######## lc3_execute_stage ########
Fig. 1: lc3_execute_stage, gate-type map
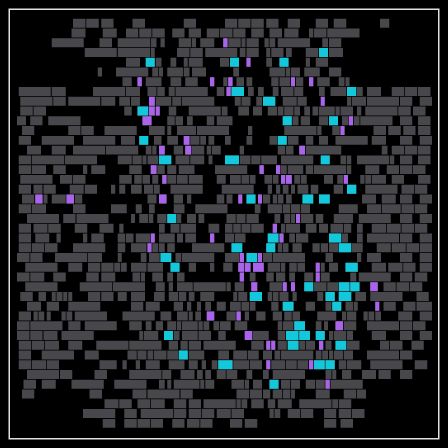

<file path="config.mk">
export PLATFORM = sky130hd
export DESIGN_NAME = lc3_execute_stage
export DESIGN_NICKNAME = d
export VERILOG_FILES = /design/src/rtl/lc3_execute_pkg.sv /design/src/rtl/lc3_execute_alu.sv /design/src/rtl/lc3_execute_stage.sv
export SDC_FILE = /design/constraint.sdc
export NUM_CORES = 1
export LEC_CHECK = 0
export CORE_MARGIN = 1.5
export CORE_UTILIZATION = 45
export DETAILED_ROUTE_END_ITERATION = 12
export PLACE_DENSITY = 0.84
export SETUP_SLACK_MARGIN = 0.2
export SYNTH_ARGS = -nofsm -noshare
export SYNTH_HDL_FRONTEND = slang
export SYNTH_SLANG_ARGS = --single-unit
</file>
<file path="constraint.sdc">
create_clock -name clock -period 4.12 [get_ports clock]
set_input_delay 0.618 -clock clock [delete_from_list [all_inputs] [get_ports clock]]
set_output_delay 0.618 -clock clock [all_outputs]
set_load 0.005 [all_outputs]
</file>
<file path="src/rtl/lc3_execute_pkg.sv">
// Shared types for the LC3 execute stage: opcodes, E_Control field layout.
// Optional feature macro: LC3_EXECUTE_OUT_VALID_EN (see lc3_execute_stage).
package lc3_execute_pkg;

    localparam logic [3:0] OP_BR  = 4'b0000;
    localparam logic [3:0] OP_ADD = 4'b0001;
    localparam logic [3:0] OP_ST  = 4'b0011;
    localparam logic [3:0] OP_AND = 4'b0101;
    localparam logic [3:0] OP_STR = 4'b0111;
    localparam logic [3:0] OP_NOT = 4'b1001;
    localparam logic [3:0] OP_STI = 4'b1011;

    typedef enum logic [1:0] {
        ALU_ADD  = 2'b00,
        ALU_AND  = 2'b01,
        ALU_NOT  = 2'b10,
        ALU_ZERO = 2'b11
    } e_alu_t;

    typedef enum logic [1:0] {
        PC_OFF11 = 2'b00,
        PC_OFF9  = 2'b01,
        PC_OFF6  = 2'b10,
        PC_ZERO  = 2'b11
    } e_pcsel1_t;

    typedef struct packed {
        e_alu_t    alu_control;
        e_pcsel1_t pcselect1;
        logic      pcselect2;
        logic      op2select;
    } e_control_t;

endpackage

</file>
<file path="src/rtl/lc3_execute_alu.sv">
// Combinational LC3 ALU: ADD / AND / NOT, code 11 yields zero.
module lc3_execute_alu
    import lc3_execute_pkg::*;
#(
    parameter int DATA_W = 16
) (
    input  logic [DATA_W-1:0] i_val1,
    input  logic [DATA_W-1:0] i_op2,
    input  e_alu_t            i_ctrl,
    output logic [DATA_W-1:0] o_result
);

    always_comb begin
        o_result = '0;
        unique case (i_ctrl)
            ALU_ADD:  o_result = i_val1 + i_op2;
            ALU_AND:  o_result = i_val1 & i_op2;
            ALU_NOT:  o_result = ~i_val1;
            ALU_ZERO: o_result = '0;
        endcase
    end

endmodule

</file>
<file path="src/rtl/lc3_execute_stage.sv">
// LC3 execute stage: operand bypass, ALU, address generation, registered bundle.
// Optional macro LC3_EXECUTE_OUT_VALID_EN adds the out_valid output.
module lc3_execute_stage
    import lc3_execute_pkg::*;
#(
    parameter int              DATA_W        = 16,
    parameter logic [DATA_W-1:0] OUT_RESET_VAL = 16'h0000
) (
    input  logic              clock,
    input  logic              reset,
    input  logic              enable_execute,
    input  logic              Mem_Control_in,
    input  logic [1:0]        W_Control_in,
    input  logic [5:0]        E_Control,
    input  logic [DATA_W-1:0] IR,
    input  logic [DATA_W-1:0] npc_in,
    input  logic [DATA_W-1:0] VSR1,
    input  logic [DATA_W-1:0] VSR2,
    input  logic              bypass_alu_1,
    input  logic              bypass_alu_2,
    input  logic              bypass_mem_1,
    input  logic              bypass_mem_2,
    input  logic [DATA_W-1:0] Mem_Bypass_Val,
    output logic [DATA_W-1:0] aluout,
    output logic [DATA_W-1:0] pcout,
    output logic [2:0]        dr,
    output logic [DATA_W-1:0] IR_Exec,
    output logic [2:0]        NZP,
    output logic [1:0]        W_Control_out,
    output logic              Mem_Control_out,
    output logic [DATA_W-1:0] M_Data,
`ifdef LC3_EXECUTE_OUT_VALID_EN
    output logic              out_valid,
`endif
    output logic [2:0]        sr1,
    output logic [2:0]        sr2
);

    if (DATA_W != 16) begin : g_bad_width
        $error("lc3_execute_stage supports DATA_W=16 only");
    end

    e_control_t        w_ctrl;
    logic [3:0]        w_op;
    logic [DATA_W-1:0] w_val1;
    logic [DATA_W-1:0] w_val2;
    logic [DATA_W-1:0] w_op2;
    logic [DATA_W-1:0] w_alu_res;
    logic [DATA_W-1:0] w_off;
    logic [DATA_W-1:0] w_base;
    logic [DATA_W-1:0] w_pc;
    logic              w_is_alu;

    assign w_ctrl = e_control_t'(E_Control);
    assign w_op   = IR[15:12];

    assign sr1 = IR[8:6];
    assign sr2 = (w_op == OP_ST || w_op == OP_STR || w_op == OP_STI)
               ? IR[11:9] : IR[2:0];

    // ALU bypass outranks memory bypass: it carries the younger result
    assign w_val1 = bypass_alu_1 ? aluout
                  : bypass_mem_1 ? Mem_Bypass_Val : VSR1;
    assign w_val2 = bypass_alu_2 ? aluout
                  : bypass_mem_2 ? Mem_Bypass_Val : VSR2;

    assign w_op2 = w_ctrl.op2select ? w_val2
                 : {{(DATA_W-5){IR[4]}}, IR[4:0]};

    lc3_execute_alu #(.DATA_W(DATA_W)) u_alu (
        .i_val1   (w_val1),
        .i_op2    (w_op2),
        .i_ctrl   (w_ctrl.alu_control),
        .o_result (w_alu_res)
    );

    always_comb begin
        w_off = '0;
        unique case (w_ctrl.pcselect1)
            PC_OFF11: w_off = {{(DATA_W-11){IR[10]}}, IR[10:0]};
            PC_OFF9:  w_off = {{(DATA_W-9){IR[8]}}, IR[8:0]};
            PC_OFF6:  w_off = {{(DATA_W-6){IR[5]}}, IR[5:0]};
            PC_ZERO:  w_off = '0;
        endcase
    end

    assign w_base   = w_ctrl.pcselect2 ? npc_in : w_val1;
    assign w_pc     = w_base + w_off;
    assign w_is_alu = (w_op == OP_ADD || w_op == OP_AND || w_op == OP_NOT);

    always_ff @(posedge clock or negedge reset) begin
        if (!reset) begin
            aluout          <= OUT_RESET_VAL;
            pcout           <= OUT_RESET_VAL;
            M_Data          <= OUT_RESET_VAL;
            dr              <= '0;
            NZP             <= '0;
            IR_Exec         <= '0;
            W_Control_out   <= '0;
            Mem_Control_out <= 1'b0;
        end else if (enable_execute) begin
            aluout          <= w_is_alu ? w_alu_res : w_pc;
            pcout           <= w_pc;
            M_Data          <= w_val2;
            dr              <= IR[11:9];
            NZP             <= (w_op == OP_BR) ? IR[11:9] : 3'b000;
            IR_Exec         <= IR;
            W_Control_out   <= W_Control_in;
            Mem_Control_out <= Mem_Control_in;
        end
    end

`ifdef LC3_EXECUTE_OUT_VALID_EN
    logic r_valid;

    always_ff @(posedge clock or negedge reset) begin
        if (!reset) r_valid <= 1'b0;
        else        r_valid <= enable_execute;
    end

    assign out_valid = r_valid;
`endif

endmodule

</file>
######## regfile_scoreboard_flat ########
$ cat src/rtl/regfile_scoreboard_pkg.sv
// Shared register-file constants, also used by decode and the hazard unit.
package regfile_scoreboard_pkg;

    localparam int unsigned DEF_DATA_W = 32;
    localparam int unsigned DEF_ADDR_W = 5;
    localparam int unsigned DEF_CNT_W  = 2;
    localparam int unsigned DEF_NUM_RD = 2;
    localparam int unsigned DEF_NUM_WR = 1;
    localparam int unsigned REG_ZERO   = 0;

    // Bits needed to count 0..numWr simultaneous retirements of one register.
    function automatic int unsigned decWidth(input int unsigned numWr);
        return $clog2(numWr + 1);
    endfunction

endpackage

$ cat src/rtl/regfile_scoreboard_if.sv
// Decode/write-back side bundle for the register file and its scoreboard.
interface regfile_scoreboard_if
    import regfile_scoreboard_pkg::*;
#(
    parameter int unsigned DATA_W = DEF_DATA_W,
    parameter int unsigned ADDR_W = DEF_ADDR_W,
    parameter int unsigned NUM_RD = DEF_NUM_RD,
    parameter int unsigned NUM_WR = DEF_NUM_WR
);

    logic [NUM_RD-1:0]        rd_en;
    logic [NUM_RD*ADDR_W-1:0] rd_addr;
    logic [NUM_RD*DATA_W-1:0] rd_data;
    logic [NUM_RD-1:0]        rd_busy;
    logic [NUM_WR-1:0]        wr_en;
    logic [NUM_WR*ADDR_W-1:0] wr_addr;
    logic [NUM_WR*DATA_W-1:0] wr_data;
    logic                     iss_en;
    logic [ADDR_W-1:0]        iss_addr;
    logic                     iss_stall;
    logic                     flush;

    modport master (
        output rd_en, rd_addr, wr_en, wr_addr, wr_data, iss_en, iss_addr, flush,
        input  rd_data, rd_busy, iss_stall
    );

    modport slave (
        input  rd_en, rd_addr, wr_en, wr_addr, wr_data, iss_en, iss_addr, flush,
        output rd_data, rd_busy, iss_stall
    );

endinterface

$ cat src/rtl/reg_pend_cnt.sv
// Pending-write counter for one register: +inc, -dec, clamped at zero, flushable.
module reg_pend_cnt #(
    parameter int unsigned CNT_W = 2,
    parameter int unsigned DEC_W = 1
) (
    input  logic             clk,
    input  logic             rstn,
    input  logic             flush,
    input  logic             inc,
    input  logic [DEC_W-1:0] dec,
    output logic [CNT_W-1:0] cnt
);

    localparam int unsigned SUM_W = (CNT_W + 1 > DEC_W) ? CNT_W + 1 : DEC_W;

    logic [CNT_W-1:0] cntQ, cntD;
    logic [SUM_W-1:0] sum;

    // Next count; the issuer never increments a full counter unless a retire frees a slot.
    always_comb begin
        sum  = SUM_W'(cntQ) + SUM_W'(inc);
        cntD = cntQ;
        if (flush) begin
            cntD = '0;
        end else if (SUM_W'(dec) >= sum) begin
            cntD = '0;
        end else begin
            cntD = CNT_W'(sum - SUM_W'(dec));
        end
    end

    // Counter state.
    always_ff @(posedge clk or negedge rstn) begin
        if (!rstn) begin
            cntQ <= '0;
        end else begin
            cntQ <= cntD;
        end
    end

    assign cnt = cntQ;

endmodule

$ cat src/rtl/regfile_scoreboard.sv
// Multi-port register file with write-to-read bypass and a per-register
// pending-write scoreboard for the hazard unit.
module regfile_scoreboard
    import regfile_scoreboard_pkg::*;
#(
    parameter int unsigned DATA_W = DEF_DATA_W,
    parameter int unsigned ADDR_W = DEF_ADDR_W,
    parameter int unsigned NUM_RD = DEF_NUM_RD,
    parameter int unsigned NUM_WR = DEF_NUM_WR,
    parameter int unsigned CNT_W  = DEF_CNT_W
) (
    input logic                 clk,
    input logic                 rstn,
    regfile_scoreboard_if.slave bus
);

    localparam int unsigned DEPTH = 2 ** ADDR_W;
    localparam int unsigned DEC_W = decWidth(NUM_WR);
    localparam int unsigned CMP_W = (CNT_W > DEC_W) ? CNT_W : DEC_W;
    localparam logic [CNT_W-1:0]  CNT_MAX = '1;
    localparam logic [ADDR_W-1:0] ZERO_A  = ADDR_W'(REG_ZERO);

    logic [DATA_W-1:0]        regQ   [DEPTH];
    logic [CNT_W-1:0]         cntArr [DEPTH];
    logic [DEC_W-1:0]         decArr [DEPTH];
    logic                     issStall;
    logic [ADDR_W-1:0]        rAddr;
    logic [ADDR_W-1:0]        wAddr;
    logic [NUM_RD*DATA_W-1:0] rdData;
    logic [NUM_RD-1:0]        rdBusy;

    // Retirements landing on each register this cycle (r0 never retires).
    always_comb begin
        for (int r = 0; r < DEPTH; r++) begin
            decArr[r] = '0;
            for (int w = 0; w < NUM_WR; w++) begin
                if (r != 0 && bus.wr_en[w] && bus.wr_addr[w*ADDR_W +: ADDR_W] == ADDR_W'(r)) begin
                    decArr[r] = decArr[r] + DEC_W'(1);
                end
            end
        end
    end

    // A full counter refuses the issue unless a retire on the same register frees a slot.
    assign issStall = bus.iss_en && (bus.iss_addr != ZERO_A) &&
                      (cntArr[bus.iss_addr] == CNT_MAX) && (decArr[bus.iss_addr] == '0);
    assign bus.iss_stall = issStall;

    assign cntArr[0] = '0;

    for (genvar r = 1; r < DEPTH; r++) begin : gCnt
        logic incR;
        assign incR = bus.iss_en && (bus.iss_addr == ADDR_W'(r)) && !issStall;

        reg_pend_cnt #(
            .CNT_W (CNT_W),
            .DEC_W (DEC_W)
        ) uCnt (
            .clk   (clk),
            .rstn  (rstn),
            .flush (bus.flush),
            .inc   (incR),
            .dec   (decArr[r]),
            .cnt   (cntArr[r])
        );
    end

    // Storage write-back; iterating upward lets the highest port win an address clash.
    always_ff @(posedge clk or negedge rstn) begin
        if (!rstn) begin
            for (int r = 0; r < DEPTH; r++) begin
                regQ[r] <= '0;
            end
        end else begin
            for (int w = 0; w < NUM_WR; w++) begin
                if (bus.wr_en[w] && bus.wr_addr[w*ADDR_W +: ADDR_W] != ZERO_A) begin
                    regQ[bus.wr_addr[w*ADDR_W +: ADDR_W]] <= bus.wr_data[w*DATA_W +: DATA_W];
                end
            end
        end
    end

    // Read ports: storage or bypassed write data, plus outstanding-write flag net of retires.
    always_comb begin
        rdData = '0;
        rdBusy = '0;
        rAddr  = '0;
        wAddr  = '0;
        for (int k = 0; k < NUM_RD; k++) begin
            rAddr = bus.rd_addr[k*ADDR_W +: ADDR_W];
            if (bus.rd_en[k] && rAddr != ZERO_A) begin
                rdData[k*DATA_W +: DATA_W] = regQ[rAddr];
                for (int w = 0; w < NUM_WR; w++) begin
                    wAddr = bus.wr_addr[w*ADDR_W +: ADDR_W];
                    if (bus.wr_en[w] && wAddr == rAddr) begin
                        rdData[k*DATA_W +: DATA_W] = bus.wr_data[w*DATA_W +: DATA_W];
                    end
                end
                rdBusy[k] = CMP_W'(cntArr[rAddr]) > CMP_W'(decArr[rAddr]);
            end
        end
    end

    assign bus.rd_data = rdData;
    assign bus.rd_busy = rdBusy;

endmodule

$ cat src/flat_wrapper.sv
// flat-port wrapper written by rule: the top's interface ports become plain ports
module regfile_scoreboard_flat import regfile_scoreboard_pkg::*;
#(
    parameter int unsigned DATA_W = DEF_DATA_W,
    parameter int unsigned ADDR_W = DEF_ADDR_W,
    parameter int unsigned NUM_RD = DEF_NUM_RD,
    parameter int unsigned NUM_WR = DEF_NUM_WR,
    parameter int unsigned CNT_W  = DEF_CNT_W
)
  (clk, rstn, bus_rd_en, bus_rd_addr, bus_wr_en, bus_wr_addr, bus_wr_data, bus_iss_en, bus_iss_addr, bus_flush, bus_rd_data, bus_rd_busy, bus_iss_stall);
  regfile_scoreboard_if #(.DATA_W(DATA_W), .ADDR_W(ADDR_W), .NUM_RD(NUM_RD), .NUM_WR(NUM_WR)) bus_i ();
  input logic clk;
  input logic rstn;
  input wire logic [$bits(bus_i.rd_en)-1:0] bus_rd_en;
  input wire logic [$bits(bus_i.rd_addr)-1:0] bus_rd_addr;
  input wire logic [$bits(bus_i.wr_en)-1:0] bus_wr_en;
  input wire logic [$bits(bus_i.wr_addr)-1:0] bus_wr_addr;
  input wire logic [$bits(bus_i.wr_data)-1:0] bus_wr_data;
  input wire logic [$bits(bus_i.iss_en)-1:0] bus_iss_en;
  input wire logic [$bits(bus_i.iss_addr)-1:0] bus_iss_addr;
  input wire logic [$bits(bus_i.flush)-1:0] bus_flush;
  output wire logic [$bits(bus_i.rd_data)-1:0] bus_rd_data;
  output wire logic [$bits(bus_i.rd_busy)-1:0] bus_rd_busy;
  output wire logic [$bits(bus_i.iss_stall)-1:0] bus_iss_stall;
  assign bus_i.rd_en = bus_rd_en;
  assign bus_i.rd_addr = bus_rd_addr;
  assign bus_i.wr_en = bus_wr_en;
  assign bus_i.wr_addr = bus_wr_addr;
  assign bus_i.wr_data = bus_wr_data;
  assign bus_i.iss_en = bus_iss_en;
  assign bus_i.iss_addr = bus_iss_addr;
  assign bus_i.flush = bus_flush;
  assign bus_rd_data = bus_i.rd_data;
  assign bus_rd_busy = bus_i.rd_busy;
  assign bus_iss_stall = bus_i.iss_stall;
  regfile_scoreboard #(.DATA_W(DATA_W), .ADDR_W(ADDR_W), .NUM_RD(NUM_RD), .NUM_WR(NUM_WR), .CNT_W(CNT_W)) u_core (.clk(clk), .rstn(rstn), .bus(bus_i));
endmodule
$ cat config.mk
export PLATFORM = sky130hd
export DESIGN_NAME = regfile_scoreboard_flat
export DESIGN_NICKNAME = d
export VERILOG_FILES = /design/src/rtl/regfile_scoreboard_pkg.sv /design/src/rtl/regfile_scoreboard_if.sv /design/src/rtl/reg_pend_cnt.sv /design/src/rtl/regfile_scoreboard.sv /design/src/flat_wrapper.sv
export SDC_FILE = /design/constraint.sdc
export NUM_CORES = 2
export LEC_CHECK = 0
export CAP_MARGIN = 0
export CORE_ASPECT_RATIO = 0.5
export CORE_MARGIN = 2
export CORE_UTILIZATION = 40
export CTS_CLUSTER_DIAMETER = 100
export DETAILED_ROUTE_END_ITERATION = 10
export SLEW_MARGIN = 15
export SYNTH_ARGS = -nofsm -noshare
export SYNTH_HDL_FRONTEND = slang
export SYNTH_SLANG_ARGS = --single-unit
$ cat constraint.sdc
create_clock -name clk -period 6.7 [get_ports clk]
set_input_delay 1.005 -clock clk [delete_from_list [all_inputs] [get_ports clk]]
set_output_delay 1.005 -clock clk [all_outputs]
set_load 0.02 [all_outputs]
######## kf_iter_sequencer ########
$ cat config.mk
export PLATFORM = sky130hd
export DESIGN_NAME = kf_iter_sequencer
export DESIGN_NICKNAME = d
export VERILOG_FILES = /design/src/rtl/kf_pkg.sv /design/src/rtl/kf_z_fifo.sv /design/src/rtl/kf_iter_sequencer.sv
export SDC_FILE = /design/constraint.sdc
export NUM_CORES = 1
export LEC_CHECK = 0
export CAP_MARGIN = 20
export CELL_PAD_IN_SITES_DETAIL_PLACEMENT = 0
export CELL_PAD_IN_SITES_GLOBAL_PLACEMENT = 1
export CORE_UTILIZATION = 35
export CTS_CLUSTER_DIAMETER = 150
export CTS_CLUSTER_SIZE = 10
export DETAILED_ROUTE_END_ITERATION = 7
export PLACE_DENSITY_LB_ADDON = 0.05
export SLEW_MARGIN = 5
export SYNTH_ARGS = -nofsm -noshare
export SYNTH_HDL_FRONTEND = slang
export SYNTH_SLANG_ARGS = --single-unit
$ cat constraint.sdc
create_clock -name clk_300 -period 12.13 [get_ports clk_300]
set_input_delay 2.426 -clock clk_300 [delete_from_list [all_inputs] [get_ports clk_300]]
set_output_delay 2.426 -clock clk_300 [all_outputs]
set_load 0.005 [all_outputs]
$ cat src/rtl/kf_pkg.sv
// Shared types and constants for the Kalman measurement-update front end.
// Latency: n/a (package only).
// Backpressure: n/a (package only).
package kf_pkg;

    // One real or imaginary component, signed Q1.15.
    localparam int DW  = 16;
    // Full 2x2 complex Z matrix: eight components.
    localparam int Z_W = 8 * DW;

    // LSB offsets of each component inside a packed Z matrix, z11r in the MSBs.
    localparam int Z11R_LSB = 7 * DW;
    localparam int Z11I_LSB = 6 * DW;
    localparam int Z12R_LSB = 5 * DW;
    localparam int Z12I_LSB = 4 * DW;
    localparam int Z21R_LSB = 3 * DW;
    localparam int Z21I_LSB = 2 * DW;
    localparam int Z22R_LSB = 1 * DW;
    localparam int Z22I_LSB = 0;

    typedef enum logic [2:0] {
        ST_IDLE  = 3'd0,
        ST_ISSUE = 3'd1,
        ST_WAIT  = 3'd2,
        ST_HOLD  = 3'd3,
        ST_ERR   = 3'd4
    } kf_seq_state_t;

endpackage

$ cat src/rtl/kf_z_fifo.sv
// Synchronous FIFO buffering Z matrices ahead of the sequencer.
// Latency: one cycle from push to visible at dout (count/empty are registered).
// Backpressure: full blocks pushes; a pop while empty or a push while full is dropped.
// Ports: clk/rst_n, push+din write side, pop+dout read side (dout is the head, show-ahead),
//        full/empty/count derived from the registered occupancy.
module kf_z_fifo #(
    parameter int DEPTH = 4,
    parameter int WIDTH = 128
) (
    input  logic                     clk,
    input  logic                     rst_n,
    input  logic                     push,
    input  logic [WIDTH-1:0]         din,
    input  logic                     pop,
    output logic [WIDTH-1:0]         dout,
    output logic                     full,
    output logic                     empty,
    output logic [$clog2(DEPTH):0]   count
);
    localparam int AW = $clog2(DEPTH);

    logic [WIDTH-1:0] mem_q [DEPTH];
    logic [AW-1:0]    wr_ptr_q, wr_ptr_d;
    logic [AW-1:0]    rd_ptr_q, rd_ptr_d;
    logic [AW:0]      count_q, count_d;
    logic             do_push, do_pop;

    assign full  = (count_q == (AW+1)'(DEPTH));
    assign empty = (count_q == '0);
    assign count = count_q;
    assign dout  = mem_q[rd_ptr_q];

    always_comb begin
        do_push  = push && !full;
        do_pop   = pop && !empty;
        // DEPTH is a power of two, so the pointers wrap on their own.
        wr_ptr_d = wr_ptr_q + AW'(do_push);
        rd_ptr_d = rd_ptr_q + AW'(do_pop);
        count_d  = count_q + (AW+1)'(do_push) - (AW+1)'(do_pop);
    end

    always_ff @(posedge clk or negedge rst_n) begin
        if (!rst_n) begin
            wr_ptr_q <= '0;
            rd_ptr_q <= '0;
            count_q  <= '0;
        end else begin
            wr_ptr_q <= wr_ptr_d;
            rd_ptr_q <= rd_ptr_d;
            count_q  <= count_d;
        end
    end

    // Storage needs no reset: nothing is read out unless count says it was written.
    always_ff @(posedge clk) begin
        if (do_push) begin
            mem_q[wr_ptr_q] <= din;
        end
    end

endmodule

$ cat src/rtl/kf_iter_sequencer.sv
// Front-end scheduler: buffers Z matrices, issues them one at a time, captures h11.
// Latency: push into idle/empty -> kf_start 2 cycles later; kf_valid -> m_valid next edge.
// Backpressure: s_ready = !full; no issue while m_valid is held by m_ready=0 or in ERR.
// Ports: s_* Z-matrix input, kf_* pipeline interface, m_* estimate output,
//        iter_count/err_timeout/clr_err status and control, leds board indicators.
module kf_iter_sequencer #(
    parameter int DW          = kf_pkg::DW,
    parameter int FIFO_DEPTH  = 4,
    parameter int TIMEOUT_CYC = 1024
) (
    input  logic            clk_300,
    input  logic            rst_n_btn,
    input  logic            s_valid,
    output logic            s_ready,
    input  logic [8*DW-1:0] s_z,
    output logic            kf_start,
    output logic            kf_init,
    output logic [8*DW-1:0] kf_z,
    input  logic            kf_valid,
    input  logic [DW-1:0]   kf_h11r,
    input  logic [DW-1:0]   kf_h11i,
    output logic            m_valid,
    input  logic            m_ready,
    output logic [2*DW-1:0] m_h,
    output logic [15:0]     iter_count,
    output logic            err_timeout,
    input  logic            clr_err,
    output logic [3:0]      leds
);
    import kf_pkg::*;

    localparam int ZW  = 8 * DW;
    localparam int CW  = $clog2(FIFO_DEPTH) + 1;
    localparam int WCW = (TIMEOUT_CYC > 1) ? $clog2(TIMEOUT_CYC) : 1;

    kf_seq_state_t   state_q, state_d;
    logic [ZW-1:0]   kf_z_q, kf_z_d;
    logic            kf_start_q, kf_start_d;
    logic            kf_init_q, kf_init_d;
    logic            first_q, first_d;
    logic [WCW-1:0]  wait_cnt_q, wait_cnt_d;
    logic            m_valid_q, m_valid_d;
    logic [2*DW-1:0] m_h_q, m_h_d;
    logic [15:0]     iter_q, iter_d;
    logic            err_q, err_d;

    logic            fifo_pop;
    logic [ZW-1:0]   fifo_dout;
    logic            fifo_full, fifo_empty;
    logic [CW-1:0]   fifo_count;

    kf_z_fifo #(
        .DEPTH (FIFO_DEPTH),
        .WIDTH (ZW)
    ) u_fifo (
        .clk   (clk_300),
        .rst_n (rst_n_btn),
        .push  (s_valid && s_ready),
        .din   (s_z),
        .pop   (fifo_pop),
        .dout  (fifo_dout),
        .full  (fifo_full),
        .empty (fifo_empty),
        .count (fifo_count)
    );

    always_comb begin
        state_d    = state_q;
        kf_z_d     = kf_z_q;
        kf_start_d = 1'b0;
        kf_init_d  = 1'b0;
        first_d    = first_q;
        wait_cnt_d = wait_cnt_q;
        m_valid_d  = m_valid_q;
        m_h_d      = m_h_q;
        iter_d     = iter_q;
        err_d      = err_q;
        fifo_pop   = 1'b0;

        if (m_valid_q && m_ready) begin
            m_valid_d = 1'b0;
        end

        case (state_q)
            ST_IDLE: begin
                // An unconsumed result blocks the next issue so it is never overwritten.
                if (!fifo_empty && !m_valid_q) begin
                    fifo_pop = 1'b1;
                    kf_z_d   = fifo_dout;
                    state_d  = ST_ISSUE;
                end
            end
            ST_ISSUE: begin
                kf_start_d = 1'b1;
                kf_init_d  = first_q;
                first_d    = 1'b0;
                wait_cnt_d = '0;
                state_d    = ST_WAIT;
            end
            ST_WAIT: begin
                // A result arriving on the timeout cycle still wins.
                if (kf_valid) begin
                    m_h_d     = {kf_h11r, kf_h11i};
                    m_valid_d = 1'b1;
                    iter_d    = iter_q + 16'd1;
                    state_d   = ST_HOLD;
                end else if (wait_cnt_q == WCW'(TIMEOUT_CYC - 1)) begin
                    err_d   = 1'b1;
                    state_d = ST_ERR;
                end else begin
                    wait_cnt_d = wait_cnt_q + WCW'(1);
                end
            end
            ST_HOLD: begin
                // Swallow the tail of a multi-cycle valid_all so it is captured once.
                if (!kf_valid) begin
                    state_d = ST_IDLE;
                end
            end
            ST_ERR: begin
                // The pipeline state is unknown after a hang, so force a re-init.
                if (clr_err) begin
                    err_d   = 1'b0;
                    first_d = 1'b1;
                    state_d = ST_IDLE;
                end
            end
            default: state_d = ST_IDLE;
        endcase
    end

    always_ff @(posedge clk_300 or negedge rst_n_btn) begin
        if (!rst_n_btn) begin
            state_q    <= ST_IDLE;
            kf_z_q     <= '0;
            kf_start_q <= 1'b0;
            kf_init_q  <= 1'b0;
            first_q    <= 1'b1;
            wait_cnt_q <= '0;
            m_valid_q  <= 1'b0;
            m_h_q      <= '0;
            iter_q     <= '0;
            err_q      <= 1'b0;
        end else begin
            state_q    <= state_d;
            kf_z_q     <= kf_z_d;
            kf_start_q <= kf_start_d;
            kf_init_q  <= kf_init_d;
            first_q    <= first_d;
            wait_cnt_q <= wait_cnt_d;
            m_valid_q  <= m_valid_d;
            m_h_q      <= m_h_d;
            iter_q     <= iter_d;
            err_q      <= err_d;
        end
    end

    assign s_ready     = !fifo_full;
    assign kf_start    = kf_start_q;
    assign kf_init     = kf_init_q;
    assign kf_z        = kf_z_q;
    assign m_valid     = m_valid_q;
    assign m_h         = m_h_q;
    assign iter_count  = iter_q;
    assign err_timeout = err_q;
    assign leds        = {fifo_count == CW'(FIFO_DEPTH), err_q, state_q != ST_IDLE, m_valid_q};

endmodule

Fig. 2: lc3_execute_stage, the clock network
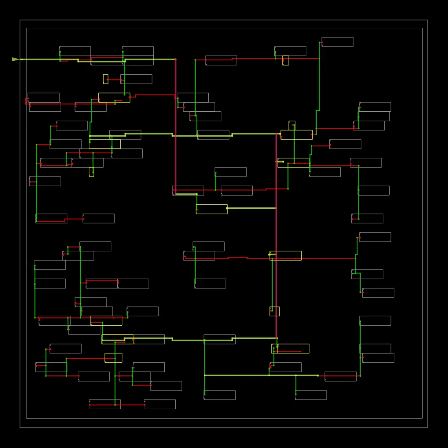
Clk power: 0.728 mW
Worst-Skew Late Latency: 0.34 ns
Clock buffer cells: 12

## Picture notes: Fig. 1
| family | color | cells |
|---|---|---|
| nor cells | purple | 60 |
| non-inverting ao/oa cells | cyan | 49 |
Non-Filler Instances: 1055
highest-count logic cell in the final layout: clkdlybuf4s50_1
Comb area share: 47.65%

==> run summary, lc3_execute_stage <==
Setup crit end kind -> register
Total Power -> 3.319 mW
Biggest regs -> M_Data (16), aluout (16), pcout (16)
Status -> complete, no violations
WP data arrival -> 4.00 ns
Seq area share -> 20.73%
XORs/XNORs by Area -> 2.303%
Initial antenna violation count -> 0
Mux share -> 20.05%
Post-place setup slack -> -0.1589 ns
Layout area overhead -> 38.82%
CTS Buf Count -> 9
Fin nets -> 995
Top layer in use -> met4
Comb area -> 4025 um2
Post-synth top cells -> 74 x mux2_2, 70 x dfrtp_1, 59 x nand2_1, 57 x o21ai_0, 40 x nor2_1
PD cells -> 392.8 nW/um2
Slew HR -> 36.19%
Vias/cell -> 5.784
Comb. pwr -> 1.61 mW
Max-cap violation count -> 0
CTS resizes -> 0
Tap Cells -> 176
Most numerous logic cells after layout -> 171 x clkdlybuf4s50_1, 74 x mux2_2, 70 x dfrtp_1
Post-layout period usage -> 90.78%
Clk sinks -> 70
Syn. warnings -> 0
Achievable frequency -> 267.4 MHz
Top-area cell share -> 28.78%
CP Max Fanout -> 5
Aoi share -> 23.60%
Clock power frac -> 21.9%
First-pass GRT wire length -> 30750 um
GRT overflow -> 0
Clock root buffer -> clkbuf_16
Comb gates -> 548
Vias in the first global route -> 5907
FP Rows -> 42
Post-DP HPWL -> 14550 um
Final Max Tran Viols -> 0
IO Port Bufs -> 174
Clk slew on worst S/H paths -> 0.06 ns
Registers, synthesis -> 70
Post-synth top area cell -> dfrtp_1
Met1 usage -> 38.66%
Met2 Use GR -> 41.62%
CP endpoint -> aluout[15]$_DFFE_PN0P_
Clock Skew -> 0.004704 ns
Cell Area, Placed -> 8163 um2
FF+latch area -> 1752 um2
Non-Clock Buffer Count -> 219
Routed vias -> 6102
Netlist Area Pre-Place -> 6086 um2
Average wire per standard cell -> 18.15 um
Crit-path leading delay family -> AND-OR/OR-AND gates
Die Span X -> 119.3 um
Drt first-iter violations -> 377
Met2 wire length -> 8208 um
Sw Share -> 35.28%
Largest cells by area -> dfrtp_1 29%, mux2_2 14%, mux2i_1 5.9%
Fillers -> 1180
Worst Hold Class -> in -> async
Total track usage -> 27.10%
Synth logic family -> AND-OR/OR-AND gates
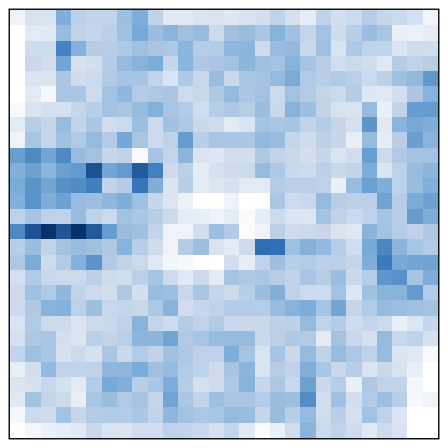
Fig. 3. Wire density map (kf_iter_sequencer).
28 x 28 tiles, from white (low) to dark blue (high), scaled to the fullest tile. Values are wire area over tile area, all layers added.
mean over tiles: 0.13
tiles over half the peak: 7.5%
densest ninth of the die: middle left
emptiest ninth of the die: center
nearly empty tiles: 2.3%
fullest tile: 0.42
average wire per standard cell: 22.31 um
routed vias: 12940
total track usage: 15.85%

==> run summary, kf_iter_sequencer <==
I/O pin total -> 351
Post-layout period usage -> 37.57%
Share of post-route cells with drive strength above 1 -> 21.48%
CTS resizes -> 0
Max-cap violation count -> 0
Hold path cells -> 1
Critical path startpoint -> state_q[2]$_DFFE_PN0P_
Tap Cells -> 969
FP Rows -> 100
Crit-path leading delay family -> simple AND/OR/NAND/NOR gates
Adder-Cell Fraction of Synth Area -> 0.2667%
Met2 Use GR -> 26.24%
Aoi share -> 0.6238%
Max FFs per register -> 512
Cell-internal power -> 5.991 mW
GRT overflow -> 0
Peak supply drop -> 0.2063 mV
CP Max Fanout -> 11
Clk sinks -> 713
CTS Hold Bufs -> 0
Cell area after layout -> 33330 um2
XORs/XNORs by Area -> 0.7333%
Final Max Tran Viols -> 0
Comb gates -> 484
Post-synth EDFFs -> 512
Leading cell kind -> registers
Register area share after synthesis -> 77.66%
Clock Skew -> 0.01832 ns
Busiest metal layer after global routing -> met2
Post-synth top cells -> 512 x edfxtp_1, 200 x dfrtp_1, 128 x mux4_2, 122 x mux2_2, 122 x nand2_1
Most numerous logic cells after layout -> 512 x edfxtp_1, 349 x clkdlybuf4s50_1, 198 x dfrtp_1
Final min period -> 4.557 ns
CP endpoint -> leds[1]
Synth Flop Type -> edfxtp_1
Count leader, synth -> edfxtp_1
Inverters -> 7
Top-area cell share -> 58.51%
Comb. pwr -> 2.47 mW
Worst-Skew Late Latency -> 0.62 ns
Comb area -> 5580 um2
Status -> complete, no violations
Fin nets -> 1825
Final Hold Viols -> 0
Die height -> 276.0 um
Cell Chain, Critical Path -> or3_1, clkdlybuf4s50_1
Final core utilization -> 44.84%
Psw -> 2.336 mW
IO Port Bufs -> 350
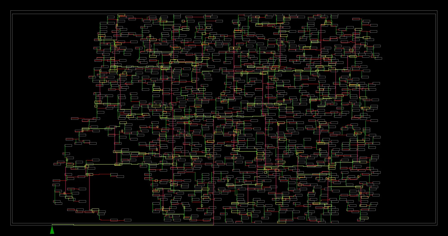
Fig. 4. The clock network (regfile_scoreboard_flat).
Worst-Skew Late Latency: 0.73 ns
clk sinks: 1086

==> run summary, regfile_scoreboard_flat <==
Non-Filler Instances -> 7101
Post-synth top cells -> 1200 x nand2_1, 1086 x dfrtp_1, 684 x mux2_2, 591 x mux4_2, 287 x clkbuf_1
XORs/XNORs by Area -> 0.1986%
Cell-internal power -> 13.36 mW
ANT cells -> 4
Comb power frac -> 20.1%
Share of post-route cells with drive strength above 1 -> 33.17%
Biggest register -> u_core.regQ
Status -> complete, no violations
Final Max Tran Viols -> 0
Post-synth EDFFs -> 0
Drt first-iter violations -> 5370
Non-clk buf share -> 3.722%
Vias in the first global route -> 45570
CP endpoint -> bus_rd_data[27]
Met1 usage -> 36.63%
Average wire per standard cell -> 30.31 um
Flop count -> 1086
Critical path startpoint -> bus_wr_addr[0]
Synthesized area per cell -> 12.21 um2
Netlist Area Pre-Place -> 61750 um2
Max-cap violation count -> 0
Setup crit end kind -> primary output
Clk slew on worst S/H paths -> 0.06 ns
Aoi share -> 3.548%
DRC Markers -> 0
Number of distinct library cells after synthesis -> 65
ClkCell Share -> 5.272%
Most numerous logic cells after layout -> 1186 x nand2_1, 1086 x dfrtp_1, 684 x mux2_2
CORE AREA -> 152500 um2
Peak supply drop -> 0.2311 mV
Die height -> 281.8 um
CTS Hold Bufs -> 0
Largest cells by area -> dfrtp_1 44%, mux4_2 22%, mux2_2 12%
PD cells -> 271.6 nW/um2
RR Startpoint -> u_core.gCnt[2].uCnt.cnt[1]$_DFF_PN0_
Post-place setup slack -> 1.029 ns
Cell Area, Placed -> 64970 um2
GP Congestion -> 0.8739
GRT met3 Usage -> 7.403%
Top layer in use -> met5
H-Tree Depth -> 3
Sw Share -> 28.24%
Syn. warnings -> 0
Seq area share -> 39.63%
Adder-Cell Fraction of Synth Area -> 3.181%
FFs w/ async S/R, synth -> 100.0%
Vias/cell -> 6.307
Post-CTS Setup Bufs -> 0
Simple Share, Synth -> 10.50%
Total track usage -> 27.19%
Reg2reg setup slack -> 3.34 ns
Worst Hold Class -> in -> async
Cell area after layout -> 68570 um2
Comb. pwr -> 3.75 mW
Floorplan Nets -> 5272
Max clock buf depth -> 3
Slew HR -> 18.31%
Clock root buffer -> clkbuf_16
Met2 wire length -> 95820 um
Synth Flop Type -> dfrtp_1
Fin Hold WS -> 0.3512 ns
Post-layout period usage -> 87.08%

######## maze_run_sequencer ########
Fig. 5: maze_run_sequencer, wire density map
21 x 21 tiles, from white (low) to dark blue (high), scaled to the fullest tile. Values are wire area over tile area, all layers added.
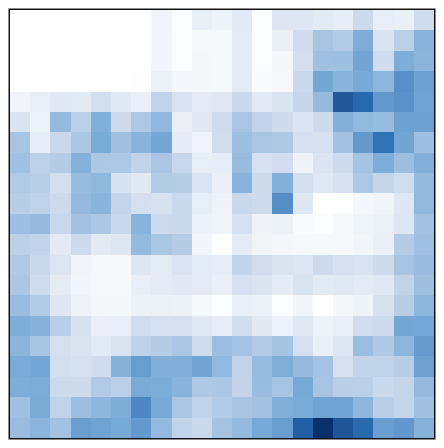

--- src/rtl/maze_pkg.sv ---
// Shared constants and types for the maze runner: move encodings, grid
// geometry, failure codes and the run sequencer state encoding.
package maze_pkg;

  localparam logic [3:0] DIR_UP    = 4'b0001;
  localparam logic [3:0] DIR_DOWN  = 4'b0010;
  localparam logic [3:0] DIR_LEFT  = 4'b0100;
  localparam logic [3:0] DIR_RIGHT = 4'b1000;

  localparam int GRID_W   = 10;
  localparam int CELLS    = 100;
  localparam int MAX_PATH = 99;

  typedef enum logic [1:0] {
    FC_NONE    = 2'd0,
    FC_NO_PATH = 2'd1,
    FC_TIMEOUT = 2'd2,
    FC_ILLEGAL = 2'd3
  } fail_code_t;

  typedef enum logic [2:0] {
    S_IDLE   = 3'd0,
    S_LAUNCH = 3'd1,
    S_SOLVE  = 3'd2,
    S_PLAY   = 3'd3,
    S_GAP    = 3'd4,
    S_DONE   = 3'd5,
    S_FAIL   = 3'd6
  } seq_state_t;

endpackage

--- src/rtl/maze_run_sequencer_move_checker.sv ---
// Combinational move legality: rejects non-one-hot directions, moves off the
// grid edge and moves into a wall; also returns the target row/col.
module move_checker
  import maze_pkg::*;
(
  input  logic [3:0] row,
  input  logic [3:0] col,
  input  logic [3:0] dir,
  input  logic       maze [0:CELLS-1],
  output logic       legal,
  output logic [3:0] next_row,
  output logic [3:0] next_col
);

  logic       in_bounds;
  logic [6:0] target;

  always_comb begin
    next_row  = row;
    next_col  = col;
    in_bounds = 1'b0;
    case (dir)
      DIR_UP:    if (row != 4'd0) begin in_bounds = 1'b1; next_row = row - 4'd1; end
      DIR_DOWN:  if (row != 4'(GRID_W - 1)) begin in_bounds = 1'b1; next_row = row + 4'd1; end
      DIR_LEFT:  if (col != 4'd0) begin in_bounds = 1'b1; next_col = col - 4'd1; end
      DIR_RIGHT: if (col != 4'(GRID_W - 1)) begin in_bounds = 1'b1; next_col = col + 4'd1; end
      default:   in_bounds = 1'b0;
    endcase
    target = 7'(next_row) * 7'(GRID_W) + 7'(next_col);
    legal  = in_bounds && !maze[target];
  end

endmodule

--- src/rtl/maze_run_sequencer.sv ---
// Launches the BFS solver under a watchdog, then replays its path one move at
// a time to a downstream consumer while tracking and checking the runner.
module maze_run_sequencer
  import maze_pkg::*;
#(
  parameter int STEP_GAP      = 4,
  parameter int SOLVE_TIMEOUT = 4096
) (
  input  logic       clk,
  input  logic       rst_n,
  input  logic       go,
  input  logic       abort,
  input  logic       maze [0:CELLS-1],
  output logic       bfs_start,
  input  logic [3:0] bfs_path [0:MAX_PATH-1],
  input  logic [6:0] bfs_path_length,
  input  logic       bfs_path_ready,
  input  logic       bfs_no_path,
  output logic       mv_valid,
  output logic [3:0] mv_dir,
  input  logic       mv_ready,
  output logic [6:0] pos,
  output logic       busy,
  output logic       done,
  output logic       fail,
  output logic [1:0] fail_code,
  output seq_state_t state_dbg
);

  seq_state_t state, state_n;
  fail_code_t fc;
  logic [3:0]  row, col, nrow, ncol, cur_dir;
  logic [6:0]  pos_q, idx, len;
  logic [15:0] wd;
  logic [7:0]  gap_cnt;
  logic        checked, chk_legal, wd_hit, gap_last, last_move;

  assign cur_dir   = bfs_path[idx];
  assign wd_hit    = ({1'b0, wd} + 17'd1) == 17'(SOLVE_TIMEOUT);
  assign gap_last  = gap_cnt == 8'(STEP_GAP - 1);
  assign last_move = (idx + 7'd1) == len;

  move_checker u_checker (
    .row      (row),
    .col      (col),
    .dir      (cur_dir),
    .maze     (maze),
    .legal    (chk_legal),
    .next_row (nrow),
    .next_col (ncol)
  );

  // Handshake: a move is offered only after its legality check cycle;
  // mv_valid and mv_dir then hold until an edge with mv_valid && mv_ready,
  // and only abort or reset may withdraw an offered move.
  always_comb begin
    state_n   = state;
    bfs_start = 1'b0;
    mv_valid  = 1'b0;
    case (state)
      S_IDLE:   if (go) state_n = S_LAUNCH;
      S_LAUNCH: begin
        bfs_start = 1'b1;
        state_n   = S_SOLVE;
      end
      S_SOLVE: begin
        if (bfs_no_path)         state_n = S_FAIL;
        else if (bfs_path_ready) state_n = (bfs_path_length != 7'd0) ? S_PLAY : S_DONE;
        else if (wd_hit)         state_n = S_FAIL;
      end
      S_PLAY: begin
        if (!checked) begin
          if (!chk_legal) state_n = S_FAIL;
        end else begin
          mv_valid = 1'b1;
          if (mv_ready) begin
            if (last_move)          state_n = S_DONE;
            else if (STEP_GAP == 0) state_n = S_PLAY;
            else                    state_n = S_GAP;
          end
        end
      end
      S_GAP:          if (gap_last) state_n = S_PLAY;
      S_DONE, S_FAIL: if (go) state_n = S_LAUNCH;
      default:        state_n = S_IDLE;
    endcase
    if (abort) state_n = S_IDLE;
  end

  always_ff @(posedge clk) begin
    if (!rst_n) begin
      state   <= S_IDLE;
      row     <= 4'd0;
      col     <= 4'd0;
      pos_q   <= 7'd0;
      idx     <= 7'd0;
      len     <= 7'd0;
      wd      <= 16'd0;
      gap_cnt <= 8'd0;
      checked <= 1'b0;
      fc      <= FC_NONE;
    end else begin
      state <= state_n;
      case (state)
        S_IDLE: begin
          row <= 4'd0; col <= 4'd0; pos_q <= 7'd0; idx <= 7'd0;
          fc  <= FC_NONE;
        end
        S_LAUNCH: begin
          wd      <= 16'd0;
          checked <= 1'b0;
        end
        S_SOLVE: begin
          wd <= wd + 16'd1;
          if (bfs_no_path)         fc  <= FC_NO_PATH;
          else if (bfs_path_ready) len <= bfs_path_length;
          else if (wd_hit)         fc  <= FC_TIMEOUT;
        end
        S_PLAY: begin
          if (!checked) begin
            if (chk_legal) checked <= 1'b1;
            else           fc      <= FC_ILLEGAL;
          end else if (mv_ready) begin
            row     <= nrow;
            col     <= ncol;
            pos_q   <= 7'(nrow) * 7'(GRID_W) + 7'(ncol);
            idx     <= idx + 7'd1;
            checked <= 1'b0;
            gap_cnt <= 8'd0;
          end
        end
        S_GAP: gap_cnt <= gap_cnt + 8'd1;
        S_DONE, S_FAIL: begin
          if (go) begin
            row <= 4'd0; col <= 4'd0; pos_q <= 7'd0; idx <= 7'd0;
            fc  <= FC_NONE;
          end
        end
        default: ;
      endcase
      // Abort wins over any move or failure captured above on the same edge.
      if (abort) begin
        row <= 4'd0; col <= 4'd0; pos_q <= 7'd0; idx <= 7'd0;
        checked <= 1'b0;
        fc      <= FC_NONE;
      end
    end
  end

  always_comb begin
    busy      = !(state == S_IDLE || state == S_DONE || state == S_FAIL);
    done      = state == S_DONE;
    fail      = state == S_FAIL;
    mv_dir    = mv_valid ? cur_dir : 4'd0;
    pos       = pos_q;
    fail_code = fc;
    state_dbg = state;
  end

endmodule

--- config.mk ---
export PLATFORM = sky130hd
export DESIGN_NAME = maze_run_sequencer
export DESIGN_NICKNAME = d
export VERILOG_FILES = /design/src/rtl/maze_pkg.sv /design/src/rtl/maze_run_sequencer_move_checker.sv /design/src/rtl/maze_run_sequencer.sv
export SDC_FILE = /design/constraint.sdc
export NUM_CORES = 1
export LEC_CHECK = 0
export CAP_MARGIN = 0
export CORE_AREA = 2 2 205 207
export CTS_CLUSTER_DIAMETER = 80
export DETAILED_ROUTE_END_ITERATION = 6
export DIE_AREA = 0 0 207 209
export SYNTH_ARGS = -nofsm -noshare
export SYNTH_HDL_FRONTEND = slang
export SYNTH_HIERARCHICAL = 1
export SYNTH_SLANG_ARGS = --single-unit
--- constraint.sdc ---
create_clock -name clk -period 12.9 [get_ports clk]
set_input_delay 3.87 -clock clk [delete_from_list [all_inputs] [get_ports clk]]
set_output_delay 3.87 -clock clk [all_outputs]
set_load 0.05 [all_outputs]
######## dmem_arbiter ########
File: config.mk
export PLATFORM = sky130hd
export DESIGN_NAME = dmem_arbiter
export DESIGN_NICKNAME = d
export VERILOG_FILES = /design/src/rtl/fullsend_pkg.sv /design/src/rtl/arb_sat_counter.sv /design/src/rtl/dmem_arbiter.sv
export SDC_FILE = /design/constraint.sdc
export NUM_CORES = 1
export LEC_CHECK = 0
export CELL_PAD_IN_SITES_DETAIL_PLACEMENT = 0
export CELL_PAD_IN_SITES_GLOBAL_PLACEMENT = 1
export CORE_AREA = 4 4 112 114
export CTS_CLUSTER_DIAMETER = 50
export DETAILED_ROUTE_END_ITERATION = 7
export DIE_AREA = 0 0 116 118
export GPL_ROUTABILITY_DRIVEN = 0
export MAX_ROUTING_LAYER = met4
export PLACE_DENSITY = 0.83
export SLEW_MARGIN = 0
export SYNTH_ARGS = -nofsm -noshare
export SYNTH_HDL_FRONTEND = slang
export SYNTH_HIERARCHICAL = 1
export SYNTH_SLANG_ARGS = --single-unit
export TNS_END_PERCENT = 1
File: constraint.sdc
create_clock -name clk -period 2.3 [get_ports clk]
set_clock_uncertainty 0.15 [all_clocks]
set_input_delay 0.46 -clock clk [delete_from_list [all_inputs] [get_ports clk]]
set_output_delay 0.46 -clock clk [all_outputs]
set_load 0.1 [all_outputs]
File: src/rtl/fullsend_pkg.sv
// Shared widths, arbitration limits and FSM state encoding for the
// data-memory arbiter between the core MEM stage and the debug/loader host.
package fullsend_pkg;

    localparam int ADDR_W       = 11;
    localparam int DATA_W       = 32;
    localparam int STARVE_LIMIT = 8;
    localparam int BURST_MAX    = 4;

    typedef enum logic [0:0] {
        S_CORE = 1'b0,
        S_HOST = 1'b1
    } arb_state_t;

    // Bits needed to hold every count from 0 up to and including max_val.
    function automatic int cnt_width(input int max_val);
        return (max_val < 1) ? 1 : $clog2(max_val + 1);
    endfunction

endpackage

File: src/rtl/arb_sat_counter.sv
// Saturating up-counter with synchronous clear; clear wins over increment.
module arb_sat_counter #(
    parameter int WIDTH = 4
) (
    input  logic             clk,
    input  logic             reset,
    input  logic             inc,
    input  logic             clr,
    output logic [WIDTH-1:0] count
);

    logic [WIDTH-1:0] count_q;
    logic [WIDTH-1:0] count_d;

    always_comb begin
        count_d = count_q;
        if (clr) begin
            count_d = '0;
        end else if (inc && (count_q != {WIDTH{1'b1}})) begin
            count_d = count_q + 1'b1;
        end
    end

    always_ff @(posedge clk or negedge reset) begin
        if (!reset) begin
            count_q <= '0;
        end else begin
            count_q <= count_d;
        end
    end

    assign count = count_q;

endmodule

File: src/rtl/dmem_arbiter.sv
// Single-port data-memory arbiter: core has priority, the host is guaranteed
// a slot after STARVE_LIMIT-1 contended core grants and then a bounded burst.
module dmem_arbiter #(
    parameter int ADDR_W       = fullsend_pkg::ADDR_W,
    parameter int DATA_W       = fullsend_pkg::DATA_W,
    parameter int STARVE_LIMIT = fullsend_pkg::STARVE_LIMIT,
    parameter int BURST_MAX    = fullsend_pkg::BURST_MAX
) (
    input  logic              clk,
    input  logic              reset,

    input  logic              core_req,
    input  logic              core_we,
    input  logic [ADDR_W-1:0] core_addr,
    input  logic [DATA_W-1:0] core_wdata,
    output logic              core_stall,
    output logic              core_rvalid,
    output logic [DATA_W-1:0] core_rdata,

    input  logic              host_req,
    input  logic              host_we,
    input  logic [ADDR_W-1:0] host_addr,
    input  logic [DATA_W-1:0] host_wdata,
    output logic              host_gnt,
    output logic              host_rvalid,
    output logic [DATA_W-1:0] host_rdata,

    output logic              mem_en,
    output logic              mem_we,
    output logic [ADDR_W-1:0] mem_addr,
    output logic [DATA_W-1:0] mem_wdata,
    input  logic [DATA_W-1:0] mem_rdata
);

    import fullsend_pkg::arb_state_t;
    import fullsend_pkg::S_CORE;
    import fullsend_pkg::S_HOST;
    import fullsend_pkg::cnt_width;

    localparam int STARVE_W = cnt_width(STARVE_LIMIT);
    localparam int BURST_W  = cnt_width(BURST_MAX);
    localparam logic [STARVE_W-1:0] STARVE_LAST = STARVE_W'(STARVE_LIMIT - 1);
    // The grant that enters S_HOST is already the first of the burst, so the
    // burst ends on the S_HOST grant seen with burst_cnt == BURST_MAX-2.
    localparam logic [BURST_W-1:0]  BURST_LAST  = BURST_W'(BURST_MAX - 2);

    arb_state_t state_q;
    arb_state_t state_d;

    logic core_grant;
    logic host_grant;
    logic starve_inc;
    logic starve_clr;
    logic burst_inc;
    logic burst_clr;
    logic rd_pend_q;
    logic rd_pend_d;
    logic owner_q;
    logic owner_d;
    logic load_grant;

    logic [STARVE_W-1:0] starve_cnt;
    logic [BURST_W-1:0]  burst_cnt;

    // Grants are suppressed while reset is held so the memory sees no command.
    always_comb begin
        state_d    = state_q;
        core_grant = 1'b0;
        host_grant = 1'b0;
        starve_inc = 1'b0;
        if (reset) begin
            case (state_q)
                S_CORE: begin
                    if (core_req && host_req) begin
                        if (starve_cnt == STARVE_LAST) begin
                            host_grant = 1'b1;
                            state_d    = S_HOST;
                        end else begin
                            core_grant = 1'b1;
                            starve_inc = 1'b1;
                        end
                    end else if (core_req) begin
                        core_grant = 1'b1;
                    end else if (host_req) begin
                        host_grant = 1'b1;
                    end
                end
                S_HOST: begin
                    if (host_req) begin
                        host_grant = 1'b1;
                        if (burst_cnt == BURST_LAST) begin
                            state_d = S_CORE;
                        end
                    end else begin
                        core_grant = core_req;
                        state_d    = S_CORE;
                    end
                end
                default: begin
                    state_d = S_CORE;
                end
            endcase
        end
    end

    assign starve_clr = host_grant || !host_req;
    assign burst_inc  = host_grant && (state_q == S_HOST);
    assign burst_clr  = (state_q == S_CORE);

    arb_sat_counter #(
        .WIDTH (STARVE_W)
    ) u_starve_cnt (
        .clk   (clk),
        .reset (reset),
        .inc   (starve_inc),
        .clr   (starve_clr),
        .count (starve_cnt)
    );

    arb_sat_counter #(
        .WIDTH (BURST_W)
    ) u_burst_cnt (
        .clk   (clk),
        .reset (reset),
        .inc   (burst_inc),
        .clr   (burst_clr),
        .count (burst_cnt)
    );

    always_comb begin
        mem_en    = 1'b0;
        mem_we    = 1'b0;
        mem_addr  = '0;
        mem_wdata = '0;
        if (core_grant) begin
            mem_en    = 1'b1;
            mem_we    = core_we;
            mem_addr  = core_addr;
            mem_wdata = core_wdata;
        end else if (host_grant) begin
            mem_en    = 1'b1;
            mem_we    = host_we;
            mem_addr  = host_addr;
            mem_wdata = host_wdata;
        end
    end

    assign core_stall = core_req && !core_grant;
    assign host_gnt   = host_grant;

    // The owner flag remembers who issued the load so the returning word is
    // steered to that port only; stores leave no return pending.
    assign load_grant = mem_en && !mem_we;

    always_comb begin
        rd_pend_d = load_grant;
        owner_d   = owner_q;
        if (load_grant) begin
            owner_d = host_grant;
        end
    end

    always_ff @(posedge clk or negedge reset) begin
        if (!reset) begin
            state_q   <= S_CORE;
            rd_pend_q <= 1'b0;
            owner_q   <= 1'b0;
        end else begin
            state_q   <= state_d;
            rd_pend_q <= rd_pend_d;
            owner_q   <= owner_d;
        end
    end

    assign core_rvalid = rd_pend_q && !owner_q;
    assign host_rvalid = rd_pend_q && owner_q;
    assign core_rdata  = core_rvalid ? mem_rdata : '0;
    assign host_rdata  = host_rvalid ? mem_rdata : '0;

endmodule

######## uart_rx_core ########
File: config.mk
export PLATFORM = sky130hd
export DESIGN_NAME = uart_rx_core
export DESIGN_NICKNAME = d
export VERILOG_FILES = /design/src/rtl/uart_rx_core.sv
export SDC_FILE = /design/constraint.sdc
export NUM_CORES = 1
export LEC_CHECK = 0
export CORE_MARGIN = 2
export CORE_UTILIZATION = 40
export DETAILED_ROUTE_END_ITERATION = 16
export MAX_ROUTING_LAYER = met4
export SETUP_SLACK_MARGIN = 0.02
export SYNTH_ARGS = -nofsm -noshare
export SYNTH_HDL_FRONTEND = slang
export SYNTH_SLANG_ARGS = --single-unit
File: constraint.sdc
create_clock -name clk -period 3 [get_ports clk]
set_input_delay 0.3 -clock clk [delete_from_list [all_inputs] [get_ports clk]]
set_output_delay 0.3 -clock clk [all_outputs]
set_load 0.1 [all_outputs]
File: src/rtl/uart_rx_core.sv
`default_nettype none
// ============================================================================
//  Module      : uart_rx_core
//  Description : UART receiver core. Synchronizes the asynchronous serial
//                line, detects the start bit, samples each bit at its centre
//                using a programmable per-bit clock divisor, checks optional
//                even/odd parity and the stop bit, and delivers good bytes
//                into a single-entry holding register with ready/valid
//                hand-off.
//  Revision    : 1.0 - initial release
// ----------------------------------------------------------------------------
//  Parameters
//    CLK_SYNC_STAGES  flops in the rx_in synchronizer (legal 2..3)
//  Ports
//    clk          in   clock, rising edge
//    rst_n        in   synchronous active-low reset
//    rx_in        in   asynchronous serial line, idle high
//    uart_enable  in   receiver enable
//    uart_mode    in   [1:0] parity 00/11 none, 01 even, 10 odd;
//                      [2] data bits 0 = 8, 1 = 7
//    uart_rate    in   clock cycles per bit (clamped to >= 4)
//    rx_data      out  received byte (bit 7 is 0 in 7-bit mode)
//    rx_valid     out  holding register full
//    rx_ready     in   consumer accepts when rx_valid & rx_ready
//    rx_overrun   out  1-cycle pulse, good frame dropped (holding reg full)
//    uart_busy    out  frame reception in progress
//    uart_error   out  1-cycle pulses: [0] parity, [1] framing
//    update_ok    out  receiver idle, baud-rate commit is safe
// ============================================================================
module uart_rx_core #(
  parameter int CLK_SYNC_STAGES = 2
) (
  input  logic        clk,
  input  logic        rst_n,
  input  logic        rx_in,
  input  logic        uart_enable,
  input  logic [2:0]  uart_mode,
  input  logic [15:0] uart_rate,
  output logic [7:0]  rx_data,
  output logic        rx_valid,
  input  logic        rx_ready,
  output logic        rx_overrun,
  output logic        uart_busy,
  output logic [1:0]  uart_error,
  output logic        update_ok
);

  // --------------------------------------------------------------------------
  // State encoding
  // --------------------------------------------------------------------------
  localparam logic [2:0] c_IDLE   = 3'd0;
  localparam logic [2:0] c_START  = 3'd1;
  localparam logic [2:0] c_DATA   = 3'd2;
  localparam logic [2:0] c_PARITY = 3'd3;
  localparam logic [2:0] c_STOP   = 3'd4;

  localparam logic [15:0] c_MIN_DIV = 16'd4;

  // --------------------------------------------------------------------------
  // Registers
  // --------------------------------------------------------------------------
  logic [CLK_SYNC_STAGES-1:0] r_sync;
  logic                       r_rxs_prev;
  logic [2:0]                 r_state;
  logic [15:0]                r_cnt;
  logic [15:0]                r_div;
  logic [2:0]                 r_mode;
  logic [2:0]                 r_bit_idx;
  logic [7:0]                 r_shift;
  logic                       r_par_acc;
  logic                       r_par_err;
  logic [7:0]                 r_data;
  logic                       r_valid;
  logic                       r_overrun;
  logic                       r_busy;
  logic [1:0]                 r_error;
  logic                       r_update_ok;

  // --------------------------------------------------------------------------
  // Combinational signals
  // --------------------------------------------------------------------------
  logic        w_rxs;
  logic        w_fall;
  logic [15:0] w_div_eff;
  logic        w_tick;
  logic        w_par_en;
  logic        w_par_odd;
  logic [2:0]  w_last_bit;
  logic        w_good;
  logic        w_pop;

  logic [2:0]  w_state_nxt;
  logic [15:0] w_cnt_nxt;
  logic [15:0] w_div_nxt;
  logic [2:0]  w_mode_nxt;
  logic [2:0]  w_bit_nxt;
  logic [7:0]  w_shift_nxt;
  logic        w_par_acc_nxt;
  logic        w_par_err_nxt;
  logic        w_stop_sample;
  logic        w_frame_err;

  // --------------------------------------------------------------------------
  // Input synchronizer. Resets to all ones so that reset release never looks
  // like a start-bit falling edge.
  // --------------------------------------------------------------------------
  always_ff @(posedge clk) begin
    if (!rst_n) begin
      r_sync     <= '1;
      r_rxs_prev <= 1'b1;
    end else begin
      r_sync     <= {r_sync[CLK_SYNC_STAGES-2:0], rx_in};
      r_rxs_prev <= w_rxs;
    end
  end

  assign w_rxs = r_sync[CLK_SYNC_STAGES-1];

  // The previous-value register is updated every cycle regardless of state,
  // so an edge arriving right as the FSM returns to IDLE is still caught.
  assign w_fall = r_rxs_prev & ~w_rxs;

  assign w_div_eff  = (uart_rate < c_MIN_DIV) ? c_MIN_DIV : uart_rate;
  assign w_tick     = (r_cnt == 16'd0);
  assign w_par_en   = (r_mode[1:0] == 2'b01) || (r_mode[1:0] == 2'b10);
  assign w_par_odd  = (r_mode[1:0] == 2'b10);
  assign w_last_bit = r_mode[2] ? 3'd6 : 3'd7;

  // --------------------------------------------------------------------------
  // Next-state logic
  // --------------------------------------------------------------------------
  always_comb begin
    w_state_nxt   = r_state;
    w_cnt_nxt     = r_cnt;
    w_div_nxt     = r_div;
    w_mode_nxt    = r_mode;
    w_bit_nxt     = r_bit_idx;
    w_shift_nxt   = r_shift;
    w_par_acc_nxt = r_par_acc;
    w_par_err_nxt = r_par_err;
    w_stop_sample = 1'b0;
    w_frame_err   = 1'b0;

    if (!uart_enable) begin
      // Disabling aborts any frame silently; holding register untouched.
      w_state_nxt = c_IDLE;
      w_cnt_nxt   = 16'd0;
    end else begin
      case (r_state)
        c_IDLE: begin
          if (w_fall) begin
            // Divisor and mode are frozen for the whole frame; the first
            // sample lands half a bit in, at the centre of the start bit.
            w_state_nxt = c_START;
            w_div_nxt   = w_div_eff;
            w_mode_nxt  = uart_mode;
            w_cnt_nxt   = (w_div_eff >> 1) - 16'd1;
          end
        end

        default: begin
          if (!w_tick) begin
            w_cnt_nxt = r_cnt - 16'd1;
          end else begin
            w_cnt_nxt = r_div - 16'd1;
            case (r_state)
              c_START: begin
                if (!w_rxs) begin
                  w_state_nxt   = c_DATA;
                  w_bit_nxt     = 3'd0;
                  w_shift_nxt   = 8'h00;
                  w_par_acc_nxt = 1'b0;
                  w_par_err_nxt = 1'b0;
                end else begin
                  // Line back high at mid start bit: treat as a glitch.
                  w_state_nxt = c_IDLE;
                  w_cnt_nxt   = 16'd0;
                end
              end

              c_DATA: begin
                w_shift_nxt[r_bit_idx] = w_rxs;
                w_par_acc_nxt          = r_par_acc ^ w_rxs;
                w_bit_nxt              = r_bit_idx + 3'd1;
                if (r_bit_idx == w_last_bit) begin
                  w_state_nxt = w_par_en ? c_PARITY : c_STOP;
                end
              end

              c_PARITY: begin
                // Even: total XOR must be 0; odd: must be 1.
                w_par_err_nxt = r_par_acc ^ w_rxs ^ w_par_odd;
                w_state_nxt   = c_STOP;
              end

              c_STOP: begin
                w_stop_sample = 1'b1;
                w_frame_err   = ~w_rxs;
                w_state_nxt   = c_IDLE;
                w_cnt_nxt     = 16'd0;
              end

              default: begin
                w_state_nxt = c_IDLE;
                w_cnt_nxt   = 16'd0;
              end
            endcase
          end
        end
      endcase
    end
  end

  // --------------------------------------------------------------------------
  // Frame state registers
  // --------------------------------------------------------------------------
  always_ff @(posedge clk) begin
    if (!rst_n) begin
      r_state   <= c_IDLE;
      r_cnt     <= 16'd0;
      r_div     <= 16'd0;
      r_mode    <= 3'd0;
      r_bit_idx <= 3'd0;
      r_shift   <= 8'h00;
      r_par_acc <= 1'b0;
      r_par_err <= 1'b0;
    end else begin
      r_state   <= w_state_nxt;
      r_cnt     <= w_cnt_nxt;
      r_div     <= w_div_nxt;
      r_mode    <= w_mode_nxt;
      r_bit_idx <= w_bit_nxt;
      r_shift   <= w_shift_nxt;
      r_par_acc <= w_par_acc_nxt;
      r_par_err <= w_par_err_nxt;
    end
  end

  // --------------------------------------------------------------------------
  // Holding register, status pulses and status levels
  // --------------------------------------------------------------------------
  assign w_good = w_stop_sample & ~w_frame_err & ~r_par_err;
  assign w_pop  = r_valid & rx_ready;

  always_ff @(posedge clk) begin
    if (!rst_n) begin
      r_data      <= 8'h00;
      r_valid     <= 1'b0;
      r_overrun   <= 1'b0;
      r_error     <= 2'b00;
      r_busy      <= 1'b0;
      r_update_ok <= 1'b0;
    end else begin
      r_error   <= w_stop_sample ? {w_frame_err, r_par_err} : 2'b00;
      r_overrun <= w_good & r_valid & ~rx_ready;

      // A push in the same cycle as a pop wins: the new byte replaces the
      // one being consumed and valid stays set.
      if (w_good && (!r_valid || rx_ready)) begin
        r_data  <= r_shift;
        r_valid <= 1'b1;
      end else if (w_pop) begin
        r_valid <= 1'b0;
      end

      // Derived from the next state so update_ok is already low on the
      // first cycle of START.
      r_busy      <= (w_state_nxt != c_IDLE);
      r_update_ok <= (w_state_nxt == c_IDLE);
    end
  end

  assign rx_data    = r_data;
  assign rx_valid   = r_valid;
  assign rx_overrun = r_overrun;
  assign uart_busy  = r_busy;
  assign uart_error = r_error;
  assign update_ok  = r_update_ok;

endmodule
`default_nettype wire


## Gallery

Close-up of the layout.
shot_01.png
The bar under the picture is 5 um long. Region (48, 73) to (68, 93) um. Cells in gray, sequential cells in the stronger gray; small squares are vias.
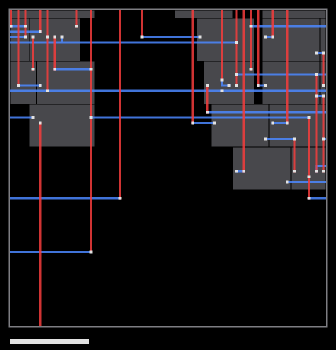
shot_02.png
The bar under the picture is 5 um long. Region (42, 62) to (62, 82) um. Cells in gray, sequential cells in the stronger gray; small squares are vias.
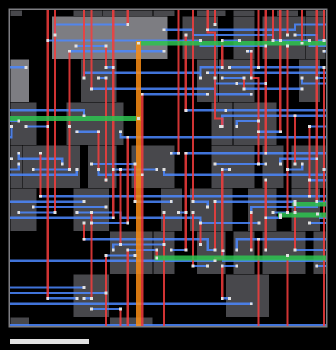
shot_03.png
The bar under the picture is 5 um long. Region (94, 136) to (114, 156) um. Cells in gray, sequential cells in the stronger gray; small squares are vias.
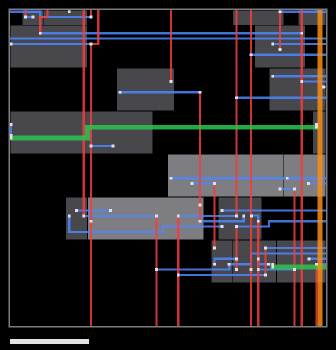
shot_01.png comes from dmem_arbiter.
shot_03.png comes from maze_run_sequencer.
shot_02.png comes from uart_rx_core.
The one with the smallest die is shot_02.png.
The one with the largest die is shot_03.png.

Key to shot_02.png:
| layer | color |
|---|---|
| M2 | red |
| M3 | green |
| M1 | blue |
| M4 | orange |
sequential cells in the window: 1
netlist names of flops here include: r_state (1)
cells with their middle in the window: 30
most frequent: buf_4 (6), nand2_1 (3), nor2_1 (3)

Fig. 6: maze_run_sequencer, the clock network
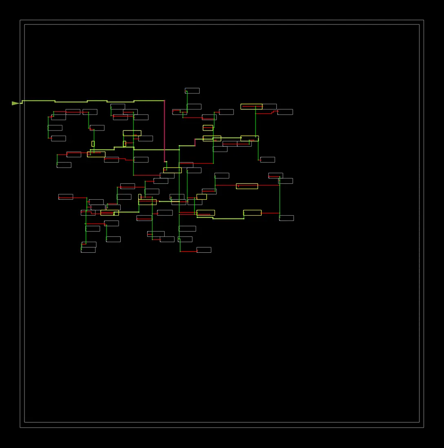
flop count: 58
Clk power: 0.264 mW

About Fig. 5:
nearly empty tiles: 9.3%
fullest tile: 0.71
mean over tiles: 0.18
tiles over half the peak: 8.8%
emptiest ninth of the die: upper left
total track usage: 21.03%
routed vias: 10720

==> run summary, maze_run_sequencer <==
CP endpoint -> fail_code[0]$_SDFFE_PP0P_
Yosys cell count -> 1038
Seq area share -> 7.865%
Biggest register -> wd
Routed Antenna Nets -> 0
Final Max Tran Viols -> 0
Leading cell kind -> logic gates
Layout area overhead -> 67.67%
Peak supply drop -> 0.05113 mV
Worst path depth -> 26
Syn. warnings -> 6
Clock buffer cells -> 14
Cell-internal power -> 0.5357 mW
Final Hold Viols -> 0
Post-layout period usage -> 91.72%
Die height -> 209 um
DRC Markers -> 0
Comb gates -> 872
CORE AREA -> 41290 um2
Leakage -> 4.999 nW
Clock Skew -> 0.005874 ns
Met2 Use GR -> 34.37%
Status -> complete, no violations
CP Max Fanout -> 16
Setup tns final -> 0 ns
H-Tree Depth -> 3
Reg-to-reg critical path endpoint -> fail_code[0]$_SDFFE_PP0P_
CTS Hold Bufs -> 0
CTS tree -> built
WP buf/inv -> 1
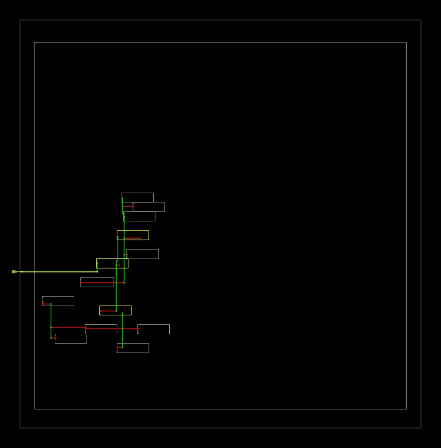
Fig. 7. The clock network (dmem_arbiter).
Clock buffer cells: 3
Clk power: 0.295 mW

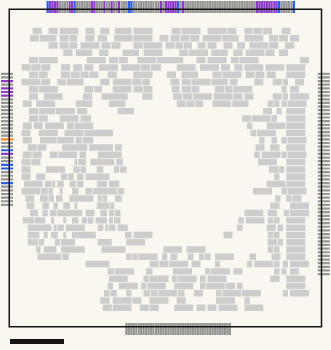
Fig. 8. Ports around the boundary (dmem_arbiter).
The bar under the picture is 20 um long. Pins as bars across the die edge, other pins in gray.
| port | color | pins | direction | edge |
|---|---|---|---|---|
| core_addr | blue | 11 | input | 7 top, 4 left |
| host_wdata | purple | 32 | input | 27 top, 5 left |
| host_gnt | orange | 1 | output | left |
all pins by edge: 101 top, 56 right, 43 bottom, 37 left

==> run summary, dmem_arbiter <==
Status -> finished, violations left
Failing checks -> setup timing
Setup tns final -> -9.086 ns
Non-Clock Buffer Count -> 267
Simple Share, Synth -> 37.67%
RR Startpoint -> u_starve_cnt/count[3]$_DFFE_PN0P_
Yosys chip area -> 1578 um2
Adder-Cell Fraction of Synth Area -> 2.379%
Non-Filler Instances -> 586
Final min period -> 2.527 ns
Clk sinks -> 10
Cell Chain, Critical Path -> and4b_2, o311ai_4, bufinv_16, a22o_2, buf_12
Final WS setup -> -0.2266 ns
Netlist Area Pre-Place -> 1578 um2
Leading power group -> combinational logic
TritonRoute pass-1 iters -> 4
Mux share -> 2.538%
ANT cells -> 0
Layout area overhead -> 262.0%
Slew HR -> 76.21%
Post-DP HPWL -> 8418 um
Yosys cell count -> 190
Total track usage -> 14.73%
Floorplan Nets -> 317
Clk slew on worst S/H paths -> 0.04 ns
Comb area share -> 23.72%
Comb area -> 1355 um2
DRC Markers -> 0
Largest cells by area -> a22o_1 22%, dfrtp_1 16%, and2_1 13%
Final Max Tran Viols -> 0
Count leader, synth -> a22o_1
Cell area after layout -> 5712 um2
Die height -> 118 um
Max-cap violation count -> 0
GRT overflow -> 0
Psw -> 1.166 mW
WL met3 -> 617 um
CTS resizes -> 25
FF+latch area -> 251.5 um2
Setup violations, final -> 45
Seq area share -> 4.403%
Total routed wirelength -> 10580 um
Peak supply drop -> 0.2379 mV
Req. time, crit path -> 1.69 ns
Registers, synthesis -> 10
Leakage -> 2.492 nW
Busiest metal layer after global routing -> met2
PD cells -> 405.2 nW/um2
Drt first-iter violations -> 114
Met1 WL -> 3988 um
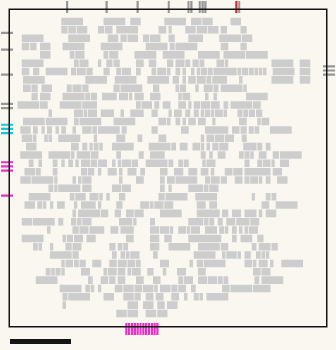
Fig. 9. Ports around the boundary (uart_rx_core).
The bar under the picture is 20 um long. Pins as bars across the die edge, other pins in gray.
| port | color | pins | direction | edge |
|---|---|---|---|---|
| rx_valid | red | 1 | output | top |
| uart_rate | magenta | 16 | input | 12 bottom, 4 left |
| uart_mode | cyan | 3 | input | left |
all pins by edge: 12 left, 12 bottom, 11 top, 3 right
die height: 103.0 um
IO Port Bufs: 37
Die Span X: 103.0 um

==> run summary, uart_rx_core <==
Sw Share -> 29.73%
Tap Cells -> 133
Share of post-route cells with drive strength above 1 -> 14.63%
Register area share after synthesis -> 34.70%
Placed cells -> 657
Critical path startpoint -> uart_rate[10]
Drt first-iter violations -> 206
Vias/cell -> 5.490
Number of distinct library cells after synthesis -> 62
Clock root buffer -> clkbuf_8
Status -> complete, no violations
Req. time, crit path -> 3.24 ns
Cell area after layout -> 4755 um2
Cell-internal power -> 1.470 mW
Most numerous logic cells after layout -> 68 x dfxtp_1, 60 x nand2_1, 40 x a21oi_1
Post-layout period usage -> 85.90%
PD cells -> 439.9 nW/um2
RR Startpoint -> r_cnt[1]$_SDFFE_PN0P_
Syn. warnings -> 0
Fin Hold WS -> 0.4139 ns
Achievable frequency -> 388.0 MHz
Met1 usage -> 31.73%
Non-Clock Buffer Count -> 69
Final WS setup -> 0.4229 ns
Hold Path End -> r_sync[1]$_SDFF_PN1_
Busiest metal layer after global routing -> met2
Fin nets -> 565
CTS resizes -> 0
Adder-Cell Fraction of Synth Area -> 1.914%
WP data arrival -> 2.82 ns
Leakage -> 1.707 nW
Netlist Area Pre-Place -> 3923 um2
Fillers -> 992
Crit-path leading delay family -> simple AND/OR/NAND/NOR gates
FP Rows -> 36
Floorplan Nets -> 513
Flop count -> 68
I/O pin total -> 38
RSZ-0062 raised after global routing -> no
Reg2reg setup slack -> 0.70 ns
Met2 Use GR -> 33.67%
First-pass GRT wire length -> 18020 um
CP endpoint -> r_cnt[12]$_SDFFE_PN0P_
WL met3 -> 580 um
Slew HR -> 35.69%
GRT met3 Usage -> 4.407%
CP peak stage delay -> 0.42 ns
Hold Startpoint -> r_sync[0]$_SDFF_PN1_

######## uart_rx_fsm ########
Fig. 10: uart_rx_fsm, gate-type map
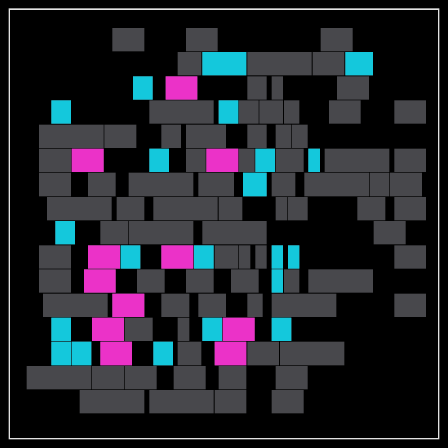

--- src/rtl/uart_rx_pkg.sv ---
// Shared types and constants for the UART receive path.
package uart_rx_pkg;

  // Data bits per frame and oversampling phase at which a bit is consumed.
  localparam int unsigned DATA_WIDTH = 8;
  localparam logic [2:0]  LAST_EDGE  = 3'd7;

  // Frame bit indices as reported by the edge/bit counter.
  localparam logic [3:0] START_IDX     = 4'd0;
  localparam logic [3:0] LAST_DATA_IDX = 4'd8;

  // Frame controller states; IDLE must encode as zero.
  typedef enum logic [2:0] {
    ST_IDLE   = 3'd0,
    ST_START  = 3'd1,
    ST_DATA   = 3'd2,
    ST_PARITY = 3'd3,
    ST_STOP   = 3'd4,
    ST_DONE   = 3'd5
  } state_e;

endpackage

--- src/rtl/uart_rx_deserializer.sv ---
// LSB-first shift register for the received data bits, with a running
// XOR-reduction of the collected byte for the parity check.
module uart_rx_deserializer
  import uart_rx_pkg::*;
(
  input  logic                  CLK,
  input  logic                  RST,
  input  logic                  shift_en,
  input  logic                  bit_in,
  output logic [DATA_WIDTH-1:0] data,
  output logic                  parity
);

  logic [DATA_WIDTH-1:0] data_q;
  logic [DATA_WIDTH-1:0] data_d;

  // New bits enter at the MSB so the first received bit ends up at the LSB.
  always_comb begin
    data_d = data_q;
    if (shift_en) begin
      data_d = {bit_in, data_q[DATA_WIDTH-1:1]};
    end
  end

  // Byte register; cleared by reset so a partial frame never leaks out.
  always_ff @(posedge CLK) begin
    if (!RST) begin
      data_q <= '0;
    end else begin
      data_q <= data_d;
    end
  end

  assign data   = data_q;
  assign parity = ^data_q;

endmodule

--- src/rtl/uart_rx_fsm.sv ---
// UART receive frame controller: sequences start/data/parity/stop bits from
// the oversampling counter's ticks, checks framing and emits the byte.
module uart_rx_fsm
  import uart_rx_pkg::*;
(
  input  logic                  CLK,
  input  logic                  RST,
  input  logic                  RX_IN,
  input  logic                  PAR_EN,
  input  logic                  PAR_TYP,
  input  logic [2:0]            edge_count,
  input  logic [3:0]            bit_count,
  input  logic                  sampled_bit,
  output logic                  cnt_enable,
  output logic                  smp_enable,
  output logic [DATA_WIDTH-1:0] P_DATA,
  output logic                  data_valid,
  output logic                  par_err,
  output logic                  stp_err
);

  state_e state_q, state_d;
  logic   active_q, active_d;
  logic   par_en_q, par_en_d;
  logic   par_typ_q, par_typ_d;
  logic   data_valid_q, data_valid_d;
  logic   par_err_q, par_err_d;
  logic   stp_err_q, stp_err_d;

  logic   tick;
  logic   shift_en;
  logic   frame_start;
  logic   data_parity;

  // A bit period completes on the last oversampling edge; the counter wraps
  // on the same clock, so bit_count here is still the index of this bit.
  assign tick = active_q && (edge_count == LAST_EDGE);

  // Next-state, frame configuration latch and error/valid flag computation.
  always_comb begin
    state_d      = state_q;
    par_en_d     = par_en_q;
    par_typ_d    = par_typ_q;
    par_err_d    = par_err_q;
    stp_err_d    = stp_err_q;
    data_valid_d = 1'b0;
    shift_en     = 1'b0;
    frame_start  = 1'b0;

    case (state_q)
      ST_IDLE: begin
        if (!RX_IN) begin
          state_d     = ST_START;
          frame_start = 1'b1;
        end
      end
      ST_START: begin
        if (tick) begin
          // A high start bit at mid-period is treated as line noise.
          state_d = sampled_bit ? ST_IDLE : ST_DATA;
        end
      end
      ST_DATA: begin
        if (tick) begin
          shift_en = 1'b1;
          if (bit_count == LAST_DATA_IDX) begin
            state_d = par_en_q ? ST_PARITY : ST_STOP;
          end
        end
      end
      ST_PARITY: begin
        if (tick) begin
          par_err_d = (sampled_bit != (data_parity ^ par_typ_q));
          state_d   = ST_STOP;
        end
      end
      ST_STOP: begin
        if (tick) begin
          stp_err_d    = ~sampled_bit;
          data_valid_d = sampled_bit && !par_err_q;
          state_d      = ST_DONE;
        end
      end
      ST_DONE: begin
        // A line still low here is the start bit of a back-to-back frame.
        if (!RX_IN) begin
          state_d     = ST_START;
          frame_start = 1'b1;
        end else begin
          state_d = ST_IDLE;
        end
      end
      default: begin
        state_d = ST_IDLE;
      end
    endcase

    // Parity configuration is frozen and stale errors dropped per frame.
    if (frame_start) begin
      par_en_d  = PAR_EN;
      par_typ_d = PAR_TYP;
      par_err_d = 1'b0;
      stp_err_d = 1'b0;
    end

    active_d = (state_d != ST_IDLE) && (state_d != ST_DONE);
  end

  // FSM state and all registered outputs.
  always_ff @(posedge CLK) begin
    if (!RST) begin
      state_q      <= ST_IDLE;
      active_q     <= 1'b0;
      par_en_q     <= 1'b0;
      par_typ_q    <= 1'b0;
      data_valid_q <= 1'b0;
      par_err_q    <= 1'b0;
      stp_err_q    <= 1'b0;
    end else begin
      state_q      <= state_d;
      active_q     <= active_d;
      par_en_q     <= par_en_d;
      par_typ_q    <= par_typ_d;
      data_valid_q <= data_valid_d;
      par_err_q    <= par_err_d;
      stp_err_q    <= stp_err_d;
    end
  end

  uart_rx_deserializer u_deser (
    .CLK      (CLK),
    .RST      (RST),
    .shift_en (shift_en),
    .bit_in   (sampled_bit),
    .data     (P_DATA),
    .parity   (data_parity)
  );

  assign cnt_enable = active_q;
  assign smp_enable = active_q;
  assign data_valid = data_valid_q;
  assign par_err    = par_err_q;
  assign stp_err    = stp_err_q;

endmodule

--- config.mk ---
export PLATFORM = sky130hd
export DESIGN_NAME = uart_rx_fsm
export DESIGN_NICKNAME = d
export VERILOG_FILES = /design/src/rtl/uart_rx_pkg.sv /design/src/rtl/uart_rx_deserializer.sv /design/src/rtl/uart_rx_fsm.sv
export SDC_FILE = /design/constraint.sdc
export NUM_CORES = 1
export LEC_CHECK = 0
export CORE_UTILIZATION = 40
export CTS_CLUSTER_DIAMETER = 30
export DETAILED_ROUTE_END_ITERATION = 8
export HOLD_SLACK_MARGIN = 0.12
export PLACE_DENSITY_LB_ADDON = 0.3
export SKIP_CTS_REPAIR_TIMING = 1
export SLEW_MARGIN = 20
export SYNTH_ARGS = -nofsm -noshare
export SYNTH_HDL_FRONTEND = slang
export SYNTH_SLANG_ARGS = --single-unit
--- constraint.sdc ---
create_clock -name CLK -period 2.3 [get_ports CLK]
set_input_delay 0.46 -clock CLK [delete_from_list [all_inputs] [get_ports CLK]]
set_output_delay 0.46 -clock CLK [all_outputs]
set_load 0.03 [all_outputs]
######## crf_lite_master ########
==> config.mk <==
export PLATFORM = sky130hd
export DESIGN_NAME = crf_lite_master
export DESIGN_NICKNAME = d
export VERILOG_FILES = /design/src/rtl/crf_lite_master.sv
export SDC_FILE = /design/constraint.sdc
export NUM_CORES = 1
export LEC_CHECK = 0
export ABC_AREA = 1
export CORE_MARGIN = 3
export CORE_UTILIZATION = 35
export DETAILED_ROUTE_END_ITERATION = 8
export PLACE_DENSITY = 0.74
export SLEW_MARGIN = 20
export SYNTH_ARGS = -nofsm -noshare
export SYNTH_HDL_FRONTEND = slang
export SYNTH_SLANG_ARGS = --single-unit
==> constraint.sdc <==
create_clock -name clk -period 1.55 [get_ports clk]
set_input_delay 0.155 -clock clk [delete_from_list [all_inputs] [get_ports clk]]
set_output_delay 0.155 -clock clk [all_outputs]
set_load 0.02 [all_outputs]
==> src/rtl/crf_lite_master.sv <==
// rtl/crf_lite_master.sv - single-outstanding AXI4-Lite master with command/response handshake, timeout and updone flags
module crf_lite_master #(
  parameter int AXI_DATA_WIDTH = 32,
  parameter int AXI_ADDR_WIDTH = 32,
  parameter int TIMEOUT_CYCLES = 1024
) (
  input  logic                        clk,
  input  logic                        rst,
  input  logic                        cmd_valid,
  output logic                        cmd_ready,
  input  logic                        cmd_write,
  input  logic [AXI_ADDR_WIDTH-1:0]   cmd_addr,
  input  logic [AXI_DATA_WIDTH-1:0]   cmd_wdata,
  input  logic [AXI_DATA_WIDTH/8-1:0] cmd_wstrb,
  output logic                        rsp_valid,
  input  logic                        rsp_ready,
  output logic                        rsp_write,
  output logic [1:0]                  rsp_resp,
  output logic [AXI_DATA_WIDTH-1:0]   rsp_rdata,
  output logic                        timeout,
  output logic                        m_axi_awvalid,
  input  logic                        m_axi_awready,
  output logic [AXI_ADDR_WIDTH-1:0]   m_axi_awaddr,
  output logic [2:0]                  m_axi_awprot,
  output logic                        m_axi_wvalid,
  input  logic                        m_axi_wready,
  output logic [AXI_DATA_WIDTH-1:0]   m_axi_wdata,
  output logic [AXI_DATA_WIDTH/8-1:0] m_axi_wstrb,
  input  logic                        m_axi_bvalid,
  output logic                        m_axi_bready,
  input  logic [1:0]                  m_axi_bresp,
  output logic                        m_axi_arvalid,
  input  logic                        m_axi_arready,
  output logic [AXI_ADDR_WIDTH-1:0]   m_axi_araddr,
  output logic [2:0]                  m_axi_arprot,
  input  logic                        m_axi_rvalid,
  output logic                        m_axi_rready,
  input  logic [AXI_DATA_WIDTH-1:0]   m_axi_rdata,
  input  logic [1:0]                  m_axi_rresp,
  input  logic                        interrupt_updone,
  output logic                        updone
);

  localparam int STRB_W = AXI_DATA_WIDTH / 8;
  localparam int CNT_W  = $clog2(TIMEOUT_CYCLES + 1);
  localparam logic [CNT_W-1:0] CNT_MAX = CNT_W'(TIMEOUT_CYCLES);

  typedef enum logic [2:0] {
    S_IDLE, S_WR, S_WB, S_RA, S_RD, S_RSP
  } state_t;

  state_t                    state_q, state_d;
  logic [AXI_ADDR_WIDTH-1:0] addr_q, addr_d;
  logic [AXI_DATA_WIDTH-1:0] wdata_q, wdata_d;
  logic [STRB_W-1:0]         wstrb_q, wstrb_d;
  logic                      awvalid_q, awvalid_d;
  logic                      wvalid_q, wvalid_d;
  logic                      bready_q, bready_d;
  logic                      arvalid_q, arvalid_d;
  logic                      rready_q, rready_d;
  logic                      rsp_valid_q, rsp_valid_d;
  logic                      rsp_write_q, rsp_write_d;
  logic [1:0]                rsp_resp_q, rsp_resp_d;
  logic [AXI_DATA_WIDTH-1:0] rsp_rdata_q, rsp_rdata_d;
  logic [CNT_W-1:0]          cnt_q, cnt_d;
  logic                      timeout_q, timeout_d;
  logic                      updone_q, updone_d;
  logic                      irq_hist_q, irq_hist_d;

  logic cmd_accept;
  logic wait_state;
  logic irq_rise;
  logic updone_clr;

  // Next-state, AXI channel and response register computation
  always_comb begin
    state_d     = state_q;
    addr_d      = addr_q;
    wdata_d     = wdata_q;
    wstrb_d     = wstrb_q;
    awvalid_d   = awvalid_q;
    wvalid_d    = wvalid_q;
    bready_d    = bready_q;
    arvalid_d   = arvalid_q;
    rready_d    = rready_q;
    rsp_valid_d = rsp_valid_q;
    rsp_write_d = rsp_write_q;
    rsp_resp_d  = rsp_resp_q;
    rsp_rdata_d = rsp_rdata_q;
    cnt_d       = cnt_q;

    cmd_accept = (state_q == S_IDLE) && cmd_valid;
    wait_state = (state_q == S_WR) || (state_q == S_WB) ||
                 (state_q == S_RA) || (state_q == S_RD);

    case (state_q)
      S_IDLE: begin
        if (cmd_valid) begin
          addr_d = cmd_addr;
          if (cmd_write) begin
            wdata_d   = cmd_wdata;
            wstrb_d   = cmd_wstrb;
            awvalid_d = 1'b1;
            wvalid_d  = 1'b1;
            state_d   = S_WR;
          end else begin
            arvalid_d = 1'b1;
            state_d   = S_RA;
          end
        end
      end
      S_WR: begin
        // AW and W retire independently; B is only awaited once both are gone
        if (awvalid_q && m_axi_awready) awvalid_d = 1'b0;
        if (wvalid_q && m_axi_wready)   wvalid_d  = 1'b0;
        if (!awvalid_d && !wvalid_d) begin
          bready_d = 1'b1;
          state_d  = S_WB;
        end
      end
      S_WB: begin
        if (m_axi_bvalid) begin
          bready_d    = 1'b0;
          rsp_valid_d = 1'b1;
          rsp_write_d = 1'b1;
          rsp_resp_d  = m_axi_bresp;
          rsp_rdata_d = '0;
          state_d     = S_RSP;
        end
      end
      S_RA: begin
        if (m_axi_arready) begin
          arvalid_d = 1'b0;
          rready_d  = 1'b1;
          state_d   = S_RD;
        end
      end
      S_RD: begin
        if (m_axi_rvalid) begin
          rready_d    = 1'b0;
          rsp_valid_d = 1'b1;
          rsp_write_d = 1'b0;
          rsp_resp_d  = m_axi_rresp;
          rsp_rdata_d = m_axi_rdata;
          state_d     = S_RSP;
        end
      end
      S_RSP: begin
        if (rsp_ready) begin
          rsp_valid_d = 1'b0;
          state_d     = S_IDLE;
        end
      end
      default: state_d = S_IDLE;
    endcase

    // Wait counter saturates so the timeout flag cannot wrap back off
    if (cmd_accept) begin
      cnt_d = '0;
    end else if (wait_state && (cnt_q != CNT_MAX)) begin
      cnt_d = cnt_q + CNT_W'(1);
    end
    timeout_d = !cmd_accept && (timeout_q || (cnt_d == CNT_MAX));

    // A fresh interrupt edge beats a simultaneous read-response clear
    irq_hist_d = interrupt_updone;
    irq_rise   = interrupt_updone && !irq_hist_q;
    updone_clr = (state_q == S_RSP) && rsp_ready && !rsp_write_q;
    updone_d   = irq_rise || (updone_q && !updone_clr);
  end

  // State register with synchronous active-high reset
  always_ff @(posedge clk) begin
    if (rst) begin
      state_q     <= S_IDLE;
      addr_q      <= '0;
      wdata_q     <= '0;
      wstrb_q     <= '0;
      awvalid_q   <= 1'b0;
      wvalid_q    <= 1'b0;
      bready_q    <= 1'b0;
      arvalid_q   <= 1'b0;
      rready_q    <= 1'b0;
      rsp_valid_q <= 1'b0;
      rsp_write_q <= 1'b0;
      rsp_resp_q  <= 2'b00;
      rsp_rdata_q <= '0;
      cnt_q       <= '0;
      timeout_q   <= 1'b0;
      updone_q    <= 1'b0;
      irq_hist_q  <= 1'b0;
    end else begin
      state_q     <= state_d;
      addr_q      <= addr_d;
      wdata_q     <= wdata_d;
      wstrb_q     <= wstrb_d;
      awvalid_q   <= awvalid_d;
      wvalid_q    <= wvalid_d;
      bready_q    <= bready_d;
      arvalid_q   <= arvalid_d;
      rready_q    <= rready_d;
      rsp_valid_q <= rsp_valid_d;
      rsp_write_q <= rsp_write_d;
      rsp_resp_q  <= rsp_resp_d;
      rsp_rdata_q <= rsp_rdata_d;
      cnt_q       <= cnt_d;
      timeout_q   <= timeout_d;
      updone_q    <= updone_d;
      irq_hist_q  <= irq_hist_d;
    end
  end

  // cmd_ready is held low while rst is asserted, even if already in IDLE
  assign cmd_ready     = (state_q == S_IDLE) && !rst;
  assign rsp_valid     = rsp_valid_q;
  assign rsp_write     = rsp_write_q;
  assign rsp_resp      = rsp_resp_q;
  assign rsp_rdata     = rsp_rdata_q;
  assign timeout       = timeout_q;
  assign updone        = updone_q;
  assign m_axi_awvalid = awvalid_q;
  assign m_axi_awaddr  = addr_q;
  assign m_axi_awprot  = 3'b000;
  assign m_axi_wvalid  = wvalid_q;
  assign m_axi_wdata   = wdata_q;
  assign m_axi_wstrb   = wstrb_q;
  assign m_axi_bready  = bready_q;
  assign m_axi_arvalid = arvalid_q;
  assign m_axi_araddr  = addr_q;
  assign m_axi_arprot  = 3'b000;
  assign m_axi_rready  = rready_q;

endmodule


==> notes/layouts.md <==
Pictures saved along the way, in no particular order.

The clock network.
(a)
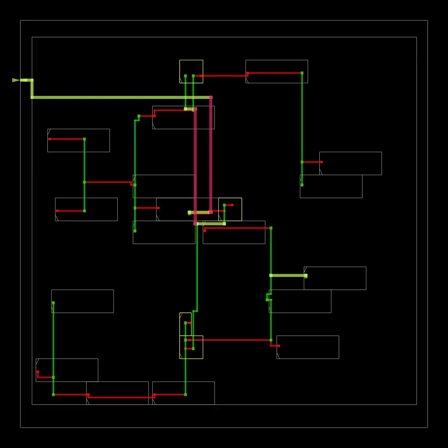
(b)
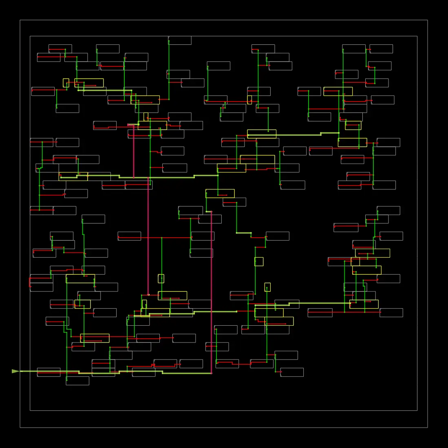
crf_lite_master is (b).
uart_rx_fsm is (a).

Fig. 11: uart_rx_fsm, ports around the boundary
The bar under the picture is 10 um long. Pins as bars across the die edge, other pins in gray.
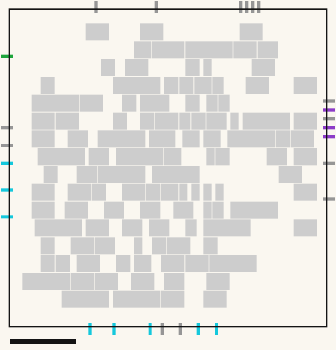
| port | color | pins | direction | edge |
|---|---|---|---|---|
| CLK | green | 1 | input | left |
| edge_count | purple | 3 | input | right |
| P_DATA | cyan | 8 | output | 5 bottom, 3 left |
all pins by edge: 7 bottom, 7 right, 6 left, 6 top

About Fig. 10:
| family | color | cells |
|---|---|---|
| mux cells | magenta | 11 |
| nor cells | cyan | 21 |
Comb area share: 41.61%
Non-Filler Instances: 139
highest-count logic cell in the final layout: clkdlybuf4s50_1

==> run summary, uart_rx_fsm <==
Status -> complete, no violations
Most numerous logic cells after layout -> 25 x clkdlybuf4s50_1, 17 x dfxtp_1, 14 x nor2b_1
Leakage -> 0.3867 nW
Met1 usage -> 17.91%
RSZ-0062 raised after global routing -> no
Critical path startpoint -> edge_count[1]
Worst Hold Class -> reg -> reg
Seq area share -> 30.02%
Syn Inst Count -> 87
Max clock buf depth -> 2
Sw Share -> 23.98%
Routed vias -> 692
Cell area after layout -> 1134 um2
Adder-Cell Fraction of Synth Area -> 0%
Top layer in use -> met4
Inverters -> 1
Psw -> 0.1302 mW
Initial Util -> 43.12%
Achievable frequency -> 534.3 MHz
FP Rows -> 16
Average wire per standard cell -> 12.20 um
IO Port Bufs -> 25
Leading cell kind -> logic gates
Final WS setup -> 0.4284 ns
ClkCell Share -> 2.318%
CP peak stage delay -> 0.48 ns
FF+latch area -> 340.3 um2
Clock buffer cells -> 4
Worst setup SP type -> input pin
Worst path depth -> 7
Placed cells -> 135
Leading power group -> registers
Largest net degree at the start of global routing -> 17
Met1 WL -> 715 um
Total Power -> 0.5429 mW
Die height -> 48.22 um
Crit path max-delay cell type -> clkdlybuf4s50_1
Comb power frac -> 13.9%
Yosys chip area -> 854.6 um2
Final core utilization -> 57.20%
CORE AREA -> 1982 um2
Hold Path End -> stp_err$_SDFFE_PP0P_
Comb. pwr -> 0.0752 mW
Max-cap violation count -> 0
Clock root buffer -> clkbuf_4
Sequential power -> 0.307 mW
Share of post-route cells with drive strength above 1 -> 6.250%
Cell Chain, Critical Path -> clkdlybuf4s50_1, and4_1, and2_1, nor2b_1, buf_4, mux2i_1, nor2b_1
CP Max Fanout -> 8
XORs/XNORs by Area -> 9.224%
WP data arrival -> 2.06 ns
ANT cells -> 0
CP endpoint -> u_deser.data[2]$_SDFFE_PN0P_
GP Congestion -> 0.8355
Sequential power share -> 56.6%
Worst-Skew Late Latency -> 0.29 ns
Total routed wirelength -> 1696 um
Met2 Use GR -> 27.47%
Busiest metal layer after global routing -> met2
Simple Share, Synth -> 25.18%
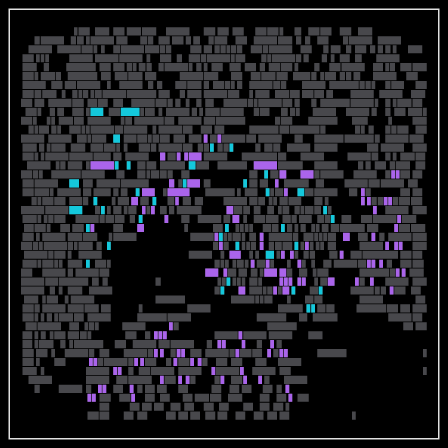
Fig. 12. Gate-type map (crf_lite_master).
| family | color | cells |
|---|---|---|
| inv cells | cyan | 37 |
| nor cells | purple | 115 |

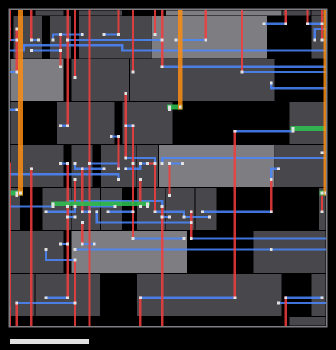
Fig. 13. Close-up of the layout (crf_lite_master).
The bar under the picture is 5 um long. Region (55, 81) to (75, 101) um. Cells in gray, sequential cells in the stronger gray; small squares are vias.
| layer | color |
|---|---|
| M4 | orange |
| M2 | red |
| M1 | blue |
| M3 | green |
sequential cells in the window: 3
cells with their middle in the window: 26
most frequent: a21oi_1 (3), dfxtp_1 (3)

==> run summary, crf_lite_master <==
CP Max Fanout -> 6
TritonRoute pass-1 iters -> 5
Count leader, synth -> nand2_1
WL met3 -> 1440 um
CP peak stage delay -> 0.36 ns
Crit path max-delay cell type -> dfxtp_4
FFs w/ async S/R, synth -> 0%
Comb area -> 2529 um2
Max clock buf depth -> 2
Fin Hold WS -> 0.2941 ns
Flop count -> 126
I/O pin total -> 265
Clock root buffer -> clkbuf_16
Slew HR -> 55.97%
Setup violations, final -> 63
Total track usage -> 19.23%
Failing checks -> setup timing
H-Tree Depth -> 4
GRT overflow -> 0
Syn Inst Count -> 732
XORs/XNORs by Area -> 0.4861%
Sequential power -> 4.26 mW
Routed Antenna Nets -> 0
Tap Cells -> 184
Total routed wirelength -> 18430 um
Clock Skew -> 0.01069 ns
Register area share after synthesis -> 46.67%
DRC Markers -> 0
Vias in the first global route -> 5222
Leading power group -> combinational logic
Critical path startpoint -> state_q[1]$_SDFFE_PP0P_
Comb. pwr -> 6.69 mW
WP buf/inv -> 2
FP Rows -> 44
Netlist Area Pre-Place -> 5405 um2
Total Power -> 14.74 mW
Met2 wire length -> 9316 um
Largest cells by area -> dfxtp_1 47%, nand2_1 13%, nor2_1 7.2%
Achievable frequency -> 597.8 MHz
CTS resizes -> 95
Largest net degree at the start of global routing -> 53
Hold Startpoint -> rst
Met2 Use GR -> 31.29%
CTS Hold Bufs -> 0
Worst-margin pin slew -> 0.6604 ns
Crit-path leading delay family -> simple AND/OR/NAND/NOR gates
Registers, synthesis -> 126
Comb area share -> 26.94%
Simple Share, Synth -> 28.87%
RSZ-0062 raised after global routing -> yes
Post-synth top area cell -> dfxtp_1
Clock buffer cells -> 22
Aoi share -> 11.81%
Reg2reg setup slack -> -0.12 ns
Die height -> 130.3 um
Status -> finished, violations left
Average wire per standard cell -> 15.30 um
Cell Area, Placed -> 8114 um2
Busiest metal layer after global routing -> met2
Initial Util -> 36.50%
Final min period -> 1.673 ns
Clk sinks -> 126
CP endpoint -> timeout$_SDFF_PP0_
Setup crit end kind -> register
Final WS setup -> -0.1227 ns

######## stream_mux_rr_flat ########
Fig. 14: stream_mux_rr_flat, close-up of the layout
The bar under the picture is 5 um long. Region (21, 49) to (41, 69) um. Cells in gray, sequential cells in the stronger gray; small squares are vias.
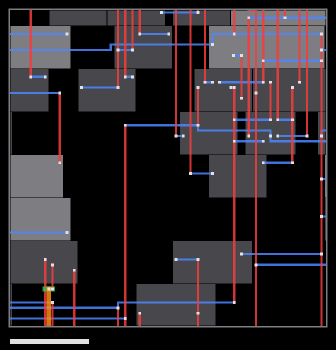

==> src/rtl/stream_mux_pkg.sv <==
// Shared constants for the round-robin stream multiplexer.
// No logic, no latency.
// No flow control.
package stream_mux_pkg;

    localparam logic MODE_FIXED  = 1'b0;
    localparam logic MODE_RR     = 1'b1;

    localparam int   DEF_WIDTH   = 16;
    localparam int   DEF_NUM_CH  = 4;

    localparam int   GRANT_CNT_W = 16;

endpackage

==> src/rtl/stream_mux_rr_if.sv <==
// Stream bus between N producers, the multiplexer and the shared consumer.
// No latency; a plain signal bundle.
// Carries per-channel valid/ready and the single output valid/ready pair.
interface stream_mux_rr_if
    import stream_mux_pkg::*;
#(
    parameter int WIDTH  = DEF_WIDTH,
    parameter int NUM_CH = DEF_NUM_CH
);
    localparam int SEL_W = $clog2(NUM_CH);

    logic [NUM_CH*WIDTH-1:0] in_data;
    logic [NUM_CH-1:0]       in_valid;
    logic [NUM_CH-1:0]       in_ready;
    logic                    mode;
    logic [SEL_W-1:0]        sel;
    logic [WIDTH-1:0]        out_data;
    logic                    out_valid;
    logic [SEL_W-1:0]        out_ch;
    logic                    out_ready;

    modport slave (
        input  in_data, in_valid, mode, sel, out_ready,
        output in_ready, out_data, out_valid, out_ch
    );

    modport master (
        output in_data, in_valid, mode, sel, out_ready,
        input  in_ready, out_data, out_valid, out_ch
    );

endinterface

==> src/rtl/stream_mux_rr_arbiter.sv <==
// Round-robin request picker: first requester at or after i_ptr, wrapping.
// Purely combinational, zero latency.
// No flow control; the caller qualifies the grant with its own load enable.
module rr_arbiter #(
    parameter int NUM_CH = 4
) (
    input  logic [NUM_CH-1:0]         i_req,
    input  logic [$clog2(NUM_CH)-1:0] i_ptr,
    output logic                      o_grant_valid,
    output logic [$clog2(NUM_CH)-1:0] o_grant_idx
);
    localparam int SEL_W = $clog2(NUM_CH);

    // Walk from the farthest offset back to i_ptr so the nearest requester wins.
    always_comb begin
        int w_c;
        w_c           = 0;
        o_grant_valid = 1'b0;
        o_grant_idx   = '0;
        for (int k = NUM_CH - 1; k >= 0; k--) begin
            w_c = int'(i_ptr) + k;
            if (w_c >= NUM_CH) begin
                w_c = w_c - NUM_CH;
            end
            if (i_req[SEL_W'(w_c)]) begin
                o_grant_valid = 1'b1;
                o_grant_idx   = SEL_W'(w_c);
            end
        end
    end

endmodule

==> src/rtl/stream_mux_rr.sv <==
// N:1 stream mux, fixed-select or round-robin; optional per-channel grant counters (STREAM_MUX_GRANT_CNT_EN).
// One registered output stage: 1 cycle from input transfer to out_valid, full throughput.
// Output stall holds the registered beat and drops every in_ready; nothing accepted in reset.
module stream_mux_rr
    import stream_mux_pkg::*;
#(
    parameter int WIDTH  = DEF_WIDTH,
    parameter int NUM_CH = DEF_NUM_CH
) (
    input  logic                          clk,
    input  logic                          rst,
    stream_mux_rr_if.slave                bus
`ifdef STREAM_MUX_GRANT_CNT_EN
    ,
    input  logic                          cnt_clr,
    output logic [NUM_CH*GRANT_CNT_W-1:0] grant_cnt
`endif
);
    localparam int SEL_W = $clog2(NUM_CH);

    logic [WIDTH-1:0]  r_out_data;
    logic              r_out_valid;
    logic [SEL_W-1:0]  r_out_ch;
    logic [SEL_W-1:0]  r_ptr;

    logic [WIDTH-1:0]  w_ch_data [NUM_CH];
    logic              w_load_en;
    logic              w_sel_in_range;
    logic              w_fixed_vld;
    logic              w_arb_valid;
    logic [SEL_W-1:0]  w_arb_idx;
    logic              w_grant_valid;
    logic [SEL_W-1:0]  w_grant_idx;
    logic [SEL_W-1:0]  w_ptr_nxt;
    logic              w_xfer;
    logic [NUM_CH-1:0] w_in_ready;

    for (genvar i = 0; i < NUM_CH; i++) begin : g_unpack
        assign w_ch_data[i] = bus.in_data[i*WIDTH +: WIDTH];
    end

    // A select index past the last channel only exists when NUM_CH is not a power of two.
    if ((1 << SEL_W) == NUM_CH) begin : g_sel_pow2
        assign w_sel_in_range = 1'b1;
    end else begin : g_sel_npow2
        assign w_sel_in_range = (32'(bus.sel) < NUM_CH);
    end

    rr_arbiter #(
        .NUM_CH        (NUM_CH)
    ) u_arb (
        .i_req         (bus.in_valid),
        .i_ptr         (r_ptr),
        .o_grant_valid (w_arb_valid),
        .o_grant_idx   (w_arb_idx)
    );

    assign w_load_en     = !r_out_valid || bus.out_ready;
    assign w_fixed_vld   = w_sel_in_range && bus.in_valid[bus.sel];
    assign w_grant_valid = (bus.mode == MODE_RR) ? w_arb_valid : w_fixed_vld;
    assign w_grant_idx   = (bus.mode == MODE_RR) ? w_arb_idx   : bus.sel;
    assign w_ptr_nxt     = (w_grant_idx == SEL_W'(NUM_CH - 1)) ? '0 : w_grant_idx + 1'b1;
    assign w_xfer        = !rst && w_load_en && w_grant_valid;

    always_comb begin
        w_in_ready = '0;
        if (w_xfer) begin
            w_in_ready[w_grant_idx] = 1'b1;
        end
    end

    always_ff @(posedge clk) begin
        if (rst) begin
            r_out_valid <= 1'b0;
            r_out_data  <= '0;
            r_out_ch    <= '0;
            r_ptr       <= '0;
        end else if (w_load_en) begin
            if (w_grant_valid) begin
                r_out_valid <= 1'b1;
                r_out_data  <= w_ch_data[w_grant_idx];
                r_out_ch    <= w_grant_idx;
                if (bus.mode == MODE_RR) begin
                    r_ptr <= w_ptr_nxt;
                end
            end else begin
                r_out_valid <= 1'b0;
            end
        end
    end

    assign bus.in_ready  = w_in_ready;
    assign bus.out_data  = r_out_data;
    assign bus.out_valid = r_out_valid;
    assign bus.out_ch    = r_out_ch;

`ifdef STREAM_MUX_GRANT_CNT_EN
    logic [GRANT_CNT_W-1:0] r_cnt [NUM_CH];

    // Clear wins over a same-cycle increment; counters stick at all-ones.
    always_ff @(posedge clk) begin
        if (rst || cnt_clr) begin
            for (int i = 0; i < NUM_CH; i++) begin
                r_cnt[i] <= '0;
            end
        end else if (w_xfer && (r_cnt[w_grant_idx] != '1)) begin
            r_cnt[w_grant_idx] <= r_cnt[w_grant_idx] + 1'b1;
        end
    end

    for (genvar i = 0; i < NUM_CH; i++) begin : g_cnt_out
        assign grant_cnt[i*GRANT_CNT_W +: GRANT_CNT_W] = r_cnt[i];
    end
`endif

endmodule
==> src/flat_wrapper.sv <==
// flat-port wrapper written by rule: the top's interface ports become plain ports
module stream_mux_rr_flat import stream_mux_pkg::*;
#(
    parameter int WIDTH  = DEF_WIDTH,
    parameter int NUM_CH = DEF_NUM_CH
)
  (clk, rst, bus_in_data, bus_in_valid, bus_mode, bus_sel, bus_out_ready, bus_in_ready, bus_out_data, bus_out_valid, bus_out_ch);
  stream_mux_rr_if #(.WIDTH(WIDTH), .NUM_CH(NUM_CH)) bus_i ();
  input  logic clk;
  input  logic rst;
  input wire logic [$bits(bus_i.in_data)-1:0] bus_in_data;
  input wire logic [$bits(bus_i.in_valid)-1:0] bus_in_valid;
  input wire logic [$bits(bus_i.mode)-1:0] bus_mode;
  input wire logic [$bits(bus_i.sel)-1:0] bus_sel;
  input wire logic [$bits(bus_i.out_ready)-1:0] bus_out_ready;
  output wire logic [$bits(bus_i.in_ready)-1:0] bus_in_ready;
  output wire logic [$bits(bus_i.out_data)-1:0] bus_out_data;
  output wire logic [$bits(bus_i.out_valid)-1:0] bus_out_valid;
  output wire logic [$bits(bus_i.out_ch)-1:0] bus_out_ch;
  assign bus_i.in_data = bus_in_data;
  assign bus_i.in_valid = bus_in_valid;
  assign bus_i.mode = bus_mode;
  assign bus_i.sel = bus_sel;
  assign bus_i.out_ready = bus_out_ready;
  assign bus_in_ready = bus_i.in_ready;
  assign bus_out_data = bus_i.out_data;
  assign bus_out_valid = bus_i.out_valid;
  assign bus_out_ch = bus_i.out_ch;
  stream_mux_rr #(.WIDTH(WIDTH), .NUM_CH(NUM_CH)) u_core (.clk(clk), .rst(rst), .bus(bus_i));
endmodule
==> config.mk <==
export PLATFORM = sky130hd
export DESIGN_NAME = stream_mux_rr_flat
export DESIGN_NICKNAME = d
export VERILOG_FILES = /design/src/rtl/stream_mux_pkg.sv /design/src/rtl/stream_mux_rr_if.sv /design/src/rtl/stream_mux_rr_arbiter.sv /design/src/rtl/stream_mux_rr.sv /design/src/flat_wrapper.sv
export SDC_FILE = /design/constraint.sdc
export NUM_CORES = 1
export LEC_CHECK = 0
export CAP_MARGIN = 15
export CORE_ASPECT_RATIO = 1.4
export CORE_MARGIN = 3
export CORE_UTILIZATION = 31
export DETAILED_ROUTE_END_ITERATION = 16
export PLACE_DENSITY = 0.82
export RECOVER_POWER = 50
export SLEW_MARGIN = 20
export SYNTH_ARGS = -nofsm -noshare
export SYNTH_HDL_FRONTEND = slang
export SYNTH_HIERARCHICAL = 1
export SYNTH_SLANG_ARGS = --single-unit
==> constraint.sdc <==
create_clock -name clk -period 3.4 [get_ports clk]
set_input_delay 1.02 -clock clk [delete_from_list [all_inputs] [get_ports clk]]
set_output_delay 1.02 -clock clk [all_outputs]
set_load 0.05 [all_outputs]
######## tdm_demux16 ########
**config.mk**
```make
export PLATFORM = sky130hd
export DESIGN_NAME = tdm_demux16
export DESIGN_NICKNAME = d
export VERILOG_FILES = /design/src/rtl/tdm_demux_pkg.sv /design/src/rtl/tdm_demux16_slot_decoder.sv /design/src/rtl/tdm_demux16.sv
export SDC_FILE = /design/constraint.sdc
export NUM_CORES = 1
export LEC_CHECK = 0
export CORE_MARGIN = 5
export CORE_UTILIZATION = 53
export CTS_CLUSTER_DIAMETER = 200
export DETAILED_ROUTE_END_ITERATION = 7
export PLACE_DENSITY_LB_ADDON = 0.25
export SLEW_MARGIN = 15
export SYNTH_ARGS = -nofsm -noshare
export SYNTH_HDL_FRONTEND = slang
export SYNTH_SLANG_ARGS = --single-unit
```
**constraint.sdc**
```tcl
create_clock -name clk -period 2.8 [get_ports clk]
set_input_delay 0.28 -clock clk [delete_from_list [all_inputs] [get_ports clk]]
set_output_delay 0.28 -clock clk [all_outputs]
set_load 0.02 [all_outputs]
```
**src/rtl/tdm_demux_pkg.sv**
```systemverilog
// Shared types and sizes for the 16-slot TDM demultiplexer.
package tdm_demux_pkg;
   localparam int SLOTS  = 16;
   localparam int SLOT_W = 4;

   typedef enum logic {
      HUNT   = 1'b0,
      LOCKED = 1'b1
   } state_t;
endpackage

```
**src/rtl/tdm_demux16_slot_decoder.sv**
```systemverilog
// One-hot write-enable for the assembly register, gated by the accept strobe.
module slot_decoder
   import tdm_demux_pkg::*;
(
   input  logic [SLOT_W-1:0] idx,
   input  logic              en,
   output logic [SLOTS-1:0]  we
);
   always_comb begin
      we = '0;
      if (en) we[idx] = 1'b1;
   end
endmodule

```
**src/rtl/tdm_demux16.sv**
```systemverilog
// Serial TDM to 16-bit frame demultiplexer with fsync framing and lock tracking.
//   state  | meaning
//   HUNT   | waiting for an fsync beat to start a frame
//   LOCKED | assembling slots; frame emitted after slot 15
module tdm_demux16
   import tdm_demux_pkg::*;
#(
   parameter bit FSYNC_CHECK = 1'b1
) (
   input  logic              clk,
   input  logic              rst_n,
   input  logic              din,
   input  logic              din_valid,
   input  logic              fsync,
   output logic [SLOTS-1:0]  dout,
   output logic              dout_valid,
   output logic [SLOT_W-1:0] slot,
   output logic              locked,
   output logic              sync_err
);
   state_t              state;
   logic [SLOT_W-1:0]   slot_q;
   logic [SLOTS-1:0]    asm_q;
   logic [SLOTS-1:0]    asm_next;
   logic [SLOTS-1:0]    we;
   logic [SLOT_W-1:0]   wr_idx;
   logic                wr_en;
   logic                bad_start;
   logic                resync;
   logic                frame_done;

   slot_decoder u_dec (
      .idx (wr_idx),
      .en  (wr_en),
      .we  (we)
   );

   always_comb begin
      bad_start  = (state == LOCKED) && din_valid && (slot_q == '0) && !fsync && FSYNC_CHECK;
      resync     = (state == LOCKED) && din_valid && (slot_q != '0) && fsync;
      wr_en      = din_valid && ((state == LOCKED) ? !bad_start : fsync);
      wr_idx     = fsync ? '0 : slot_q;
      frame_done = wr_en && (state == LOCKED) && (wr_idx == SLOT_W'(SLOTS - 1));
      // A frame start clears stale bits left behind by a discarded partial frame.
      if (wr_en && fsync) asm_next = we & {SLOTS{din}};
      else                asm_next = (asm_q & ~we) | (we & {SLOTS{din}});
   end

   always_ff @(posedge clk) begin
      if (!rst_n) begin
         state      <= HUNT;
         slot_q     <= '0;
         asm_q      <= '0;
         dout       <= '0;
         dout_valid <= 1'b0;
         sync_err   <= 1'b0;
      end else begin
         dout_valid <= frame_done;
         sync_err   <= bad_start || resync;
         if (wr_en) begin
            asm_q  <= asm_next;
            slot_q <= wr_idx + SLOT_W'(1);
            state  <= LOCKED;
         end else if (bad_start) begin
            slot_q <= '0;
            state  <= HUNT;
         end
         if (frame_done) dout <= asm_next;
      end
   end

   assign slot   = slot_q;
   assign locked = (state == LOCKED);
endmodule

```

==> gallery <==
Wire density map.
Plate I
12 x 17 tiles, from white (low) to dark blue (high), scaled to the fullest tile. Values are wire area over tile area, all layers added.
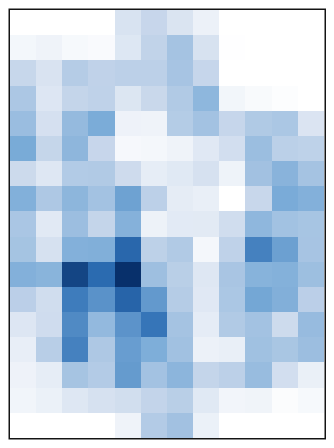
Plate II
14 x 14 tiles, from white (low) to dark blue (high), scaled to the fullest tile. Values are wire area over tile area, all layers added.
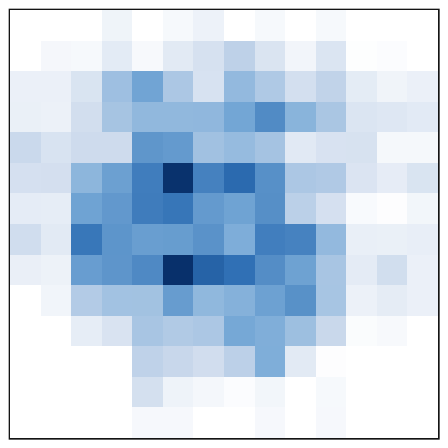
- Plate I = stream_mux_rr_flat
- Plate II = tdm_demux16

Fig. 15: stream_mux_rr_flat, the clock network
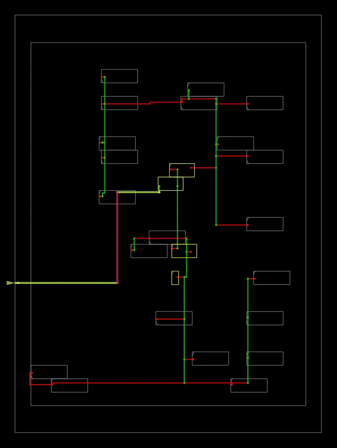
Worst-Skew Late Latency: 0.25 ns
Clock Skew: 0.005652 ns

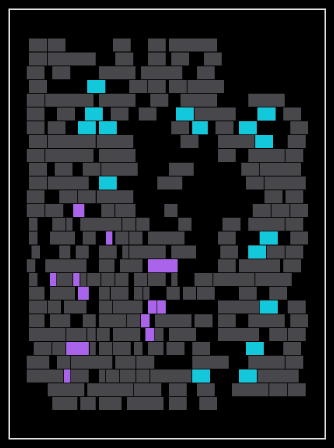
Fig. 16. Gate-type map (stream_mux_rr_flat).
| family | color | cells |
|---|---|---|
| nor cells | purple | 12 |
| non-inverting ao/oa cells | cyan | 16 |
Non-Filler Instances: 287
Comb area share: 36.00%

About Fig. 14:
| layer | color |
|---|---|
| M2 | red |
| M3 | green |
| M4 | orange |
| M1 | blue |
sequential cells in the window: 3
netlist names of flops here include: u_core/bus.out_data (3)
most frequent: clkdlybuf4s50_1 (4), dfxtp_1 (3), clkbuf_8 (2)
cells with their middle in the window: 14

==> run summary, stream_mux_rr_flat <==
TritonRoute pass-1 iters -> 4
I/O pin total -> 97
Req. time, crit path -> 2.38 ns
Most numerous logic cells after layout -> 69 x clkdlybuf4s50_1, 23 x buf_4, 21 x dfxtp_1
Synth logic family -> multiplexers
Die ar. -> 5238 um2
Registers, synthesis -> 21
CTS tree -> built
GP Congestion -> 0.8660
Post-synth EDFFs -> 0
Sw Share -> 34.37%
IO Port Bufs -> 96
Met1 usage -> 18.90%
ANT cells -> 0
Status -> complete, no violations
Total track usage -> 18.45%
Leading power group -> combinational logic
RR Startpoint -> u_core/r_ptr[1]$_SDFFE_PP0P_
Syn. warnings -> 6
Final WS setup -> 0.04728 ns
Psw -> 0.3198 mW
Reg-to-reg critical path endpoint -> u_core/bus.out_data[14]$_SDFFE_PP0P_
Average wire per standard cell -> 16.42 um
Comb area -> 980.9 um2
Routed vias -> 1442
Top-area cell share -> 30.85%
Yosys chip area -> 1363 um2
Die Span X -> 62.03 um
WP buf/inv -> 4
Worst-margin pin slew -> 0.5306 ns
Synthesized area per cell -> 12.73 um2
Setup violations, final -> 0
Placed cells -> 275
Setup crit end kind -> primary output
Max-cap violation count -> 0
Number of distinct library cells after synthesis -> 28
Drt first-iter violations -> 15
Syn Inst Count -> 107
Yosys cell count -> 107
Non-Clock Buffer Count -> 125
Comb power frac -> 51.1%
Register area share after synthesis -> 30.85%
Leakage -> 1.135 nW
Busiest metal layer after global routing -> met2
CP endpoint -> bus_in_ready[0]
Cell-internal power -> 0.6107 mW
Comb. pwr -> 0.475 mW
Share of post-route cells with drive strength above 1 -> 40.17%
Fin Hold WS -> 0.4806 ns
Leading cell kind -> buffers
Highest-count logic cell in the final layout -> clkdlybuf4s50_1
Worst setup SP type -> input pin
Flop count -> 21
Worst Hold Class -> reg -> reg
PD cells -> 341.5 nW/um2
Total Power -> 0.9306 mW
Crit path max-delay cell type -> a21oi_4
Post-layout period usage -> 98.61%
Layout area overhead -> 100.0%
Top layer in use -> met4
Netlist Area Pre-Place -> 1363 um2
Sequential power share -> 31.6%
Non-clk buf share -> 43.99%
Clk power -> 0.161 mW
Adder-Cell Fraction of Synth Area -> 3.673%
Max clock buf depth -> 2
CP peak stage delay -> 0.25 ns
Met2 wire length -> 2607 um
Crit-path leading delay family -> buffers and inverters
Worst path depth -> 7
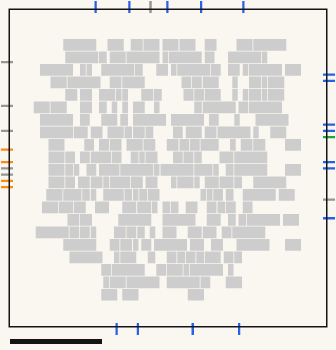
Fig. 17. Ports around the boundary (tdm_demux16).
The bar under the picture is 20 um long. Pins as bars across the die edge, other pins in gray.
| port | color | pins | direction | edge |
|---|---|---|---|---|
| dout | blue | 16 | output | 7 right, 5 top, 4 bottom |
| slot | orange | 4 | output | left |
| dout_valid | green | 1 | output | right |
IO Port Bufs: 27
Die Span X: 68.81 um

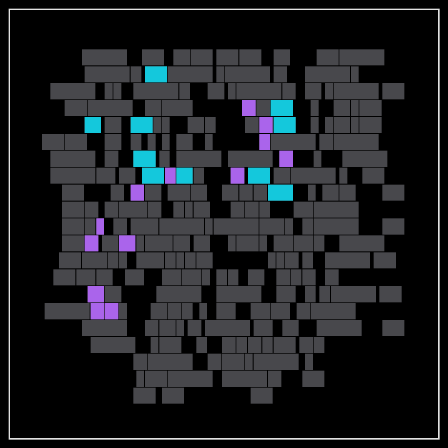
Fig. 18. Gate-type map (tdm_demux16).
| family | color | cells |
|---|---|---|
| non-inverting ao/oa cells | cyan | 10 |
| nor cells | purple | 13 |

==> run summary, tdm_demux16 <==
Status -> complete, no violations
Simple Share, Synth -> 21.91%
ANT cells -> 0
H-Tree Depth -> 2
Top layer in use -> met4
Met2 wire length -> 2085 um
Post-synth EDFFs -> 0
Worst-margin pin slew -> 0.6377 ns
Hold Startpoint -> dout[3]$_SDFFE_PN0P_
Sequential power -> 0.558 mW
Hold path cells -> 2
First-pass GRT wire length -> 7245 um
Register area share after synthesis -> 41.50%
Syn Inst Count -> 209
Vias/cell -> 5.929
Fillers -> 291
Hold Path End -> dout[3]$_SDFFE_PN0P_
Busiest metal layer after global routing -> met2
Number of distinct library cells after synthesis -> 43
GRT overflow -> 0
GRT met3 Usage -> 4.862%
Seq area share -> 34.78%
Reg2reg path depth -> 7
Total track usage -> 20.69%
Worst setup SP type -> input pin
Leakage -> 0.7219 nW
WL met3 -> 318 um
Reg-to-reg critical path endpoint -> dout[12]$_SDFFE_PN0P_
Setup crit end kind -> register
CTS resizes -> 0
Crit-path leading delay family -> simple AND/OR/NAND/NOR gates
Max FFs per register -> 16
Fin Hold WS -> 0.4711 ns
Clock power frac -> 31.4%
Non-Filler Instances -> 280
Top-area cell share -> 41.50%
FF+latch area -> 760.7 um2
Post-synth top area cell -> dfxtp_1
Peak supply drop -> 0.2224 mV
Worst-Skew Late Latency -> 0.35 ns
Floorplan Nets -> 218
Routed Antenna Nets -> 0
Clk slew on worst S/H paths -> 0.10 ns
Synth Flop Type -> dfxtp_1
Clock Skew -> 0.007630 ns
Comb area share -> 43.54%
Tool Warnings -> 29
Final Max Tran Viols -> 0
Tap Cells -> 46
CORE AREA -> 3337 um2
Count leader, synth -> dfxtp_1
Comb area -> 952.2 um2
Worst Hold Class -> reg -> reg
Yosys cell count -> 209
Largest net degree at the start of global routing -> 23
Aoi share -> 24.64%
Met1 WL -> 1952 um
Comb gates -> 144
Yosys chip area -> 1833 um2
Sequential power share -> 59.3%
Post-DP HPWL -> 3119 um
Synthesized area per cell -> 8.770 um2
Setup tns final -> 0 ns
Syn. warnings -> 0
Final min period -> 2.222 ns
Non-clk buf share -> 14.42%
WP data arrival -> 2.48 ns
CP peak stage delay -> 0.48 ns
Registers, synthesis -> 38


==> notes/layouts.md <==
Pictures saved along the way, in no particular order.

The clock network.
picture 1
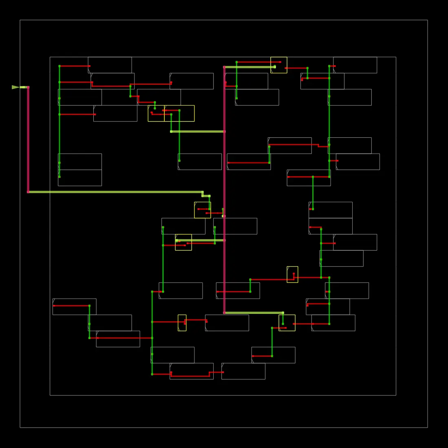
picture 2
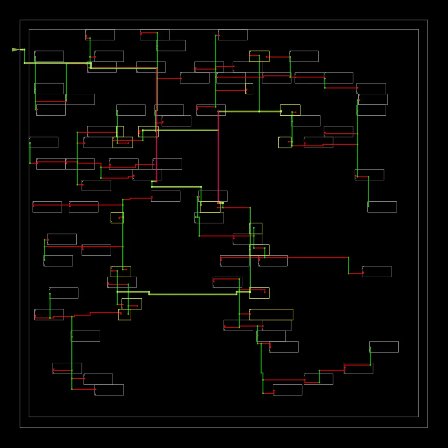
picture 3
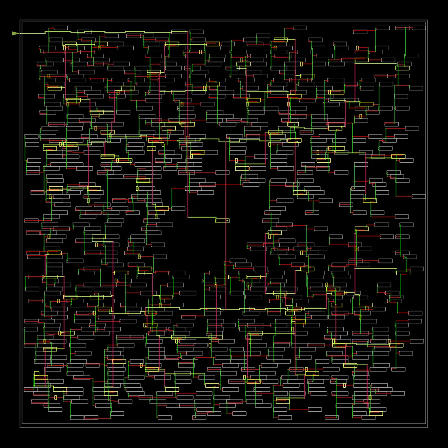
| from | picture |
|---|---|
| tdm_demux16 | picture 1 |
| kf_iter_sequencer | picture 3 |
| uart_rx_core | picture 2 |


==> notes/layouts.md <==
Pictures saved along the way, in no particular order.

Close-up of the layout.
panel A
The bar under the picture is 5 um long. Region (24, 38) to (44, 58) um. Cells in gray, sequential cells in the stronger gray; small squares are vias.
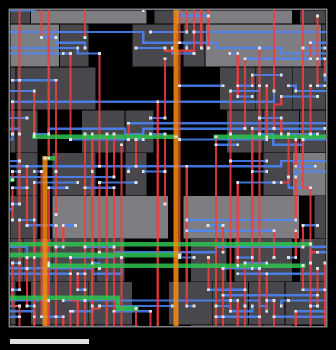
panel B
The bar under the picture is 5 um long. Region (270, 187) to (290, 207) um. Cells in gray, sequential cells in the stronger gray; small squares are vias.
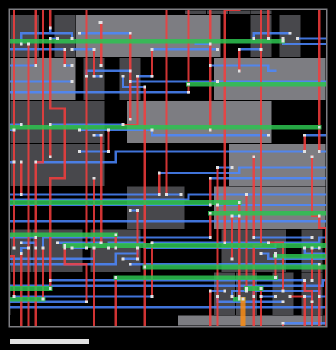
panel C
The bar under the picture is 5 um long. Region (50, 74) to (70, 94) um. Cells in gray, sequential cells in the stronger gray; small squares are vias.
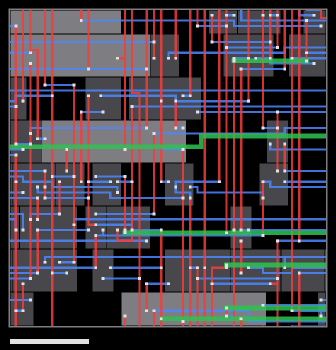
panel D
The bar under the picture is 5 um long. Region (128, 183) to (148, 203) um. Cells in gray, sequential cells in the stronger gray; small squares are vias.
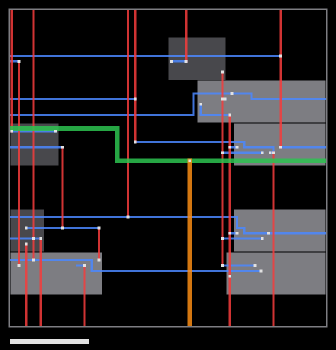
panel E
The bar under the picture is 5 um long. Region (14, 24) to (34, 44) um. Cells in gray, sequential cells in the stronger gray; small squares are vias.
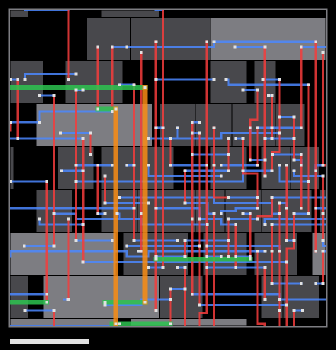
The one with the smallest die is panel E.
panel B: regfile_scoreboard_flat
panel A: tdm_demux16
panel D: kf_iter_sequencer
panel C: lc3_execute_stage
panel E: uart_rx_fsm

Power and IR drop assume default switching activity.
